# ---- strobe_sequencer ----
Figure 1. Clock nets (strobe_sequencer).
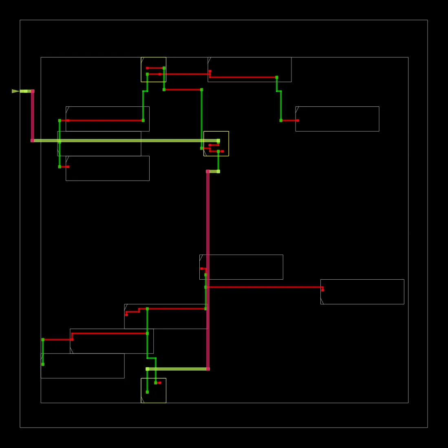

[src/rtl/strobe_sequencer.sv]
// Burst driver for the 3-to-8 one-hot strobe decoder: issues count+1 consecutive sel values with enable.
// Optional macro STROBE_SEQ_DIR_EN adds dir_down so a burst can walk sel downwards.
module strobe_sequencer #(
  parameter int unsigned GAP = 0
) (
  input  logic       sysclk,
  input  logic       sys_rst,
  input  logic       start,
  input  logic [2:0] first_sel,
  input  logic [2:0] count,
`ifdef STROBE_SEQ_DIR_EN
  input  logic       dir_down,
`endif
  input  logic       hold,
  input  logic       abort,
  output logic       enable,
  output logic [2:0] sel,
  output logic       busy,
  output logic       done
);

  typedef enum logic [1:0] {
    S_IDLE  = 2'd0,
    S_ISSUE = 2'd1,
    S_GAP   = 2'd2,
    S_DONE  = 2'd3
  } state_t;

  // Gap counter is loaded with GAP-1 so the GAP state lasts exactly GAP cycles.
  localparam logic [1:0] GAP_LD = (GAP > 0) ? 2'(GAP - 1) : 2'd0;

  state_t     r_state, w_next;
  logic [2:0] r_sel, w_sel_nxt;
  logic [2:0] r_rem, w_rem_nxt;
  logic [1:0] r_gap, w_gap_nxt;
  logic [2:0] w_sel_step;
  logic       w_take;
  logic       w_accept;

  assign w_accept = (r_state == S_IDLE) & start & ~abort;
  assign w_take   = (r_state == S_ISSUE) & ~hold & ~abort;

`ifdef STROBE_SEQ_DIR_EN
  logic r_dir;

  always_ff @(posedge sysclk or posedge sys_rst) begin
    if (sys_rst)       r_dir <= 1'b0;
    else if (w_accept) r_dir <= dir_down;
  end

  assign w_sel_step = r_dir ? (r_sel - 3'd1) : (r_sel + 3'd1);
`else
  assign w_sel_step = r_sel + 3'd1;
`endif

  always_ff @(posedge sysclk or posedge sys_rst) begin
    if (sys_rst) begin
      r_state <= S_IDLE;
      r_sel   <= 3'd0;
      r_rem   <= 3'd0;
      r_gap   <= 2'd0;
    end else begin
      r_state <= w_next;
      r_sel   <= w_sel_nxt;
      r_rem   <= w_rem_nxt;
      r_gap   <= w_gap_nxt;
    end
  end

  // sel moves only on accept or a taken strobe, so it is stable whenever enable is high.
  always_comb begin
    w_next    = r_state;
    w_sel_nxt = r_sel;
    w_rem_nxt = r_rem;
    w_gap_nxt = r_gap;
    case (r_state)
      S_IDLE: begin
        if (w_accept) begin
          w_next    = S_ISSUE;
          w_sel_nxt = first_sel;
          w_rem_nxt = count;
        end
      end
      S_ISSUE: begin
        if (abort) begin
          w_next = S_IDLE;
        end else if (w_take) begin
          if (r_rem == 3'd0) begin
            w_next = S_DONE;
          end else begin
            w_rem_nxt = r_rem - 3'd1;
            w_sel_nxt = w_sel_step;
            if (GAP > 0) begin
              w_next    = S_GAP;
              w_gap_nxt = GAP_LD;
            end
          end
        end
      end
      S_GAP: begin
        if (abort) begin
          w_next = S_IDLE;
        end else if (r_gap == 2'd0) begin
          w_next = S_ISSUE;
        end else begin
          w_gap_nxt = r_gap - 2'd1;
        end
      end
      S_DONE: begin
        w_next = S_IDLE;
      end
      default: begin
        w_next = S_IDLE;
      end
    endcase
  end

  assign enable = w_take;
  assign sel    = r_sel;
  assign busy   = (r_state == S_ISSUE) | (r_state == S_GAP);
  assign done   = (r_state == S_DONE);

endmodule

[config.mk]
export PLATFORM = sky130hd
export DESIGN_NAME = strobe_sequencer
export DESIGN_NICKNAME = d
export VERILOG_FILES = /design/src/rtl/strobe_sequencer.sv
export SDC_FILE = /design/constraint.sdc
export NUM_CORES = 1
export LEC_CHECK = 0
export ABC_AREA = 1
export CORE_MARGIN = 2
export CORE_UTILIZATION = 43
export DETAILED_ROUTE_END_ITERATION = 12
export PLACE_DENSITY = 0.84
export SLEW_MARGIN = 20
export SYNTH_ARGS = -nofsm -noshare
export SYNTH_HDL_FRONTEND = slang
export SYNTH_SLANG_ARGS = --single-unit
[constraint.sdc]
create_clock -name sysclk -period 1.18 [get_ports sysclk]
set_input_delay 0.177 -clock sysclk [delete_from_list [all_inputs] [get_ports sysclk]]
set_output_delay 0.177 -clock sysclk [all_outputs]
set_load 0.005 [all_outputs]
# ---- xfer_sequencer ----
**config.mk**
```make
export PLATFORM = sky130hd
export DESIGN_NAME = xfer_sequencer
export DESIGN_NICKNAME = d
export VERILOG_FILES = /design/src/rtl/xfer_sequencer.sv
export SDC_FILE = /design/constraint.sdc
export NUM_CORES = 1
export LEC_CHECK = 0
export ABC_AREA = 1
export CORE_MARGIN = 8
export CORE_UTILIZATION = 48
export CTS_CLUSTER_SIZE = 30
export DETAILED_ROUTE_END_ITERATION = 10
export HOLD_SLACK_MARGIN = 0.08
export PLACE_DENSITY = 0.87
export SYNTH_ARGS = -nofsm -noshare
export SYNTH_HDL_FRONTEND = slang
export SYNTH_SLANG_ARGS = --single-unit
```
**constraint.sdc**
```tcl
create_clock -name CLK -period 2 [get_ports CLK]
set_input_delay 0.4 -clock CLK [delete_from_list [all_inputs] [get_ports CLK]]
set_output_delay 0.4 -clock CLK [all_outputs]
set_load 0.005 [all_outputs]
```
**src/rtl/xfer_sequencer.sv**
```systemverilog
// rtl/xfer_sequencer.sv - SD transaction sequencer across CMD/DAT/ADMA engines; optional auto CMD12 via XFER_AUTO_CMD12_EN
module xfer_sequencer #(
    parameter int         BLK_CNT_W   = 16,
    parameter int         TIMEOUT_CYC = 1024,
    parameter logic [5:0] CMD12_IDX   = 6'd12
) (
    input  logic                 CLK,
    input  logic                 RESET,
    input  logic                 start_flag,
    input  logic [5:0]           cmd_index,
    input  logic                 data_present,
    input  logic                 multiple_blk,
    input  logic [BLK_CNT_W-1:0] block_cnt,
    input  logic                 cmd_complete,
    input  logic                 cmd_timeout,
    input  logic                 blk_done,
    input  logic                 dat_error,
    input  logic                 stop_req,
    output logic                 new_cmd,
    output logic [5:0]           cmd_index_out,
    output logic                 dat_start,
    output logic                 cmd_inhibit,
    output logic                 dat_inhibit,
    output logic                 cmd_done_irq,
    output logic                 xfer_done_irq,
    output logic                 error,
    output logic [1:0]           err_code,
    output logic [BLK_CNT_W-1:0] blocks_left
);

    localparam int TMR_W = $clog2(TIMEOUT_CYC);
    localparam logic [TMR_W-1:0] TMR_LAST = TMR_W'(TIMEOUT_CYC - 1);

    typedef enum logic [2:0] {
        IDLE, CMD_ISSUE, CMD_WAIT, DAT_RUN,
`ifdef XFER_AUTO_CMD12_EN
        STOP_ISSUE, STOP_WAIT,
`endif
        DONE, ERR
    } state_t;

    state_t               state_q, state_n;
    logic [TMR_W-1:0]     timer_q, timer_n;
    logic                 dp_q, dp_n, mb_q, mb_n;
    logic                 timed_out;
    logic                 new_cmd_n, dat_start_n, cmd_irq_n, xfer_irq_n;
    logic                 cmd_inh_n, dat_inh_n, err_n;
    logic [1:0]           code_n;
    logic [5:0]           idx_n;
    logic [BLK_CNT_W-1:0] blocks_n;

`ifndef XFER_AUTO_CMD12_EN
    logic unused_cmd12;
    assign unused_cmd12 = ^CMD12_IDX;
`endif

    always_comb begin
        state_n     = state_q;
        timer_n     = timer_q;
        dp_n        = dp_q;
        mb_n        = mb_q;
        blocks_n    = blocks_left;
        cmd_inh_n   = cmd_inhibit;
        dat_inh_n   = dat_inhibit;
        err_n       = error;
        code_n      = err_code;
        idx_n       = cmd_index_out;
        dat_start_n = 1'b0;
        cmd_irq_n   = 1'b0;
        xfer_irq_n  = 1'b0;
        // Internal timeout takes priority over a response arriving in the same cycle
        timed_out   = cmd_timeout || (timer_q == TMR_LAST);

        case (state_q)
            IDLE: begin
                if (start_flag) begin
                    state_n   = CMD_ISSUE;
                    idx_n     = cmd_index;
                    cmd_inh_n = 1'b1;
                    dat_inh_n = data_present;
                    err_n     = 1'b0;
                    code_n    = 2'd0;
                    dp_n      = data_present;
                    mb_n      = multiple_blk;
                    blocks_n  = multiple_blk ? block_cnt : BLK_CNT_W'(1);
                end
            end
            CMD_ISSUE: begin
                state_n = CMD_WAIT;
                timer_n = '0;
            end
            CMD_WAIT: begin
                timer_n = timer_q + TMR_W'(1);
                if (timed_out) begin
                    state_n = ERR;
                    code_n  = 2'd1;
                end else if (cmd_complete) begin
                    cmd_irq_n = 1'b1;
                    cmd_inh_n = 1'b0;
                    if (!dp_q) begin
                        state_n = DONE;
                    end else if (blocks_left == '0) begin
                        state_n = ERR;
                        code_n  = 2'd3;
                    end else begin
                        state_n     = DAT_RUN;
                        dat_start_n = 1'b1;
                    end
                end
            end
            DAT_RUN: begin
                if (blk_done && blocks_left != '0)
                    blocks_n = blocks_left - BLK_CNT_W'(1);
                if (dat_error) begin
                    state_n = ERR;
                    code_n  = 2'd2;
                end else if (blk_done && blocks_left == BLK_CNT_W'(1)) begin
`ifdef XFER_AUTO_CMD12_EN
                    state_n = mb_q ? STOP_ISSUE : DONE;
`else
                    state_n = DONE;
`endif
                end else if (stop_req) begin
`ifdef XFER_AUTO_CMD12_EN
                    state_n = STOP_ISSUE;
`else
                    state_n = DONE;
`endif
                end
            end
`ifdef XFER_AUTO_CMD12_EN
            STOP_ISSUE: begin
                state_n = STOP_WAIT;
                timer_n = '0;
            end
            STOP_WAIT: begin
                timer_n = timer_q + TMR_W'(1);
                if (timed_out) begin
                    state_n = ERR;
                    code_n  = 2'd1;
                end else if (cmd_complete) begin
                    state_n = DONE;
                end
            end
`endif
            DONE:    state_n = IDLE;
            ERR:     state_n = IDLE;
            default: state_n = IDLE;
        endcase

        // Issue, DONE and ERR states last one cycle, so these fire only on entry
`ifdef XFER_AUTO_CMD12_EN
        new_cmd_n = (state_n == CMD_ISSUE) || (state_n == STOP_ISSUE);
        if (state_n == STOP_ISSUE)
            idx_n = CMD12_IDX;
`else
        new_cmd_n = (state_n == CMD_ISSUE);
`endif
        if (state_n == DONE) begin
            xfer_irq_n = dp_q;
            cmd_inh_n  = 1'b0;
            dat_inh_n  = 1'b0;
        end
        if (state_n == ERR) begin
            err_n     = 1'b1;
            cmd_inh_n = 1'b0;
            dat_inh_n = 1'b0;
        end
    end

    always_ff @(posedge CLK) begin
        if (RESET) begin
            state_q       <= IDLE;
            timer_q       <= '0;
            dp_q          <= 1'b0;
            mb_q          <= 1'b0;
            new_cmd       <= 1'b0;
            cmd_index_out <= '0;
            dat_start     <= 1'b0;
            cmd_inhibit   <= 1'b0;
            dat_inhibit   <= 1'b0;
            cmd_done_irq  <= 1'b0;
            xfer_done_irq <= 1'b0;
            error         <= 1'b0;
            err_code      <= '0;
            blocks_left   <= '0;
        end else begin
            state_q       <= state_n;
            timer_q       <= timer_n;
            dp_q          <= dp_n;
            mb_q          <= mb_n;
            new_cmd       <= new_cmd_n;
            cmd_index_out <= idx_n;
            dat_start     <= dat_start_n;
            cmd_inhibit   <= cmd_inh_n;
            dat_inhibit   <= dat_inh_n;
            cmd_done_irq  <= cmd_irq_n;
            xfer_done_irq <= xfer_irq_n;
            error         <= err_n;
            err_code      <= code_n;
            blocks_left   <= blocks_n;
        end
    end

endmodule

```
# ---- vga_timing_gen ----
<file path="src/rtl/vga_timing_gen.sv">
// -----------------------------------------------------------------------------
// vga_timing_gen
//   Raster timing source for the VGA Pong pipeline. Produces the pixel/line
//   counters plus display enable and sync strobes for one pixel per pix_ce, and
//   a one-clock frame_tick when the raster enters vertical blanking (so game
//   state can be updated tear-free).
//
//   Every output is registered and loaded from the *next* count values, so all
//   outputs describe the same pixel in the same cycle with no added latency.
//
// Ports
//   clk        in   1      system clock
//   reset      in   1      asynchronous, active-high reset
//   pix_ce     in   1      pixel clock enable; state advances only when 1
//   hcount     out  CNT_W  current pixel column, 0..H_TOTAL-1
//   vcount     out  CNT_W  current line, 0..V_TOTAL-1
//   display_en out  1      inside the visible window
//   hsync      out  1      horizontal sync, active level HS_POL
//   vsync      out  1      vertical sync, active level VS_POL
//   frame_tick out  1      1-clk pulse when counts become (0, V_ACTIVE)
// -----------------------------------------------------------------------------
module vga_timing_gen #(
   parameter int H_ACTIVE = 640,
   parameter int H_FP     = 16,
   parameter int H_SYNC   = 96,
   parameter int H_BP     = 48,
   parameter int V_ACTIVE = 480,
   parameter int V_FP     = 10,
   parameter int V_SYNC   = 2,
   parameter int V_BP     = 33,
   parameter bit HS_POL   = 1'b0,
   parameter bit VS_POL   = 1'b0,
   parameter int CNT_W    = 10
) (
   input  logic             clk,
   input  logic             reset,
   input  logic             pix_ce,
   output logic [CNT_W-1:0] hcount,
   output logic [CNT_W-1:0] vcount,
   output logic             display_en,
   output logic             hsync,
   output logic             vsync,
   output logic             frame_tick
);

   localparam int H_TOTAL = H_ACTIVE + H_FP + H_SYNC + H_BP;
   localparam int V_TOTAL = V_ACTIVE + V_FP + V_SYNC + V_BP;

   // Terminal counts in counter width (H_TOTAL-1 always fits in CNT_W bits).
   localparam logic [CNT_W-1:0] H_LAST = CNT_W'(H_TOTAL - 1);
   localparam logic [CNT_W-1:0] V_LAST = CNT_W'(V_TOTAL - 1);

   // Window boundaries are held one bit wider than the counters: a boundary
   // may equal 2**CNT_W, and comparisons must never depend on counter wrap.
   localparam logic [CNT_W:0] H_ACT_C  = (CNT_W+1)'(H_ACTIVE);
   localparam logic [CNT_W:0] HS_BEG_C = (CNT_W+1)'(H_ACTIVE + H_FP);
   localparam logic [CNT_W:0] HS_END_C = (CNT_W+1)'(H_ACTIVE + H_FP + H_SYNC);
   localparam logic [CNT_W:0] V_ACT_C  = (CNT_W+1)'(V_ACTIVE);
   localparam logic [CNT_W:0] VS_BEG_C = (CNT_W+1)'(V_ACTIVE + V_FP);
   localparam logic [CNT_W:0] VS_END_C = (CNT_W+1)'(V_ACTIVE + V_FP + V_SYNC);

   logic [CNT_W-1:0] hcount_q, hcount_d;
   logic [CNT_W-1:0] vcount_q, vcount_d;
   logic             display_en_q, display_en_d;
   logic             hsync_q, hsync_d;
   logic             vsync_q, vsync_d;
   logic             frame_tick_q, frame_tick_d;
   logic [CNT_W:0]   h_next_x, v_next_x;

   // NOTE: every signal assigned in this block gets a default first, so no
   // path leaves a value unassigned and no latch is inferred.
   always_comb begin
      hcount_d     = hcount_q;
      vcount_d     = vcount_q;
      frame_tick_d = 1'b0;

      if (pix_ce) begin
         if (hcount_q == H_LAST) begin
            hcount_d = '0;
            vcount_d = (vcount_q == V_LAST) ? '0 : vcount_q + CNT_W'(1);
         end else begin
            hcount_d = hcount_q + CNT_W'(1);
         end
      end

      h_next_x = {1'b0, hcount_d};
      v_next_x = {1'b0, vcount_d};

      // Decoded from the next counts: when pix_ce=0 the counts are held, so
      // these reproduce the current values and effectively hold too.
      display_en_d = (h_next_x < H_ACT_C) && (v_next_x < V_ACT_C);
      hsync_d      = ((h_next_x >= HS_BEG_C) && (h_next_x < HS_END_C)) ? HS_POL : ~HS_POL;
      vsync_d      = ((v_next_x >= VS_BEG_C) && (v_next_x < VS_END_C)) ? VS_POL : ~VS_POL;

      // Only an advancing step can land on (0, V_ACTIVE); a held count at that
      // position must not fire again.
      if (pix_ce && (hcount_d == '0) && (v_next_x == V_ACT_C)) begin
         frame_tick_d = 1'b1;
      end
   end

   // NOTE: state registers use non-blocking assignments so every flop samples
   // the pre-edge values, independent of statement order between processes.
   // The reset values park the raster on its last pixel so the first enabled
   // pixel after release is (0,0).
   always_ff @(posedge clk or posedge reset) begin
      if (reset) begin
         hcount_q     <= H_LAST;
         vcount_q     <= V_LAST;
         display_en_q <= 1'b0;
         hsync_q      <= ~HS_POL;
         vsync_q      <= ~VS_POL;
         frame_tick_q <= 1'b0;
      end else begin
         hcount_q     <= hcount_d;
         vcount_q     <= vcount_d;
         display_en_q <= display_en_d;
         hsync_q      <= hsync_d;
         vsync_q      <= vsync_d;
         frame_tick_q <= frame_tick_d;
      end
   end

   assign hcount     = hcount_q;
   assign vcount     = vcount_q;
   assign display_en = display_en_q;
   assign hsync      = hsync_q;
   assign vsync      = vsync_q;
   assign frame_tick = frame_tick_q;

endmodule

</file>
<file path="config.mk">
export PLATFORM = sky130hd
export DESIGN_NAME = vga_timing_gen
export DESIGN_NICKNAME = d
export VERILOG_FILES = /design/src/rtl/vga_timing_gen.sv
export SDC_FILE = /design/constraint.sdc
export NUM_CORES = 1
export LEC_CHECK = 0
export CAP_MARGIN = 20
export CORE_MARGIN = 4
export CORE_UTILIZATION = 56
export DETAILED_ROUTE_END_ITERATION = 6
export GPL_ROUTABILITY_DRIVEN = 1
export PLACE_DENSITY = 0.89
export RECOVER_POWER = 50
export SYNTH_ARGS = -nofsm -noshare
export SYNTH_HDL_FRONTEND = slang
export SYNTH_SLANG_ARGS = --single-unit
</file>
<file path="constraint.sdc">
create_clock -name clk -period 6.45 [get_ports clk]
set_input_delay 0.645 -clock clk [delete_from_list [all_inputs] [get_ports clk]]
set_output_delay 0.645 -clock clk [all_outputs]
set_load 0.01 [all_outputs]
</file>
Figure 2. Signal wires on met3 (xfer_sequencer).
The bar under the picture is 20 um long.
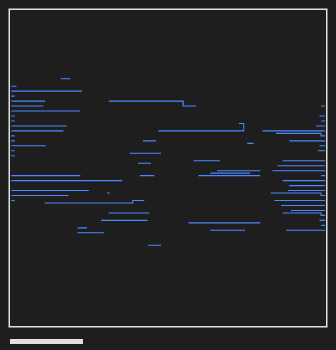
- nets with wire on the layer: 61
- longest straight run: 30.1 um
- share of all routed wire: 9.1%
met3 Track Usage GR: 6.52%
drt total wl: 6440 um

Figure 3. Signal wires on met2 (xfer_sequencer).
The bar under the picture is 20 um long.
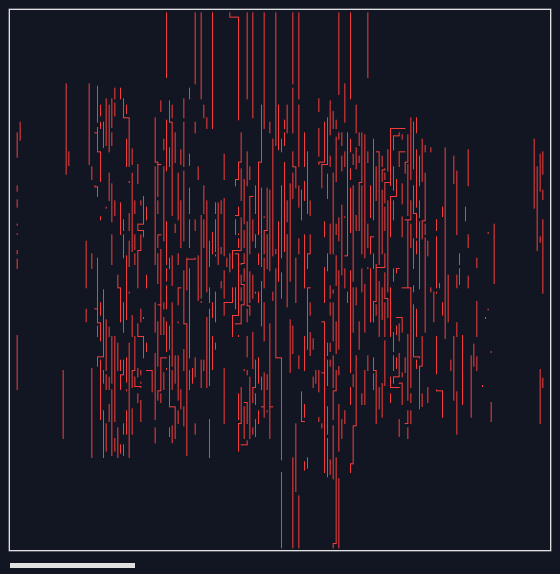
- wire length on this layer: 2,940 um
- share of all routed wire: 46%
- longest straight run: 30.6 um

==> impl_metrics.json, xfer_sequencer <==
{
  "outcome": "complete, no violations",
  "dp_cells": 475,
  "fa_ha_area_share_pct": 2.10,
  "path_clk_slew_ns": 0.07,
  "clock_path_buffers": 2,
  "grt-busiest-layer": "met2",
  "chipArea_um2": 7480,
  "p_comb_w": 0.000812,
  "routedWlPerCell_um": 13.4,
  "area_growth_pct": 32.9,
  "whs_endpoint": "err_code[1]",
  "fp_util_pct": 50.1,
  "crit_top_cell": "inv_1",
  "synth_warnings": 0,
  "rows": 25,
  "power.group.top": "sequential cells",
  "io_buffers": 62,
  "top_logic_kind": "simple AND/OR/NAND/NOR gates",
  "dr.pass1.iters": 6,
  "ys.flop_type": "dfxtp_1",
  "ys_seq_share_pct": 37.8,
  "gp_congestion": 0.823,
  "fin_total_pwr_w": 0.00245,
  "synth_cell_type_count": 32,
  "fin_crit_ns": 1.70,
  "ant_nets": 0,
  "syn_area_per_cell_um2": 6.81,
  "irDropWorstVdd_mv": 0.451,
  "core_um2": 4750,
  "yosys.area.top_type": "dfxtp_1"
}
[xfer_sequencer: state kept, by name, indices dropped and copies added, names as in the netlist]
register / flops
xfer_done_irq: 1
timer_q: 10
blocks_left: 16
state_q: 3
dat_inhibit: 1
dat_start: 1
error: 1
cmd_inhibit: 1
err_code: 2
cmd_done_irq: 1
dp_q: 1
cmd_index_out: 6
new_cmd: 1
[xfer_sequencer: final cells by class]
cell class / count / area [um2]
fillers: 438 / 1590
multi-input cells: 262 / 1300
flip-flops and latches: 45 / 901
repair buffers: 69 / 673
inverters: 32 / 120
clock buffers: 7 / 86.3
well taps: 67 / 83.8
[xfer_sequencer: cell usage in the layout (no fill, tap or decap), types with 4 or more instances in the layout]
master / instances
clkbuf_8: 6
o21ai_0: 20
xor2_1: 6
xnor2_1: 5
o21ai_1: 17
nand3_1: 10
ha_1: 4
nor2_2: 5
nor2_1: 60
nand2_1: 79
dfxtp_1: 45
buf_4: 7
a22oi_1: 5
inv_1: 31
clkdlybuf4s50_1: 62
a21oi_1: 21
[xfer_sequencer: per-layer routing]
layer	vias to the layer above	routed length (um)
met3	5	586
met1	1137	2860
met5	-	0
met2	86	2940
met4	0	46
li1	1265	-
Figure 4. Signal wires on met3 (strobe_sequencer).
The bar under the picture is 10 um long.
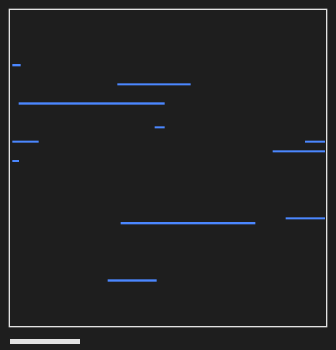
- longest straight run: 20.5 um
- nets with wire on the layer: 9
- main direction: horizontal

## Picture notes: Figure 1
Clock Buffer Count: 3
CTS Sinks: 10

==> impl_metrics.json, strobe_sequencer <==
{
  "boundaryPins": 17,
  "outcome": "finished, violations left",
  "area_growth_pct": 54.4,
  "setup_viol_count_final": 12,
  "rsz0062_at_grt": "yes",
  "hold_viol_final": 0,
  "max-cap-violations": 0,
  "yosys-stat-cells": 96,
  "cts_tree": "built",
  "yosys.area.top_type": "dfrtp_1",
  "dp_cells": 137,
  "diodes": 0,
  "ys.flop_type": "dfrtp_1",
  "yosys.area_share.aoi_pct": 4.17,
  "violations": "setup timing",
  "worstPathRequired_ns": 1.00,
  "layout_setup_ws_ns": -0.252,
  "worst_slew_pin_slew_ns": 0.406,
  "rows": 14,
  "layout.cells.non_filler": 148,
  "tns_ns": -1.87,
  "seqPwrFrac_pct": 20.3,
  "reg2reg_depth": 10,
  "crit_path_start": "r_state[0]",
  "fillCellCount": 112
}
-- strobe_sequencer: what timing repair did --
item | 4_1_cts | 5_1_grt
endpoints found under the setup margin | 16 | 13
resized | 28 | 8
gates cloned | 1 | 0
pin swaps | 3 | 4
setup buffers | 7 | 0
-- strobe_sequencer: power by group through the flow --
stage          logic [W]  clock network (W)  registers [W]
2_1_floorplan    0.00111                  0       0.000632
3_3_place_gp     0.00165                  0       0.000624
3_5_place_dp     0.00169                  0       0.000639
4_1_cts          0.00206           0.000253       0.000598
5_1_grt          0.00242           0.000268       0.000628
6_report         0.00213           0.000244       0.000605
-- strobe_sequencer: cell type report --
type | count | area [um2] | area share (%)
repair buffers | 34 | 288 | 25.9
multi-input cells | 71 | 473 | 42.6
flip-flops and latches | 10 | 250 | 22.5
clock buffers | 3 | 22.5 | 2.03
well taps | 16 | 20.0 | 1.80
inverters | 14 | 57.6 | 5.18
-- strobe_sequencer: critical path: stages (launching register included) --
cell and delay (ns):
dfrtp_1 0.40, buf_4 0.14, inv_2 0.05, ha_2 0.26, buf_2 0.12
Figure 5. Signal wires on met3 (vga_timing_gen).
The bar under the picture is 20 um long.
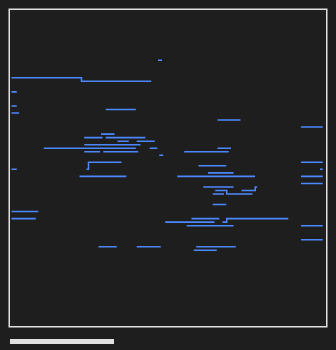
- longest straight run: 17.5 um
- nets with wire on the layer: 40
- share of all routed wire: 6.9%
- wire length on this layer: 257 um

==> impl_metrics.json, vga_timing_gen <==
{
  "outcome": "complete, no violations",
  "synth_warnings": 0,
  "worstPathRequired_ns": 6.71,
  "nClkBuffers": 3,
  "endpoint": "vsync",
  "netlist.area_leader.share_pct": 20.0,
  "top_cells_by_count": "nand2_1, dfrtp_1, dfstp_2",
  "reg2reg_setup_slack_ns": 3.06,
  "synth_flops": 24,
  "hold_start": "hcount[0]",
  "grt_pass1_wl_um": 6130,
  "vias": 1439,
  "worstPathCellList": "nor4b_1, and4_1, nand2_1, or3_1, a211oi_2, or4b_1",
  "io_buffers": 26,
  "relSlewSlack_pct": 41.5,
  "cts_resized": 0,
  "comb_power_share_pct": 26.4,
  "seq_share_pct": 33.2,
  "reg2reg_depth": 6,
  "final.setup_skew_ns": 0.00672,
  "cp_top_family": "simple AND/OR/NAND/NOR gates",
  "grt-busiest-layer": "met2"
}
==> vga_timing_gen: flip-flops by register name (all words and copies together), names as in the netlist <==
register    flops
vcount         10
hcount         10
vsync           1
display_en      1
frame_tick      1
hsync           1
==> vga_timing_gen: placed cells by master (no fill, tap or decap), types with 2 or more instances in the layout <==
cell type	n
dfrtp_1	12
nand4_1	4
o21ai_0	7
ha_1	3
a31o_2	2
xor2_1	6
o31a_1	2
a21oi_1	5
inv_1	8
a41oi_1	2
dfstp_2	11
o22ai_1	2
nor3b_1	2
nand3_1	4
clkbuf_4	3
nand2_1	29
xnor2_1	11
or4b_1	2
dlygate4sd3_1	4
and3_1	2
a31oi_1	4
nor2_1	10
nor2b_1	2
and4_1	4
and2_0	2
mux2i_1	2
nor3_1	7
clkdlybuf4s50_1	22
==> vga_timing_gen: per-stage QoR <==
step	setup WS [ns]	hold WS (ns)	instances
6_report	3.06	0.540	225
5_1_grt	2.74	0.564	225
4_1_cts	3.60	0.547	225
3_5_place_dp	3.34	0.511	221
3_3_place_gp	3.44	0.509	221
2_1_floorplan	3.90	0.509	174

# ---- rx_link_sync_ctrl_flat ----
Figure 6. Signal wires on met3 (rx_link_sync_ctrl_flat).
The bar under the picture is 20 um long.
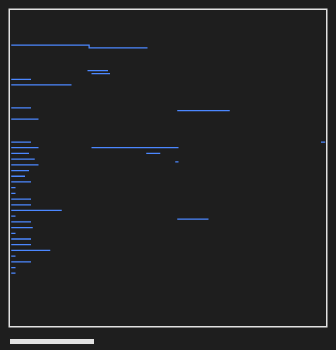

## config.mk

```make
export PLATFORM = sky130hd
export DESIGN_NAME = rx_link_sync_ctrl_flat
export DESIGN_NICKNAME = d
export VERILOG_FILES = /design/src/rtl/rx_link_sync_ctrl_if.sv /design/src/rtl/rx_link_sync_ctrl.sv /design/src/flat_wrapper.sv
export SDC_FILE = /design/constraint.sdc
export NUM_CORES = 1
export LEC_CHECK = 0
export ABC_AREA = 1
export CAP_MARGIN = 25
export CORE_MARGIN = 3
export CORE_UTILIZATION = 45
export DETAILED_ROUTE_END_ITERATION = 8
export DONT_BUFFER_PORTS = 1
export GPL_TIMING_DRIVEN = 0
export HOLD_SLACK_MARGIN = 0.05
export PLACE_DENSITY_LB_ADDON = 0.15
export SYNTH_ARGS = -nofsm -noshare
export SYNTH_HDL_FRONTEND = slang
export SYNTH_SLANG_ARGS = --single-unit
```

## constraint.sdc

```tcl
create_clock -name BitCLK_10 -period 4.2 [get_ports BitCLK_10]
set_input_delay 0.63 -clock BitCLK_10 [delete_from_list [all_inputs] [get_ports BitCLK_10]]
set_output_delay 0.63 -clock BitCLK_10 [all_outputs]
set_load 0.1 [all_outputs]
```

## src/rtl/rx_link_sync_ctrl_if.sv

```systemverilog
// rx_link_sync_ctrl_if: bundle between the deserializer/8b10b decoder and the link-sync controller.
//   Decoder side -> controller: RxParallel_10 (raw 10b word, bit0='a'), RxParallel_8 (decoded byte),
//     RxDataK (K flag), decode_error, disparity_error.
//   Controller -> deserializer/upper layer: Bitslip, SyncStatus, RxValid, RxData, RxIsK, SyncLossCount.
//   master: the side feeding words in (PHY/decoder); slave: the controller.
interface rx_link_sync_ctrl_if;
  logic [9:0] RxParallel_10;
  logic [7:0] RxParallel_8;
  logic       RxDataK;
  logic       decode_error;
  logic       disparity_error;
  logic       Bitslip;
  logic       SyncStatus;
  logic       RxValid;
  logic [7:0] RxData;
  logic       RxIsK;
  logic [7:0] SyncLossCount;

  modport master (
    output RxParallel_10, RxParallel_8, RxDataK, decode_error, disparity_error,
    input  Bitslip, SyncStatus, RxValid, RxData, RxIsK, SyncLossCount
  );

  modport slave (
    input  RxParallel_10, RxParallel_8, RxDataK, decode_error, disparity_error,
    output Bitslip, SyncStatus, RxValid, RxData, RxIsK, SyncLossCount
  );
endinterface

```

## src/rtl/rx_link_sync_ctrl.sv

```systemverilog
// rx_link_sync_ctrl: RX word-alignment / link-sync controller in front of an 8b/10b decoder.
//   Hunts for commas, pulses Bitslip until the word boundary locks, tracks decoder errors
//   while synced, and gates decoded bytes to the upper layer.
// Ports:
//   BitCLK_10 - word clock shared with the decoder
//   Reset     - asynchronous, active-high
//   bus       - rx_link_sync_ctrl_if.slave (raw/decoded words in, Bitslip/status/data out)
module rx_link_sync_ctrl #(
  parameter int unsigned COMMA_COUNT  = 3,
  parameter int unsigned ERR_LIMIT    = 4,
  parameter int unsigned GOOD_RUN     = 4,
  parameter int unsigned HUNT_TIMEOUT = 20,
  parameter int unsigned SLIP_WAIT    = 4
) (
  input  logic                 BitCLK_10,
  input  logic                 Reset,
  rx_link_sync_ctrl_if.slave   bus
);

  localparam int unsigned HUNT_W  = $clog2(HUNT_TIMEOUT);
  localparam int unsigned SLIP_W  = $clog2(SLIP_WAIT + 1);
  localparam int unsigned COMMA_W = $clog2(COMMA_COUNT + 1);
  localparam int unsigned ERR_W   = $clog2(ERR_LIMIT + 1);
  localparam int unsigned GOOD_W  = $clog2(GOOD_RUN + 1);

  localparam logic [1:0] ST_HUNT = 2'd0;
  localparam logic [1:0] ST_SLIP = 2'd1;
  localparam logic [1:0] ST_ACQ  = 2'd2;
  localparam logic [1:0] ST_SYNC = 2'd3;

  logic [1:0]         r_state,     w_state_nxt;
  logic [HUNT_W-1:0]  r_hunt_cnt,  w_hunt_cnt_nxt;
  logic [SLIP_W-1:0]  r_slip_cnt,  w_slip_cnt_nxt;
  logic [COMMA_W-1:0] r_comma_cnt, w_comma_cnt_nxt;
  logic [ERR_W-1:0]   r_err_cnt,   w_err_cnt_nxt;
  logic [GOOD_W-1:0]  r_good_cnt,  w_good_cnt_nxt;
  logic [7:0]         r_loss_cnt,  w_loss_cnt_nxt;
  logic               r_bitslip,   w_bitslip_nxt;
  logic               r_valid,     w_valid_nxt;
  logic               r_comma_d;
  logic [1:0]         r_warm;
  logic               r_sync;
  logic [7:0]         r_data;
  logic               r_is_k;

  logic w_comma_raw, w_eval, w_bad, w_good_comma;
  logic w_unused_raw;

  // Comma is the 7-bit abcdeif pattern of either running disparity.
  assign w_comma_raw  = (bus.RxParallel_10[6:0] == 7'h7C) || (bus.RxParallel_10[6:0] == 7'h03);
  assign w_unused_raw = ^bus.RxParallel_10[9:7];

  // The decoder is never reset, so its first two outputs after Reset are meaningless.
  assign w_eval       = (r_warm == 2'd2);
  assign w_bad        = w_eval & (bus.decode_error | bus.disparity_error);
  assign w_good_comma = w_eval & r_comma_d & ~(bus.decode_error | bus.disparity_error);

  // Next-state and counter logic for the sync FSM.
  always_comb begin
    w_state_nxt     = r_state;
    w_hunt_cnt_nxt  = r_hunt_cnt;
    w_slip_cnt_nxt  = r_slip_cnt;
    w_comma_cnt_nxt = r_comma_cnt;
    w_err_cnt_nxt   = r_err_cnt;
    w_good_cnt_nxt  = r_good_cnt;
    w_loss_cnt_nxt  = r_loss_cnt;
    w_bitslip_nxt   = 1'b0;
    w_valid_nxt     = 1'b0;
    if (w_eval) begin
      case (r_state)
        ST_HUNT: begin
          if (w_good_comma) begin
            w_state_nxt     = ST_ACQ;
            w_comma_cnt_nxt = COMMA_W'(1);
          end else if (r_hunt_cnt == HUNT_W'(HUNT_TIMEOUT - 1)) begin
            w_state_nxt    = ST_SLIP;
            w_bitslip_nxt  = 1'b1;
            w_slip_cnt_nxt = '0;
          end else begin
            w_hunt_cnt_nxt = r_hunt_cnt + HUNT_W'(1);
          end
        end
        // Dwell covers the pulse cycle plus SLIP_WAIT settling cycles, so pulses
        // are never closer than SLIP_WAIT+1 apart.
        ST_SLIP: begin
          if (r_slip_cnt == SLIP_W'(SLIP_WAIT)) begin
            w_state_nxt    = ST_HUNT;
            w_hunt_cnt_nxt = '0;
          end else begin
            w_slip_cnt_nxt = r_slip_cnt + SLIP_W'(1);
          end
        end
        ST_ACQ: begin
          if (w_bad) begin
            w_state_nxt    = ST_HUNT;
            w_hunt_cnt_nxt = '0;
          end else if (w_good_comma) begin
            if (r_comma_cnt == COMMA_W'(COMMA_COUNT - 1)) begin
              w_state_nxt    = ST_SYNC;
              w_err_cnt_nxt  = '0;
              w_good_cnt_nxt = '0;
            end else begin
              w_comma_cnt_nxt = r_comma_cnt + COMMA_W'(1);
            end
          end
        end
        ST_SYNC: begin
          // A bad word always wins over a completed good run.
          if (w_bad) begin
            w_good_cnt_nxt = '0;
            if (r_err_cnt == ERR_W'(ERR_LIMIT - 1)) begin
              w_state_nxt    = ST_HUNT;
              w_hunt_cnt_nxt = '0;
              w_err_cnt_nxt  = '0;
              if (r_loss_cnt != 8'hFF) w_loss_cnt_nxt = r_loss_cnt + 8'd1;
            end else begin
              w_err_cnt_nxt = r_err_cnt + ERR_W'(1);
            end
          end else begin
            w_valid_nxt = 1'b1;
            if (r_good_cnt == GOOD_W'(GOOD_RUN - 1)) begin
              w_good_cnt_nxt = '0;
              if (r_err_cnt != '0) w_err_cnt_nxt = r_err_cnt - ERR_W'(1);
            end else begin
              w_good_cnt_nxt = r_good_cnt + GOOD_W'(1);
            end
          end
        end
        default: w_state_nxt = ST_HUNT;
      endcase
    end
  end

  // State, counters and registered outputs.
  always_ff @(posedge BitCLK_10 or posedge Reset) begin
    if (Reset) begin
      r_state     <= ST_HUNT;
      r_hunt_cnt  <= '0;
      r_slip_cnt  <= '0;
      r_comma_cnt <= '0;
      r_err_cnt   <= '0;
      r_good_cnt  <= '0;
      r_loss_cnt  <= '0;
      r_bitslip   <= 1'b0;
      r_valid     <= 1'b0;
      r_comma_d   <= 1'b0;
      r_warm      <= '0;
      r_sync      <= 1'b0;
      r_data      <= '0;
      r_is_k      <= 1'b0;
    end else begin
      r_state     <= w_state_nxt;
      r_hunt_cnt  <= w_hunt_cnt_nxt;
      r_slip_cnt  <= w_slip_cnt_nxt;
      r_comma_cnt <= w_comma_cnt_nxt;
      r_err_cnt   <= w_err_cnt_nxt;
      r_good_cnt  <= w_good_cnt_nxt;
      r_loss_cnt  <= w_loss_cnt_nxt;
      r_bitslip   <= w_bitslip_nxt;
      r_valid     <= w_valid_nxt;
      r_comma_d   <= w_comma_raw;
      r_warm      <= w_eval ? r_warm : r_warm + 2'd1;
      r_sync      <= (r_state == ST_SYNC);
      r_data      <= bus.RxParallel_8;
      r_is_k      <= bus.RxDataK;
    end
  end

  assign bus.Bitslip       = r_bitslip;
  assign bus.SyncStatus    = r_sync;
  assign bus.RxValid       = r_valid;
  assign bus.RxData        = r_data;
  assign bus.RxIsK         = r_is_k;
  assign bus.SyncLossCount = r_loss_cnt;

endmodule
```

## src/flat_wrapper.sv

```systemverilog
// flat-port wrapper written by rule: the top's interface ports become plain ports
module rx_link_sync_ctrl_flat 
#(
  parameter int unsigned COMMA_COUNT  = 3,
  parameter int unsigned ERR_LIMIT    = 4,
  parameter int unsigned GOOD_RUN     = 4,
  parameter int unsigned HUNT_TIMEOUT = 20,
  parameter int unsigned SLIP_WAIT    = 4
)
  (BitCLK_10, Reset, bus_RxParallel_10, bus_RxParallel_8, bus_RxDataK, bus_decode_error, bus_disparity_error, bus_Bitslip, bus_SyncStatus, bus_RxValid, bus_RxData, bus_RxIsK, bus_SyncLossCount);
  rx_link_sync_ctrl_if bus_i ();
  input  logic BitCLK_10;
  input  logic Reset;
  input wire logic [$bits(bus_i.RxParallel_10)-1:0] bus_RxParallel_10;
  input wire logic [$bits(bus_i.RxParallel_8)-1:0] bus_RxParallel_8;
  input wire logic [$bits(bus_i.RxDataK)-1:0] bus_RxDataK;
  input wire logic [$bits(bus_i.decode_error)-1:0] bus_decode_error;
  input wire logic [$bits(bus_i.disparity_error)-1:0] bus_disparity_error;
  output wire logic [$bits(bus_i.Bitslip)-1:0] bus_Bitslip;
  output wire logic [$bits(bus_i.SyncStatus)-1:0] bus_SyncStatus;
  output wire logic [$bits(bus_i.RxValid)-1:0] bus_RxValid;
  output wire logic [$bits(bus_i.RxData)-1:0] bus_RxData;
  output wire logic [$bits(bus_i.RxIsK)-1:0] bus_RxIsK;
  output wire logic [$bits(bus_i.SyncLossCount)-1:0] bus_SyncLossCount;
  assign bus_i.RxParallel_10 = bus_RxParallel_10;
  assign bus_i.RxParallel_8 = bus_RxParallel_8;
  assign bus_i.RxDataK = bus_RxDataK;
  assign bus_i.decode_error = bus_decode_error;
  assign bus_i.disparity_error = bus_disparity_error;
  assign bus_Bitslip = bus_i.Bitslip;
  assign bus_SyncStatus = bus_i.SyncStatus;
  assign bus_RxValid = bus_i.RxValid;
  assign bus_RxData = bus_i.RxData;
  assign bus_RxIsK = bus_i.RxIsK;
  assign bus_SyncLossCount = bus_i.SyncLossCount;
  rx_link_sync_ctrl #(.COMMA_COUNT(COMMA_COUNT), .ERR_LIMIT(ERR_LIMIT), .GOOD_RUN(GOOD_RUN), .HUNT_TIMEOUT(HUNT_TIMEOUT), .SLIP_WAIT(SLIP_WAIT)) u_core (.BitCLK_10(BitCLK_10), .Reset(Reset), .bus(bus_i));
endmodule
```

# ---- clip_playback_sequencer ----
<file path="src/rtl/clip_playback_sequencer.sv">
// Sequences 16-bit audio clips from the sample ROM, one word per I2S frame.
// Latency: sample_valid 7 Clk after the LRCLK pin falling edge (3 + 1 + ROM_LAT + 1).
// No backpressure: a frame tick arriving mid-fetch is dropped and flagged as overrun.
module clip_playback_sequencer #(
  parameter int ADDR_W  = 11,
  parameter int CLIP_W  = 8,
  parameter int DATA_W  = 16,
  parameter int ROM_LAT = 2,
  parameter logic [DATA_W-1:0] END_MARK = 16'hFFFF
) (
  input  logic              Clk,
  input  logic              Reset,
  input  logic              I2S_LRCLK,
  input  logic [2:0]        clip_sel,
  input  logic              play,
  input  logic              stop,
  input  logic              loop,
  output logic [ADDR_W-1:0] rom_addr,
  input  logic [DATA_W-1:0] rom_q,
  output logic [DATA_W-1:0] sample,
  output logic              sample_valid,
  output logic              busy,
  output logic              done,
  output logic              overrun
);

  localparam int CNT_W = (ROM_LAT > 1) ? $clog2(ROM_LAT) : 1;

  localparam logic [2:0] IDLE  = 3'd0;
  localparam logic [2:0] ARMED = 3'd1;
  localparam logic [2:0] FETCH = 3'd2;
  localparam logic [2:0] WAIT  = 3'd3;
  localparam logic [2:0] CHECK = 3'd4;

  logic [2:0]        state;
  logic [ADDR_W-1:0] base;
  logic [CLIP_W-1:0] offset;
  // Set once the last word of the region has been played; the next fetch
  // then behaves as an end marker without touching the ROM.
  logic              end_pend;
  logic [CNT_W-1:0]  cnt;
  logic              lr_s1, lr_s2, lr_s3;
  logic              frame_tick;
  logic              is_end;
  logic              in_fetch;

  // Two-flop synchronizer for the raw LRCLK pin plus one history flop for edge detect.
  always_ff @(posedge Clk or posedge Reset) begin
    if (Reset) begin
      lr_s1 <= 1'b0;
      lr_s2 <= 1'b0;
      lr_s3 <= 1'b0;
    end else begin
      lr_s1 <= I2S_LRCLK;
      lr_s2 <= lr_s1;
      lr_s3 <= lr_s2;
    end
  end

  assign frame_tick = lr_s3 & ~lr_s2;
  assign is_end     = end_pend | (rom_q == END_MARK);
  assign in_fetch   = (state == FETCH) | (state == WAIT) | (state == CHECK);
  assign busy       = (state != IDLE);

  // Playback state machine: latch clip, fetch one word per frame, detect clip end.
  always_ff @(posedge Clk or posedge Reset) begin
    if (Reset) begin
      state        <= IDLE;
      base         <= '0;
      offset       <= '0;
      end_pend     <= 1'b0;
      cnt          <= '0;
      rom_addr     <= '0;
      sample       <= '0;
      sample_valid <= 1'b0;
      done         <= 1'b0;
      overrun      <= 1'b0;
    end else begin
      sample_valid <= 1'b0;
      done         <= 1'b0;
      if (frame_tick && in_fetch) begin
        overrun <= 1'b1;
      end
      if (stop) begin
        state    <= IDLE;
        sample   <= '0;
        rom_addr <= '0;
      end else begin
        case (state)
          IDLE: begin
            if (play) begin
              base     <= ADDR_W'(clip_sel) << CLIP_W;
              offset   <= '0;
              end_pend <= 1'b0;
              overrun  <= 1'b0;
              state    <= ARMED;
            end
          end
          ARMED: begin
            if (frame_tick) begin
              state <= FETCH;
            end
          end
          FETCH: begin
            if (!end_pend) begin
              rom_addr <= base + ADDR_W'(offset);
            end
            cnt   <= CNT_W'(ROM_LAT - 1);
            state <= WAIT;
          end
          WAIT: begin
            if (cnt == '0) begin
              state <= CHECK;
            end else begin
              cnt <= cnt - CNT_W'(1);
            end
          end
          CHECK: begin
            if (is_end) begin
              // An empty clip (marker at offset 0) always ends so loop cannot spin.
              if (loop && (end_pend || offset != '0)) begin
                offset   <= '0;
                end_pend <= 1'b0;
                state    <= FETCH;
              end else begin
                done     <= 1'b1;
                rom_addr <= '0;
                state    <= IDLE;
              end
            end else begin
              sample       <= rom_q;
              sample_valid <= 1'b1;
              offset       <= offset + CLIP_W'(1);
              if (offset == '1) begin
                end_pend <= 1'b1;
              end
              state <= ARMED;
            end
          end
          default: state <= IDLE;
        endcase
      end
    end
  end

endmodule

</file>
<file path="config.mk">
export PLATFORM = sky130hd
export DESIGN_NAME = clip_playback_sequencer
export DESIGN_NICKNAME = d
export VERILOG_FILES = /design/src/rtl/clip_playback_sequencer.sv
export SDC_FILE = /design/constraint.sdc
export NUM_CORES = 1
export LEC_CHECK = 0
export ABC_AREA = 1
export CAP_MARGIN = 20
export CORE_MARGIN = 2
export CORE_UTILIZATION = 44
export DETAILED_ROUTE_END_ITERATION = 10
export GPL_ROUTABILITY_DRIVEN = 0
export GPL_TIMING_DRIVEN = 1
export PLACE_DENSITY = 0.72
export REMOVE_ABC_BUFFERS = 1
export SLEW_MARGIN = 15
export SYNTH_ARGS = -nofsm -noshare
export SYNTH_HDL_FRONTEND = slang
export SYNTH_SLANG_ARGS = --single-unit
</file>
<file path="constraint.sdc">
create_clock -name Clk -period 2.8 [get_ports Clk]
set_clock_uncertainty 0.15 [all_clocks]
set_input_delay 0.56 -clock Clk [delete_from_list [all_inputs] [get_ports Clk]]
set_output_delay 0.56 -clock Clk [all_outputs]
set_load 0.03 [all_outputs]
</file>
# ---- fp_add_sequencer ----
## config.mk

```make
export PLATFORM = sky130hd
export DESIGN_NAME = fp_add_sequencer
export DESIGN_NICKNAME = d
export VERILOG_FILES = /design/src/rtl/fp_add_sequencer.sv
export SDC_FILE = /design/constraint.sdc
export NUM_CORES = 1
export LEC_CHECK = 0
export CELL_PAD_IN_SITES_DETAIL_PLACEMENT = 0
export CELL_PAD_IN_SITES_GLOBAL_PLACEMENT = 1
export CORE_MARGIN = 2
export CORE_UTILIZATION = 45
export CTS_CLUSTER_SIZE = 30
export DETAILED_ROUTE_END_ITERATION = 7
export GPL_TIMING_DRIVEN = 0
export PLACE_DENSITY_LB_ADDON = 0.1
export SLEW_MARGIN = 10
export SYNTH_ARGS = -nofsm -noshare
export SYNTH_HDL_FRONTEND = slang
export SYNTH_SLANG_ARGS = --single-unit
```

## constraint.sdc

```tcl
create_clock -name clk -period 5 [get_ports clk]
set_input_delay 1 -clock clk [delete_from_list [all_inputs] [get_ports clk]]
set_output_delay 1 -clock clk [all_outputs]
set_load 0.005 [all_outputs]
```

## src/rtl/fp_add_sequencer.sv

```systemverilog
// Multi-cycle IEEE-754 single-precision adder: ALIGN/ADD/NORM sequencing,
// denormals flushed to zero, truncating alignment, no inf/NaN inputs.
module fp_add_sequencer #(
  parameter int SHIFT_STEP = 1
) (
  input  logic        clk,
  input  logic        rst,
  input  logic        in_valid,
  output logic        in_ready,
  input  logic [31:0] a,
  input  logic [31:0] b,
  output logic        out_valid,
  input  logic        out_ready,
  output logic [31:0] result,
  output logic        busy
);

  typedef enum logic [2:0] {S_IDLE, S_ALIGN, S_ADD, S_NORM, S_DONE} state_t;

  localparam logic [7:0] STEP = 8'(SHIFT_STEP);

  state_t      state_q;
  logic [23:0] ma_q, mb_q;
  logic [7:0]  ea_q, eb_q;
  logic        sa_q, sb_q;
  logic [24:0] sum_q;
  logic [8:0]  exp_q;
  logic        sign_q;
  logic [31:0] result_q;
  logic        out_valid_q, busy_q;

  logic        a_lt;
  logic [7:0]  diff, step;
  logic        zero_case;
  logic [24:0] add_sum_d;
  logic        add_sign_d;
  logic [8:0]  exp_inc, exp_dec;

  always_comb begin
    a_lt      = ea_q < eb_q;
    diff      = a_lt ? (eb_q - ea_q) : (ea_q - eb_q);
    step      = (diff < STEP) ? diff : STEP;
    zero_case = (ea_q == 8'd0) || (eb_q == 8'd0) || (diff > 8'd24);
    exp_inc   = exp_q + 9'd1;
    exp_dec   = exp_q - 9'd1;
    add_sum_d  = 25'd0;
    add_sign_d = 1'b0;
    if (sa_q == sb_q) begin
      add_sum_d  = {1'b0, ma_q} + {1'b0, mb_q};
      add_sign_d = sa_q;
    end else if (ma_q > mb_q) begin
      add_sum_d  = {1'b0, ma_q} - {1'b0, mb_q};
      add_sign_d = sa_q;
    end else if (mb_q > ma_q) begin
      add_sum_d  = {1'b0, mb_q} - {1'b0, ma_q};
      add_sign_d = sb_q;
    end
  end

  always_ff @(posedge clk) begin
    if (rst) begin
      state_q     <= S_IDLE;
      result_q    <= 32'h0;
      out_valid_q <= 1'b0;
      busy_q      <= 1'b0;
    end else begin
      case (state_q)
        S_IDLE: if (in_valid) begin
          ma_q    <= {a[30:23] != 8'd0, a[22:0]};
          mb_q    <= {b[30:23] != 8'd0, b[22:0]};
          ea_q    <= a[30:23];
          eb_q    <= b[30:23];
          sa_q    <= a[31];
          sb_q    <= b[31];
          busy_q  <= 1'b1;
          state_q <= S_ALIGN;
        end
        S_ALIGN: begin
          // A zero operand or a gap wider than the mantissa contributes nothing.
          if (zero_case) begin
            if ((ea_q == 8'd0) || ((eb_q != 8'd0) && a_lt)) ma_q <= 24'd0;
            else                                             mb_q <= 24'd0;
            state_q <= S_ADD;
          end else begin
            if (a_lt) begin
              ma_q <= ma_q >> step;
              ea_q <= ea_q + step;
            end else begin
              mb_q <= mb_q >> step;
              eb_q <= eb_q + step;
            end
            if (diff <= STEP) state_q <= S_ADD;
          end
        end
        S_ADD: begin
          sum_q   <= add_sum_d;
          sign_q  <= add_sign_d;
          exp_q   <= {1'b0, a_lt ? eb_q : ea_q};
          state_q <= S_NORM;
        end
        S_NORM: begin
          if (sum_q == 25'd0) begin
            result_q    <= 32'h0;
            out_valid_q <= 1'b1;
            state_q     <= S_DONE;
          end else if (sum_q[24]) begin
            result_q    <= (exp_inc >= 9'd255) ? {sign_q, 8'hFF, 23'h0}
                                               : {sign_q, exp_inc[7:0], sum_q[23:1]};
            out_valid_q <= 1'b1;
            state_q     <= S_DONE;
          end else if (sum_q[23]) begin
            result_q    <= {sign_q, exp_q[7:0], sum_q[22:0]};
            out_valid_q <= 1'b1;
            state_q     <= S_DONE;
          end else if (exp_q == 9'd1) begin
            result_q    <= {sign_q, 31'h0};
            out_valid_q <= 1'b1;
            state_q     <= S_DONE;
          end else begin
            // Load on the shift that brings the leading one into bit 23.
            sum_q <= sum_q << 1;
            exp_q <= exp_dec;
            if (sum_q[22]) begin
              result_q    <= {sign_q, exp_dec[7:0], sum_q[21:0], 1'b0};
              out_valid_q <= 1'b1;
              state_q     <= S_DONE;
            end
          end
        end
        S_DONE: if (out_ready) begin
          out_valid_q <= 1'b0;
          busy_q      <= 1'b0;
          state_q     <= S_IDLE;
        end
        default: state_q <= S_IDLE;
      endcase
    end
  end

  assign in_ready  = (state_q == S_IDLE) && !rst;
  assign out_valid = out_valid_q;
  assign result    = result_q;
  assign busy      = busy_q;

endmodule

```

# ---- wb_commit ----
==> config.mk <==
export PLATFORM = sky130hd
export DESIGN_NAME = wb_commit
export DESIGN_NICKNAME = d
export VERILOG_FILES = /design/src/rtl/wb_commit_pkg.sv /design/src/rtl/wb_commit_trap.sv /design/src/rtl/wb_commit.sv
export SDC_FILE = /design/constraint.sdc
export NUM_CORES = 1
export LEC_CHECK = 0
export ABC_CLOCK_PERIOD_IN_PS = 2880
export CAP_MARGIN = 20
export CORE_AREA = 2 2 216 218
export DETAILED_ROUTE_END_ITERATION = 6
export DIE_AREA = 0 0 218 220
export PLACE_DENSITY = 0.56
export SLEW_MARGIN = 30
export SYNTH_ARGS = -nofsm -noshare
export SYNTH_HDL_FRONTEND = slang
export SYNTH_SLANG_ARGS = --single-unit
==> constraint.sdc <==
create_clock -name clk -period 2.88 [get_ports clk]
set_clock_uncertainty 0.1 [all_clocks]
set_input_delay 0.576 -clock clk [delete_from_list [all_inputs] [get_ports clk]]
set_output_delay 0.576 -clock clk [all_outputs]
set_load 0.005 [all_outputs]
==> src/rtl/wb_commit_pkg.sv <==
// Shared types and constants for the writeback/commit stage.
package wb_commit_pkg;

  localparam int unsigned XLEN    = 64;
  localparam int unsigned EXCEP_W = 4;

  localparam logic [11:0] CSR_MSTATUS = 12'h300;
  localparam logic [11:0] CSR_MEPC    = 12'h341;
  localparam logic [11:0] CSR_MCAUSE  = 12'h342;
  localparam logic [1:0]  PRIV_M      = 2'b11;

  typedef struct packed {
    logic regwrite;
    logic csrwrite;
  } control_t;

  typedef struct packed {
    logic               valid;
    logic [XLEN-1:0]    pc;
    logic [EXCEP_W-1:0] excep;
    logic [1:0]         priviledgeMode;
    logic [4:0]         dst;
    logic [XLEN-1:0]    writedata;
    logic [11:0]        csraddr;
    logic [XLEN-1:0]    csrdata;
    control_t           ctl;
  } writeback_data_t;

  typedef enum logic [2:0] {
    RUN,
    T_EPC,
    T_CAUSE,
    T_STATUS,
    T_REDIR
  } commit_state_t;

  // mstatus on trap entry: MPP <- prior privilege, MPIE <- MIE, MIE <- 0.
  function automatic logic [XLEN-1:0] trap_mstatus(input logic [XLEN-1:0] old,
                                                   input logic [1:0]      mpp);
    logic [XLEN-1:0] r;
    r        = old;
    r[12:11] = mpp;
    r[7]     = old[3];
    r[3]     = 1'b0;
    return r;
  endfunction

endpackage

==> src/rtl/wb_commit_trap.sv <==
// Trap sequencer: latches the excepting instruction and walks mepc/mcause/mstatus/redirect.
module trap_seq
  import wb_commit_pkg::*;
(
  input  logic               clk,
  input  logic               reset,
  input  logic               take,
  input  logic [XLEN-1:0]    pc,
  input  logic [EXCEP_W-1:0] excep,
  input  logic [1:0]         priv,
  input  logic [XLEN-1:0]    csrdata,
  input  logic [XLEN-1:0]    mtvec,
  output commit_state_t      state,
  output logic               csr_wen,
  output logic [11:0]        csr_wa,
  output logic [XLEN-1:0]    csr_wd,
  output logic               redirect_valid,
  output logic [XLEN-1:0]    redirect_pc
);

  commit_state_t      state_q, state_d;
  logic [XLEN-1:0]    pc_q;
  logic [EXCEP_W-1:0] excep_q;
  logic [1:0]         priv_q;
  logic [XLEN-1:0]    csrdata_q;

  logic unused_mtvec;
  assign unused_mtvec = ^mtvec[1:0];

  // State register and exception latches; latches load only when a trap is taken.
  always_ff @(posedge clk) begin
    if (reset) begin
      state_q   <= RUN;
      pc_q      <= '0;
      excep_q   <= '0;
      priv_q    <= '0;
      csrdata_q <= '0;
    end else begin
      state_q <= state_d;
      if (state_q == RUN && take) begin
        pc_q      <= pc;
        excep_q   <= excep;
        priv_q    <= priv;
        csrdata_q <= csrdata;
      end
    end
  end

  // Next state and per-state CSR write / redirect; outputs muted while reset is held.
  always_comb begin
    state_d        = state_q;
    csr_wen        = 1'b0;
    csr_wa         = '0;
    csr_wd         = '0;
    redirect_valid = 1'b0;
    redirect_pc    = '0;
    unique case (state_q)
      RUN: if (take) state_d = T_EPC;
      T_EPC: begin
        csr_wen = !reset;
        csr_wa  = CSR_MEPC;
        csr_wd  = pc_q;
        state_d = T_CAUSE;
      end
      T_CAUSE: begin
        csr_wen = !reset;
        csr_wa  = CSR_MCAUSE;
        csr_wd  = {{(XLEN-EXCEP_W){1'b0}}, excep_q};
        state_d = T_STATUS;
      end
      T_STATUS: begin
        csr_wen = !reset;
        csr_wa  = CSR_MSTATUS;
        csr_wd  = trap_mstatus(csrdata_q, priv_q);
        state_d = T_REDIR;
      end
      T_REDIR: begin
        redirect_valid = !reset;
        redirect_pc    = reset ? '0 : {mtvec[XLEN-1:2], 2'b00};
        state_d        = RUN;
      end
      default: state_d = RUN;
    endcase
  end

  assign state = state_q;

endmodule

==> src/rtl/wb_commit.sv <==
// Commit stage: retires writeback results to GPR/CSR files and sequences traps.
module wb_commit
  import wb_commit_pkg::*;
(
  input  logic             clk,
  input  logic             reset,
  input  writeback_data_t  dataW,
  input  logic [XLEN-1:0]  mtvec,
  output logic             rf_wen,
  output logic [4:0]       rf_wa,
  output logic [XLEN-1:0]  rf_wd,
  output logic             csr_wen,
  output logic [11:0]      csr_wa,
  output logic [XLEN-1:0]  csr_wd,
  output logic             redirect_valid,
  output logic [XLEN-1:0]  redirect_pc,
  output logic             stall,
  output logic [1:0]       priv_mode,
  output logic [XLEN-1:0]  minstret
);

  commit_state_t   state;
  logic            commit, take;
  logic            trap_csr_wen;
  logic [11:0]     trap_csr_wa;
  logic [XLEN-1:0] trap_csr_wd;
  logic [XLEN-1:0] minstret_q;
  logic [1:0]      priv_mode_q;

  assign commit = !reset && state == RUN && dataW.valid && dataW.excep == '0;
  assign take   = state == RUN && dataW.valid && dataW.excep != '0;

  trap_seq u_trap_seq (
    .clk            (clk),
    .reset          (reset),
    .take           (take),
    .pc             (dataW.pc),
    .excep          (dataW.excep),
    .priv           (dataW.priviledgeMode),
    .csrdata        (dataW.csrdata),
    .mtvec          (mtvec),
    .state          (state),
    .csr_wen        (trap_csr_wen),
    .csr_wa         (trap_csr_wa),
    .csr_wd         (trap_csr_wd),
    .redirect_valid (redirect_valid),
    .redirect_pc    (redirect_pc)
  );

  // Retired count and privilege; trap exit (leaving T_REDIR) enters M-mode.
  always_ff @(posedge clk) begin
    if (reset) begin
      minstret_q  <= '0;
      priv_mode_q <= PRIV_M;
    end else if (commit) begin
      minstret_q  <= minstret_q + 64'd1;
      priv_mode_q <= dataW.priviledgeMode;
    end else if (state == T_REDIR) begin
      priv_mode_q <= PRIV_M;
    end
  end

  // Write-port mux: commits own the ports in RUN, the trap sequencer elsewhere.
  always_comb begin
    rf_wen  = commit && dataW.ctl.regwrite && dataW.dst != 5'd0;
    rf_wa   = rf_wen ? dataW.dst : '0;
    rf_wd   = rf_wen ? dataW.writedata : '0;
    csr_wen = trap_csr_wen;
    csr_wa  = trap_csr_wa;
    csr_wd  = trap_csr_wd;
    if (state == RUN) begin
      csr_wen = commit && dataW.ctl.csrwrite;
      csr_wa  = csr_wen ? dataW.csraddr : '0;
      csr_wd  = csr_wen ? dataW.csrdata : '0;
    end
    stall = !reset && (take || state != RUN);
  end

  assign minstret  = minstret_q;
  assign priv_mode = priv_mode_q;

endmodule


==> screenshots <==
Signal wires on met2.
Plate I
The bar under the picture is 50 um long.
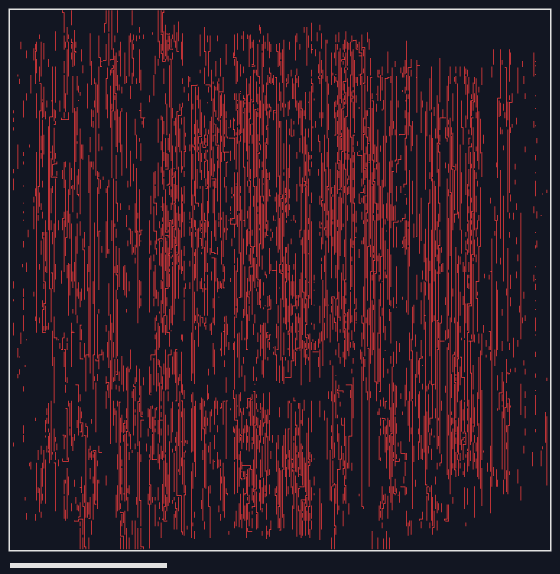
Plate II
The bar under the picture is 20 um long.
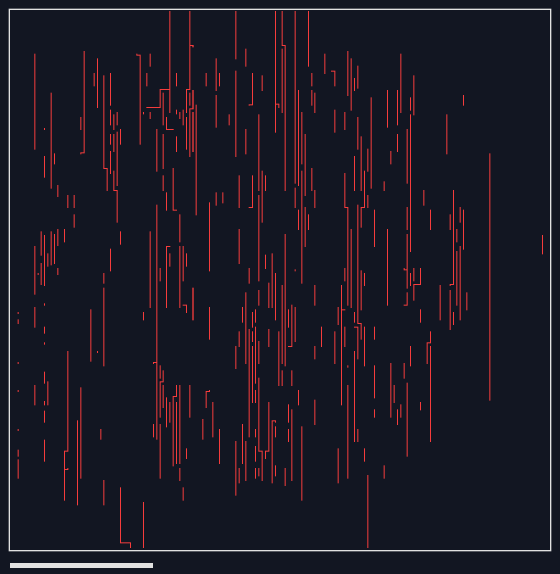
Plate III
The bar under the picture is 50 um long.
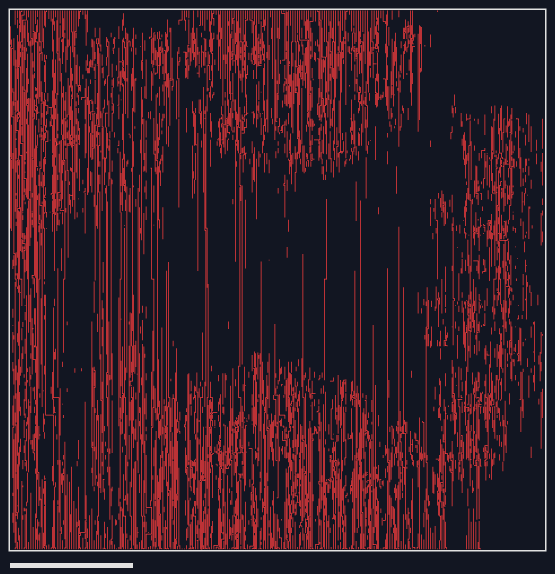
Plate IV
The bar under the picture is 20 um long.
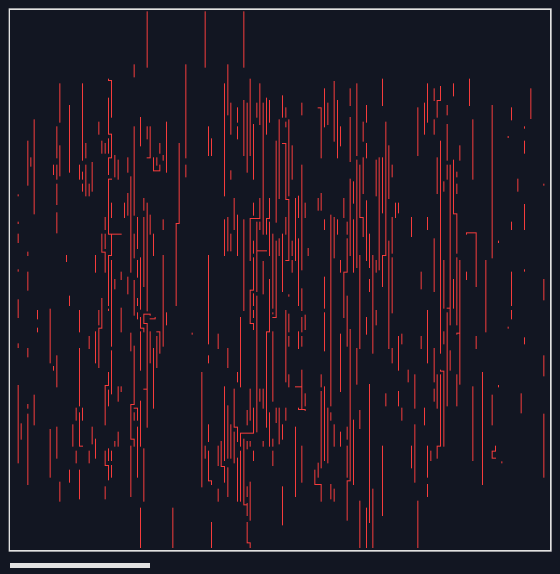
clip_playback_sequencer -> Plate IV
rx_link_sync_ctrl_flat -> Plate II
wb_commit -> Plate III
fp_add_sequencer -> Plate I
- largest die: Plate III

Figure 7. Signal metal coverage by tile (clip_playback_sequencer).
The bar under the picture is 20 um long. 15 x 15 tiles, from dark purple (low) to yellow (high), scaled to the fullest tile. Values are wire area over tile area, all layers added.
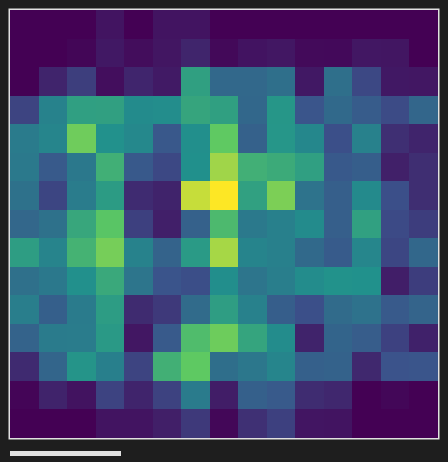
- tiles over half the peak: 18%
- fullest tile: 0.44
- nearly empty tiles: 12%
- densest ninth of the die: center
- mean over tiles: 0.13

==> impl_metrics.json, clip_playback_sequencer <==
{
  "dr.pass1.iters": 4,
  "max-cap-violations": 0,
  "nClkBuffers": 7,
  "cts_resized": 0,
  "period_used_pct": 85.6,
  "outcome": "complete, no violations",
  "crit_path_start": "rom_q[5]",
  "mux_share_pct": 0,
  "ant_nets": 0,
  "fillCellCount": 500,
  "path_buffers": 1,
  "relSlewSlack_pct": 49.4,
  "top_cells_by_count": "nand2_1, dfrtp_1, nand3_1",
  "reg2reg_depth": 7,
  "routedWlPerCell_um": 11.8,
  "regMostFlops": "sample",
  "grt_antenna_before_repair": 0,
  "diodes": 0,
  "simple_gate_share_pct": 31.6,
  "io_buffers": 55
}
==> clip_playback_sequencer: per-stage QoR <==
stage / cell area [um2] / instances / util, % / setup WS, ns
finish: 3070 / 415 / 59.8 / 0.403
global route: 3070 / 415 / 59.8 / 0.191
CTS: 3070 / 415 / 59.8 / 0.393
detailed placement: 2970 / 407 / 57.8 / 0.0838
global placement: 2970 / 407 / 57.8 / 0.186
floorplan: 2300 / 277 / - / 0.865
==> clip_playback_sequencer: report_power, final <==
| group | total (W) | internal [W] | switching (W) |
|---|---|---|---|
| Sequential | 0.000844 | 0.000790 | 0.0000546 |
| Clock | 0.000448 | 0.000223 | 0.000224 |
| Combinational | 0.000568 | 0.000210 | 0.000358 |
==> clip_playback_sequencer: metal layers <==
layer | routed length, um | share of wire (%) | global-route usage, % | vias to the layer above
met5 | 0 | 0 | 0 | -
met3 | 275 | 5.6 | 5.29 | 6
met1 | 2410 | 49 | 23.7 | 925
met2 | 2160 | 44 | 28.7 | 56
li1 | - | - | - | 1023
met4 | 55 | 1.1 | 5.18 | 0
Figure 8. Clock nets (fp_add_sequencer).
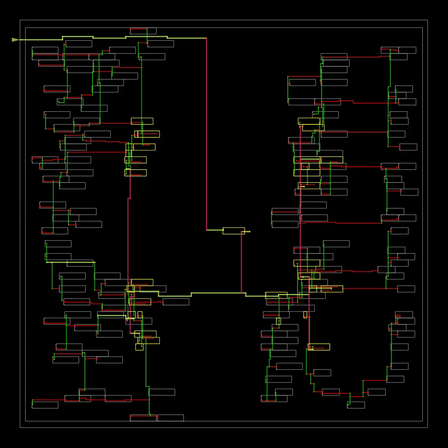
Clock Buffer Count: 19
Seq Cell Count: 138
clk_skew: 0.0166 ns

Figure 9. M1 wires (fp_add_sequencer).
Cells faint in the background.
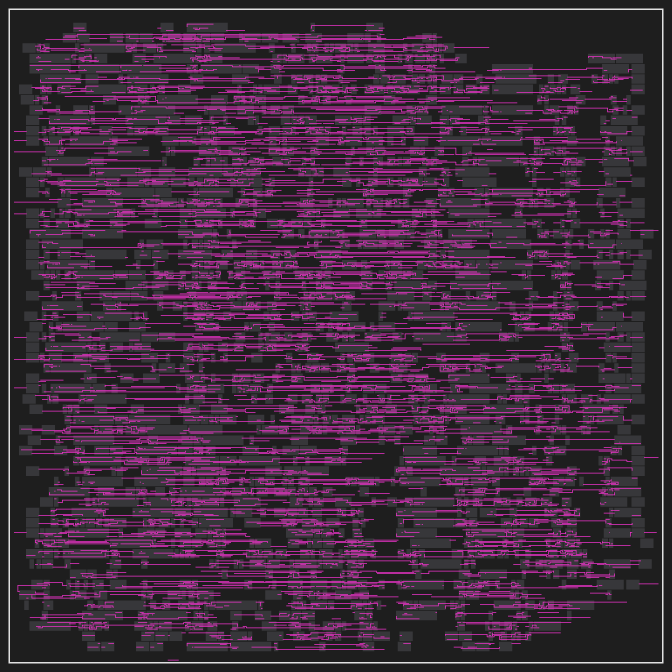
- main direction: horizontal
- nets with wire on the layer: 1,708
- share of all routed wire: 49%
- wire length on this layer: 19,400 um
- longest straight run: 61.6 um
vias: 12,100
met1 Usage GRT: 39.5%
drt total wl: 39,900 um

==> impl_metrics.json, fp_add_sequencer <==
{
  "boundaryPins": 103,
  "drt-initial-drc-count": 959,
  "vias_per_cell": 5.78,
  "taps": 378,
  "chipArea_um2": 29500,
  "cts_hold_buf": 0,
  "layout.cells.non_filler": 2090,
  "outcome": "complete, no violations",
  "hold_viol_final": 0,
  "yosys.area_share.aoi_pct": 26.3,
  "warnings": 84,
  "comb_power_share_pct": 63.7,
  "synthesis.area_um2": 12700,
  "mux_share_pct": 3.95,
  "min_path_type": "flip-flop to flip-flop"
}
==> fp_add_sequencer: cells by family after synthesis <==
group                      after synthesis
AOI/OAI and AO/OA                      506
buffers and inverters                  213
DFF                                    138
and+or+nand+nor                        492
other                                    2
adders and majority gates              112
xor gates and xnor gates                48
muxes                                   50
==> fp_add_sequencer: registers in the layout (all words and copies together) (netlist names) <==
signal and count:
out_valid 1, exp_q 9, ma_q 24, sign_q 1, state_q 3, mb_q 24, eb_q 8, sb_q 1
sum_q 25, sa_q 1, result 32, busy 1, ea_q 8
==> fp_add_sequencer: worst register-to-register path, stage by stage, from the launching register on <==
cell and delay [ns]:
edfxtp_1 0.47, inv_1 0.10, ha_1 0.23, fa_1 0.40, nand3b_1 0.29, a21oi_4 0.26
nor3_1 0.09, or3b_1 0.45, a211oi_4 0.29, nand3_2 0.15, buf_4 0.23, ha_1 0.23
a21o_1 0.17, a21oi_1 0.23, o21bai_1 0.11, a21oi_1 0.25, o21bai_1 0.09, a21oi_1 0.17
xnor2_1 0.14, o21ai_0 0.08
Figure 10. M1 wires (rx_link_sync_ctrl_flat).
Cells faint in the background.
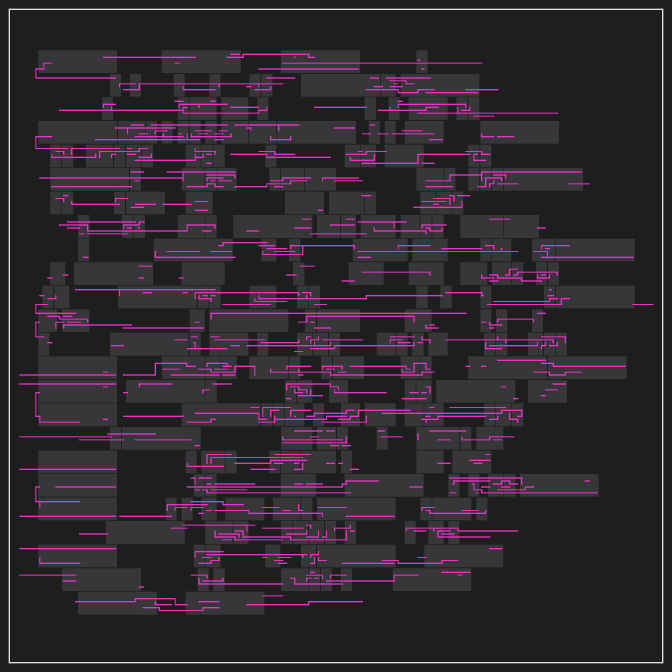
- share of all routed wire: 50%
- wire length on this layer: 1,800 um
- main direction: horizontal
vias: 1,507
met1 Usage GRT: 20.7%
drt total wl: 3580 um

Figure 11. Signal metal coverage by tile (rx_link_sync_ctrl_flat).
The bar under the picture is 20 um long. 15 x 15 tiles, from dark purple (low) to yellow (high), scaled to the fullest tile. Values are wire area over tile area, all layers added.
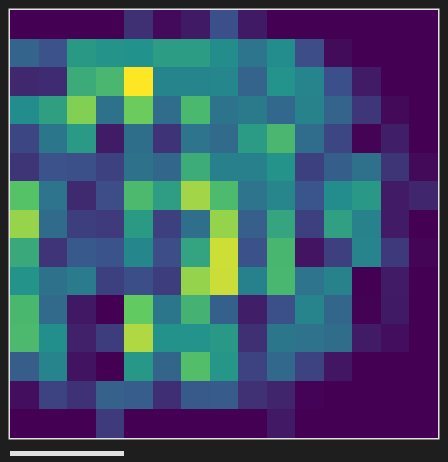
- emptiest ninth of the die: south-east
- densest ninth of the die: center
- mean over tiles: 0.10
- nearly empty tiles: 21%
- tiles over half the peak: 21%
- fullest tile: 0.35
DR WL/cell: 11.7 um
Overall Global Routing Usage: 14.6%

## Picture notes: Figure 6
- main direction: horizontal
- wire length on this layer: 208 um
- nets with wire on the layer: 33

==> impl_metrics.json, rx_link_sync_ctrl_flat <==
{
  "fin_total_pwr_w": 0.00103,
  "final_area_um2": 2320,
  "outcome": "complete, no violations",
  "rows": 24,
  "dpl_worst_slack_ns": 2.18,
  "p_clk_share_pct": 26.2,
  "gp_congestion": 0.718,
  "fp.dieW_um": 75.3,
  "postSynthCellCount": 247,
  "hold_viol_final": 0,
  "synth_cell_type_count": 28,
  "cp.arrival_ns": 2.20,
  "synth.cellmix.xorXnorShare_pct": 4.86,
  "chipArea_um2": 5680,
  "area_growth_pct": 7.35,
  "fa_ha_area_share_pct": 5.78,
  "yosys.area.top_type": "dfrtp_1"
}
[rx_link_sync_ctrl_flat: worst paths after layout]
path / slack, ns / to / cells after the start / from
worst min-delay path: 0.36 / u_core.bus.RxData[7] / 0 / bus_RxParallel_8[7]
worst max-delay path: 2.19 / u_core.bus.SyncLossCount[3] / 6 / u_core.bus.SyncLossCount[1]
min in group asynchronous: 0.37 / u_core.r_warm[0] / 1 / Reset
worst min register to register: 0.48 / u_core.r_warm[0] / 1 / u_core.r_warm[0]
max in group asynchronous: 3.29 / u_core.r_slip_cnt[2] / 1 / Reset
worst max register to register: 2.19 / u_core.bus.SyncLossCount[3] / 6 / u_core.bus.SyncLossCount[1]
[rx_link_sync_ctrl_flat: routing by layer]
layer	vias to the layer above	track usage [%]	routed length (um)	part of all wire, %
li1	794	-	-	-
met3	6	4.88	208	5.8
met2	39	20.5	1520	42
met4	0	5.83	51	1.4
met1	668	20.7	1800	50
met5	-	0	0	0
[rx_link_sync_ctrl_flat: cell type report]
type	instances	area, um2
buffer	2	15.0
clock buffer	5	68.8
clock inverter	3	25.0
fill	432	2180
inverter	24	92.6
multi-input combinational	180	1030
sequential	41	1030
tap	52	65.1
Figure 12. Clock nets (wb_commit).
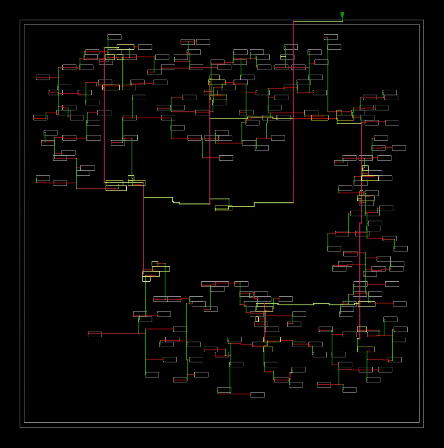
clock-net power: 0.00244 W
Seq Cell Count: 200

Figure 13. Signal wires on met3 (wb_commit).
The bar under the picture is 50 um long.
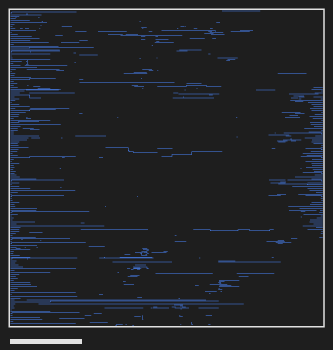
- wire length on this layer: 4,930 um
- longest straight run: 143 um
- share of all routed wire: 8.3%
- nets with wire on the layer: 381

==> impl_metrics.json, wb_commit <==
{
  "setup_viol_count_final": 159,
  "ys_seq_share_pct": 40.6,
  "final_cell_mix": "clkdlybuf4s50_1, nand2_1, dfxtp_1, a21oi_1, buf_6",
  "grt_usage_pct": 23.7,
  "boundaryPins": 563,
  "violations": "setup timing",
  "hold_viol_final": 0,
  "fin_crit_ns": 3.29,
  "grt_antenna_before_repair": 15,
  "fa_ha_area_share_pct": 0.127,
  "flop_area_um2": 4010,
  "async_reset_ff_share_pct": 0,
  "dp_cells": 2449,
  "layout_setup_ws_ns": -0.413,
  "worst_slew_pin_slew_ns": 0.912,
  "yosys.area_share.aoi_pct": 18.4,
  "chipArea_um2": 48000,
  "endpoint": "csr_wd[2]",
  "cts_tree": "built",
  "io_buffers": 558,
  "outcome": "finished, violations left",
  "worstPathRequired_ns": 2.20
}
## wb_commit: cell usage after synthesis, drive strengths merged, types with 26 or more instances
cell type | instances | share of area [%]
or3 | 27 | 1.8
o21ai | 31 | 1.6
dfxtp | 200 | 41
nand2 | 290 | 11
and2 | 131 | 8.3
a21oi | 168 | 8.5
a222oi | 60 | 6.1
nand3 | 26 | 1.3
inv | 67 | 2.6
nor2 | 41 | 1.6
clkbuf | 97 | 3.7
nand4 | 27 | 1.7
## wb_commit: layout make-up
type	count	area share, %
timing repair buffer	714	39.7
multi-input combinational	942	30.2
inverter	67	1.35
clock inverter	8	0.478
clock buffer	22	2.60
antenna	2	0.0269
tap	607	4.09
sequential	200	21.6
## wb_commit: what timing repair did
item	in CTS	in global routing
gates resized	760	218
gates cloned	16	4
hold buffers	0	0
pin swaps	45	79
buffers inserted	61	23
setup endpoints to repair	230	201
## wb_commit: worst max-delay path, cell delays in order, from the launching register on
cell and delay [ns]:
dfxtp_2 0.33, or4b_4 0.55, nor3_4 0.22, and2_4 0.19, buf_12 0.11, buf_12 0.11, buf_16 0.10, buf_6 0.09
buf_6 0.09, buf_6 0.11, nand2_2 0.05, o21ai_1 0.08, buf_2 0.13


==> screenshots <==
Signal metal coverage by tile.
shot_01.png
The bar under the picture is 20 um long. 17 x 17 tiles, from dark purple (low) to yellow (high), scaled to the fullest tile. Values are wire area over tile area, all layers added.
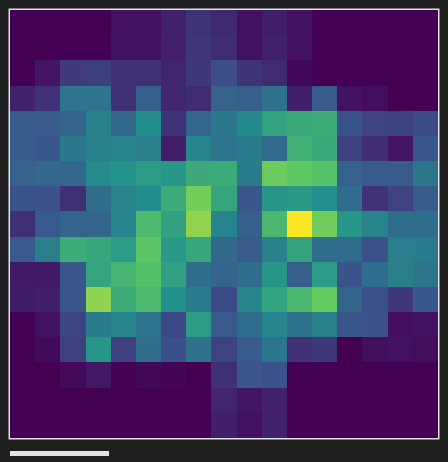
shot_02.png
The bar under the picture is 20 um long. 12 x 12 tiles, from dark purple (low) to yellow (high), scaled to the fullest tile. Values are wire area over tile area, all layers added.
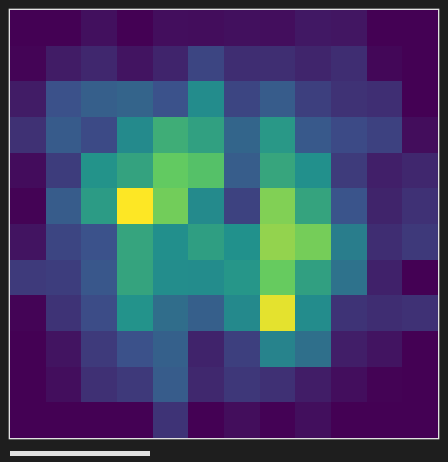
shot_03.png
The bar under the picture is 10 um long. 9 x 9 tiles, from dark purple (low) to yellow (high), scaled to the fullest tile. Values are wire area over tile area, all layers added.
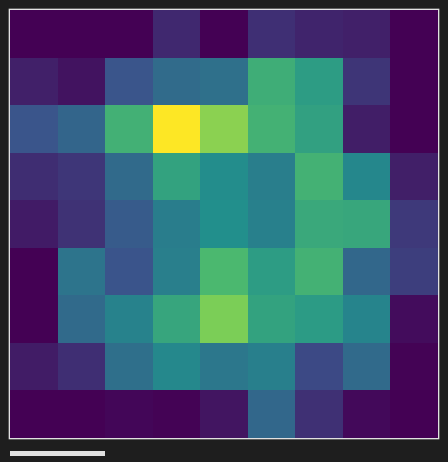
- largest die: shot_01.png
xfer_sequencer is shot_01.png.
vga_timing_gen is shot_02.png.
strobe_sequencer is shot_03.png.


## Gallery

M1 wires.
Cells faint in the background.
(a)
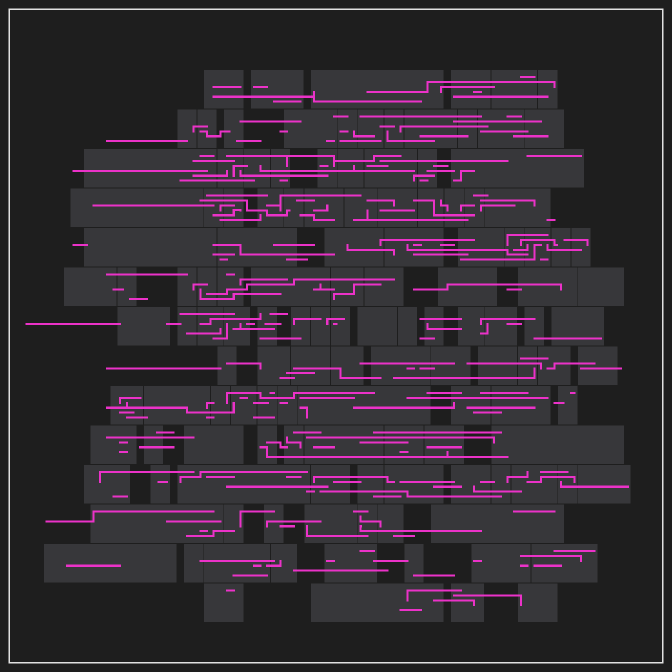
(b)
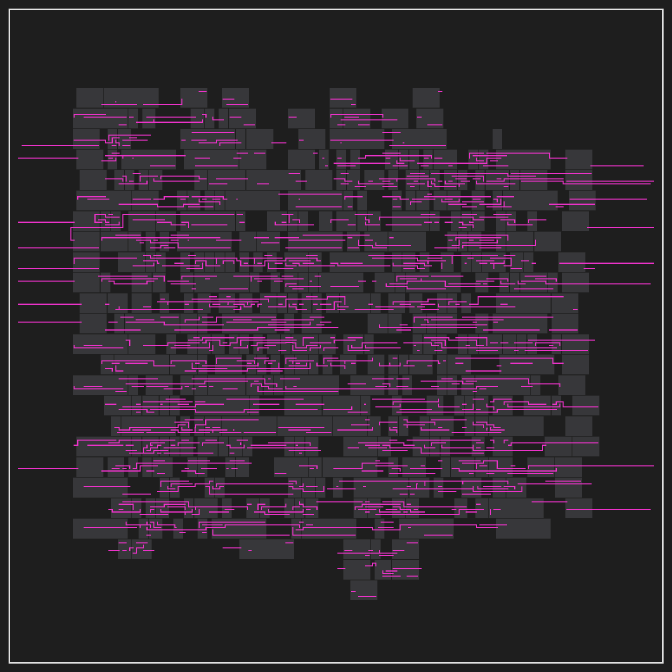
(c)
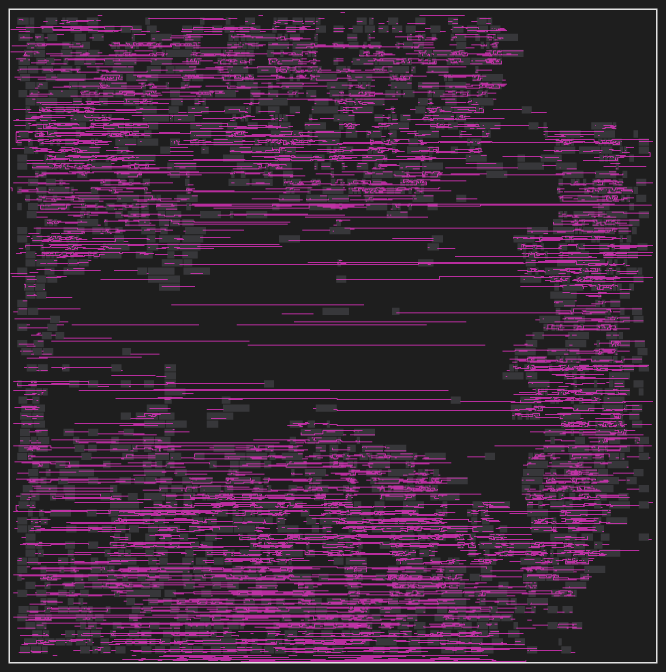
(d)
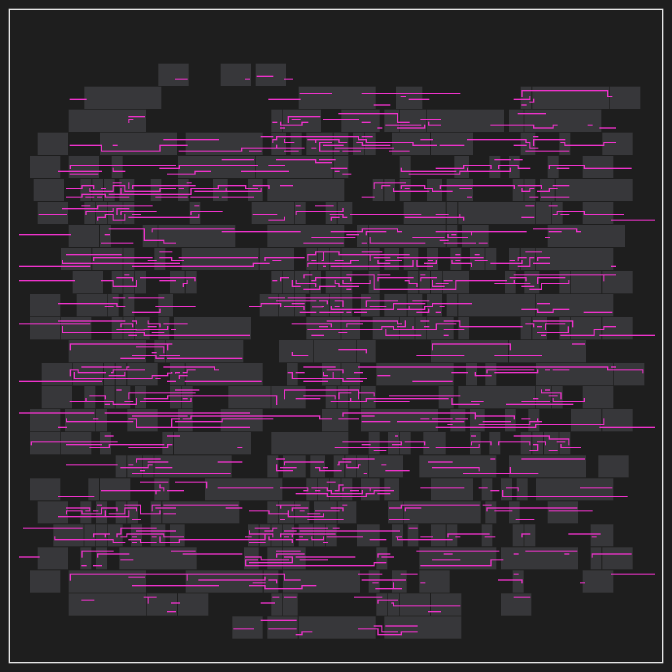
(e)
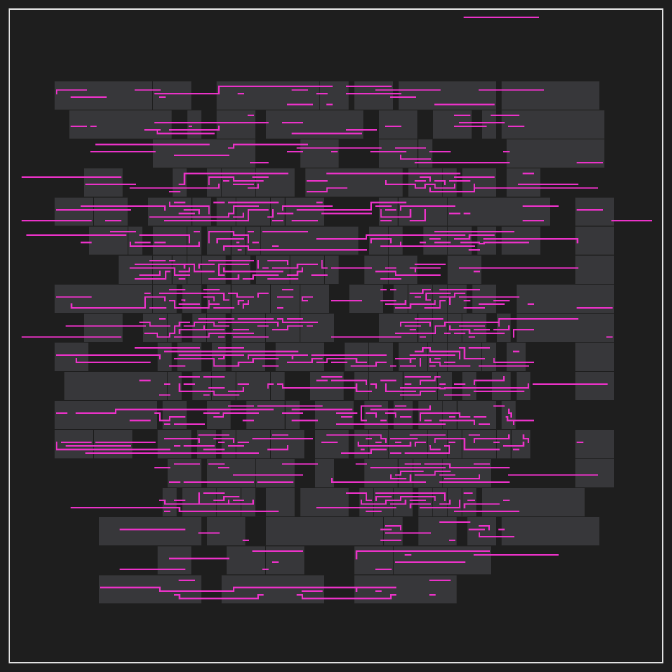
- xfer_sequencer = (b)
- vga_timing_gen = (e)
- strobe_sequencer = (a)
- clip_playback_sequencer = (d)
- wb_commit = (c)

No activity file was given, so power comes from the tool's default toggle rates.
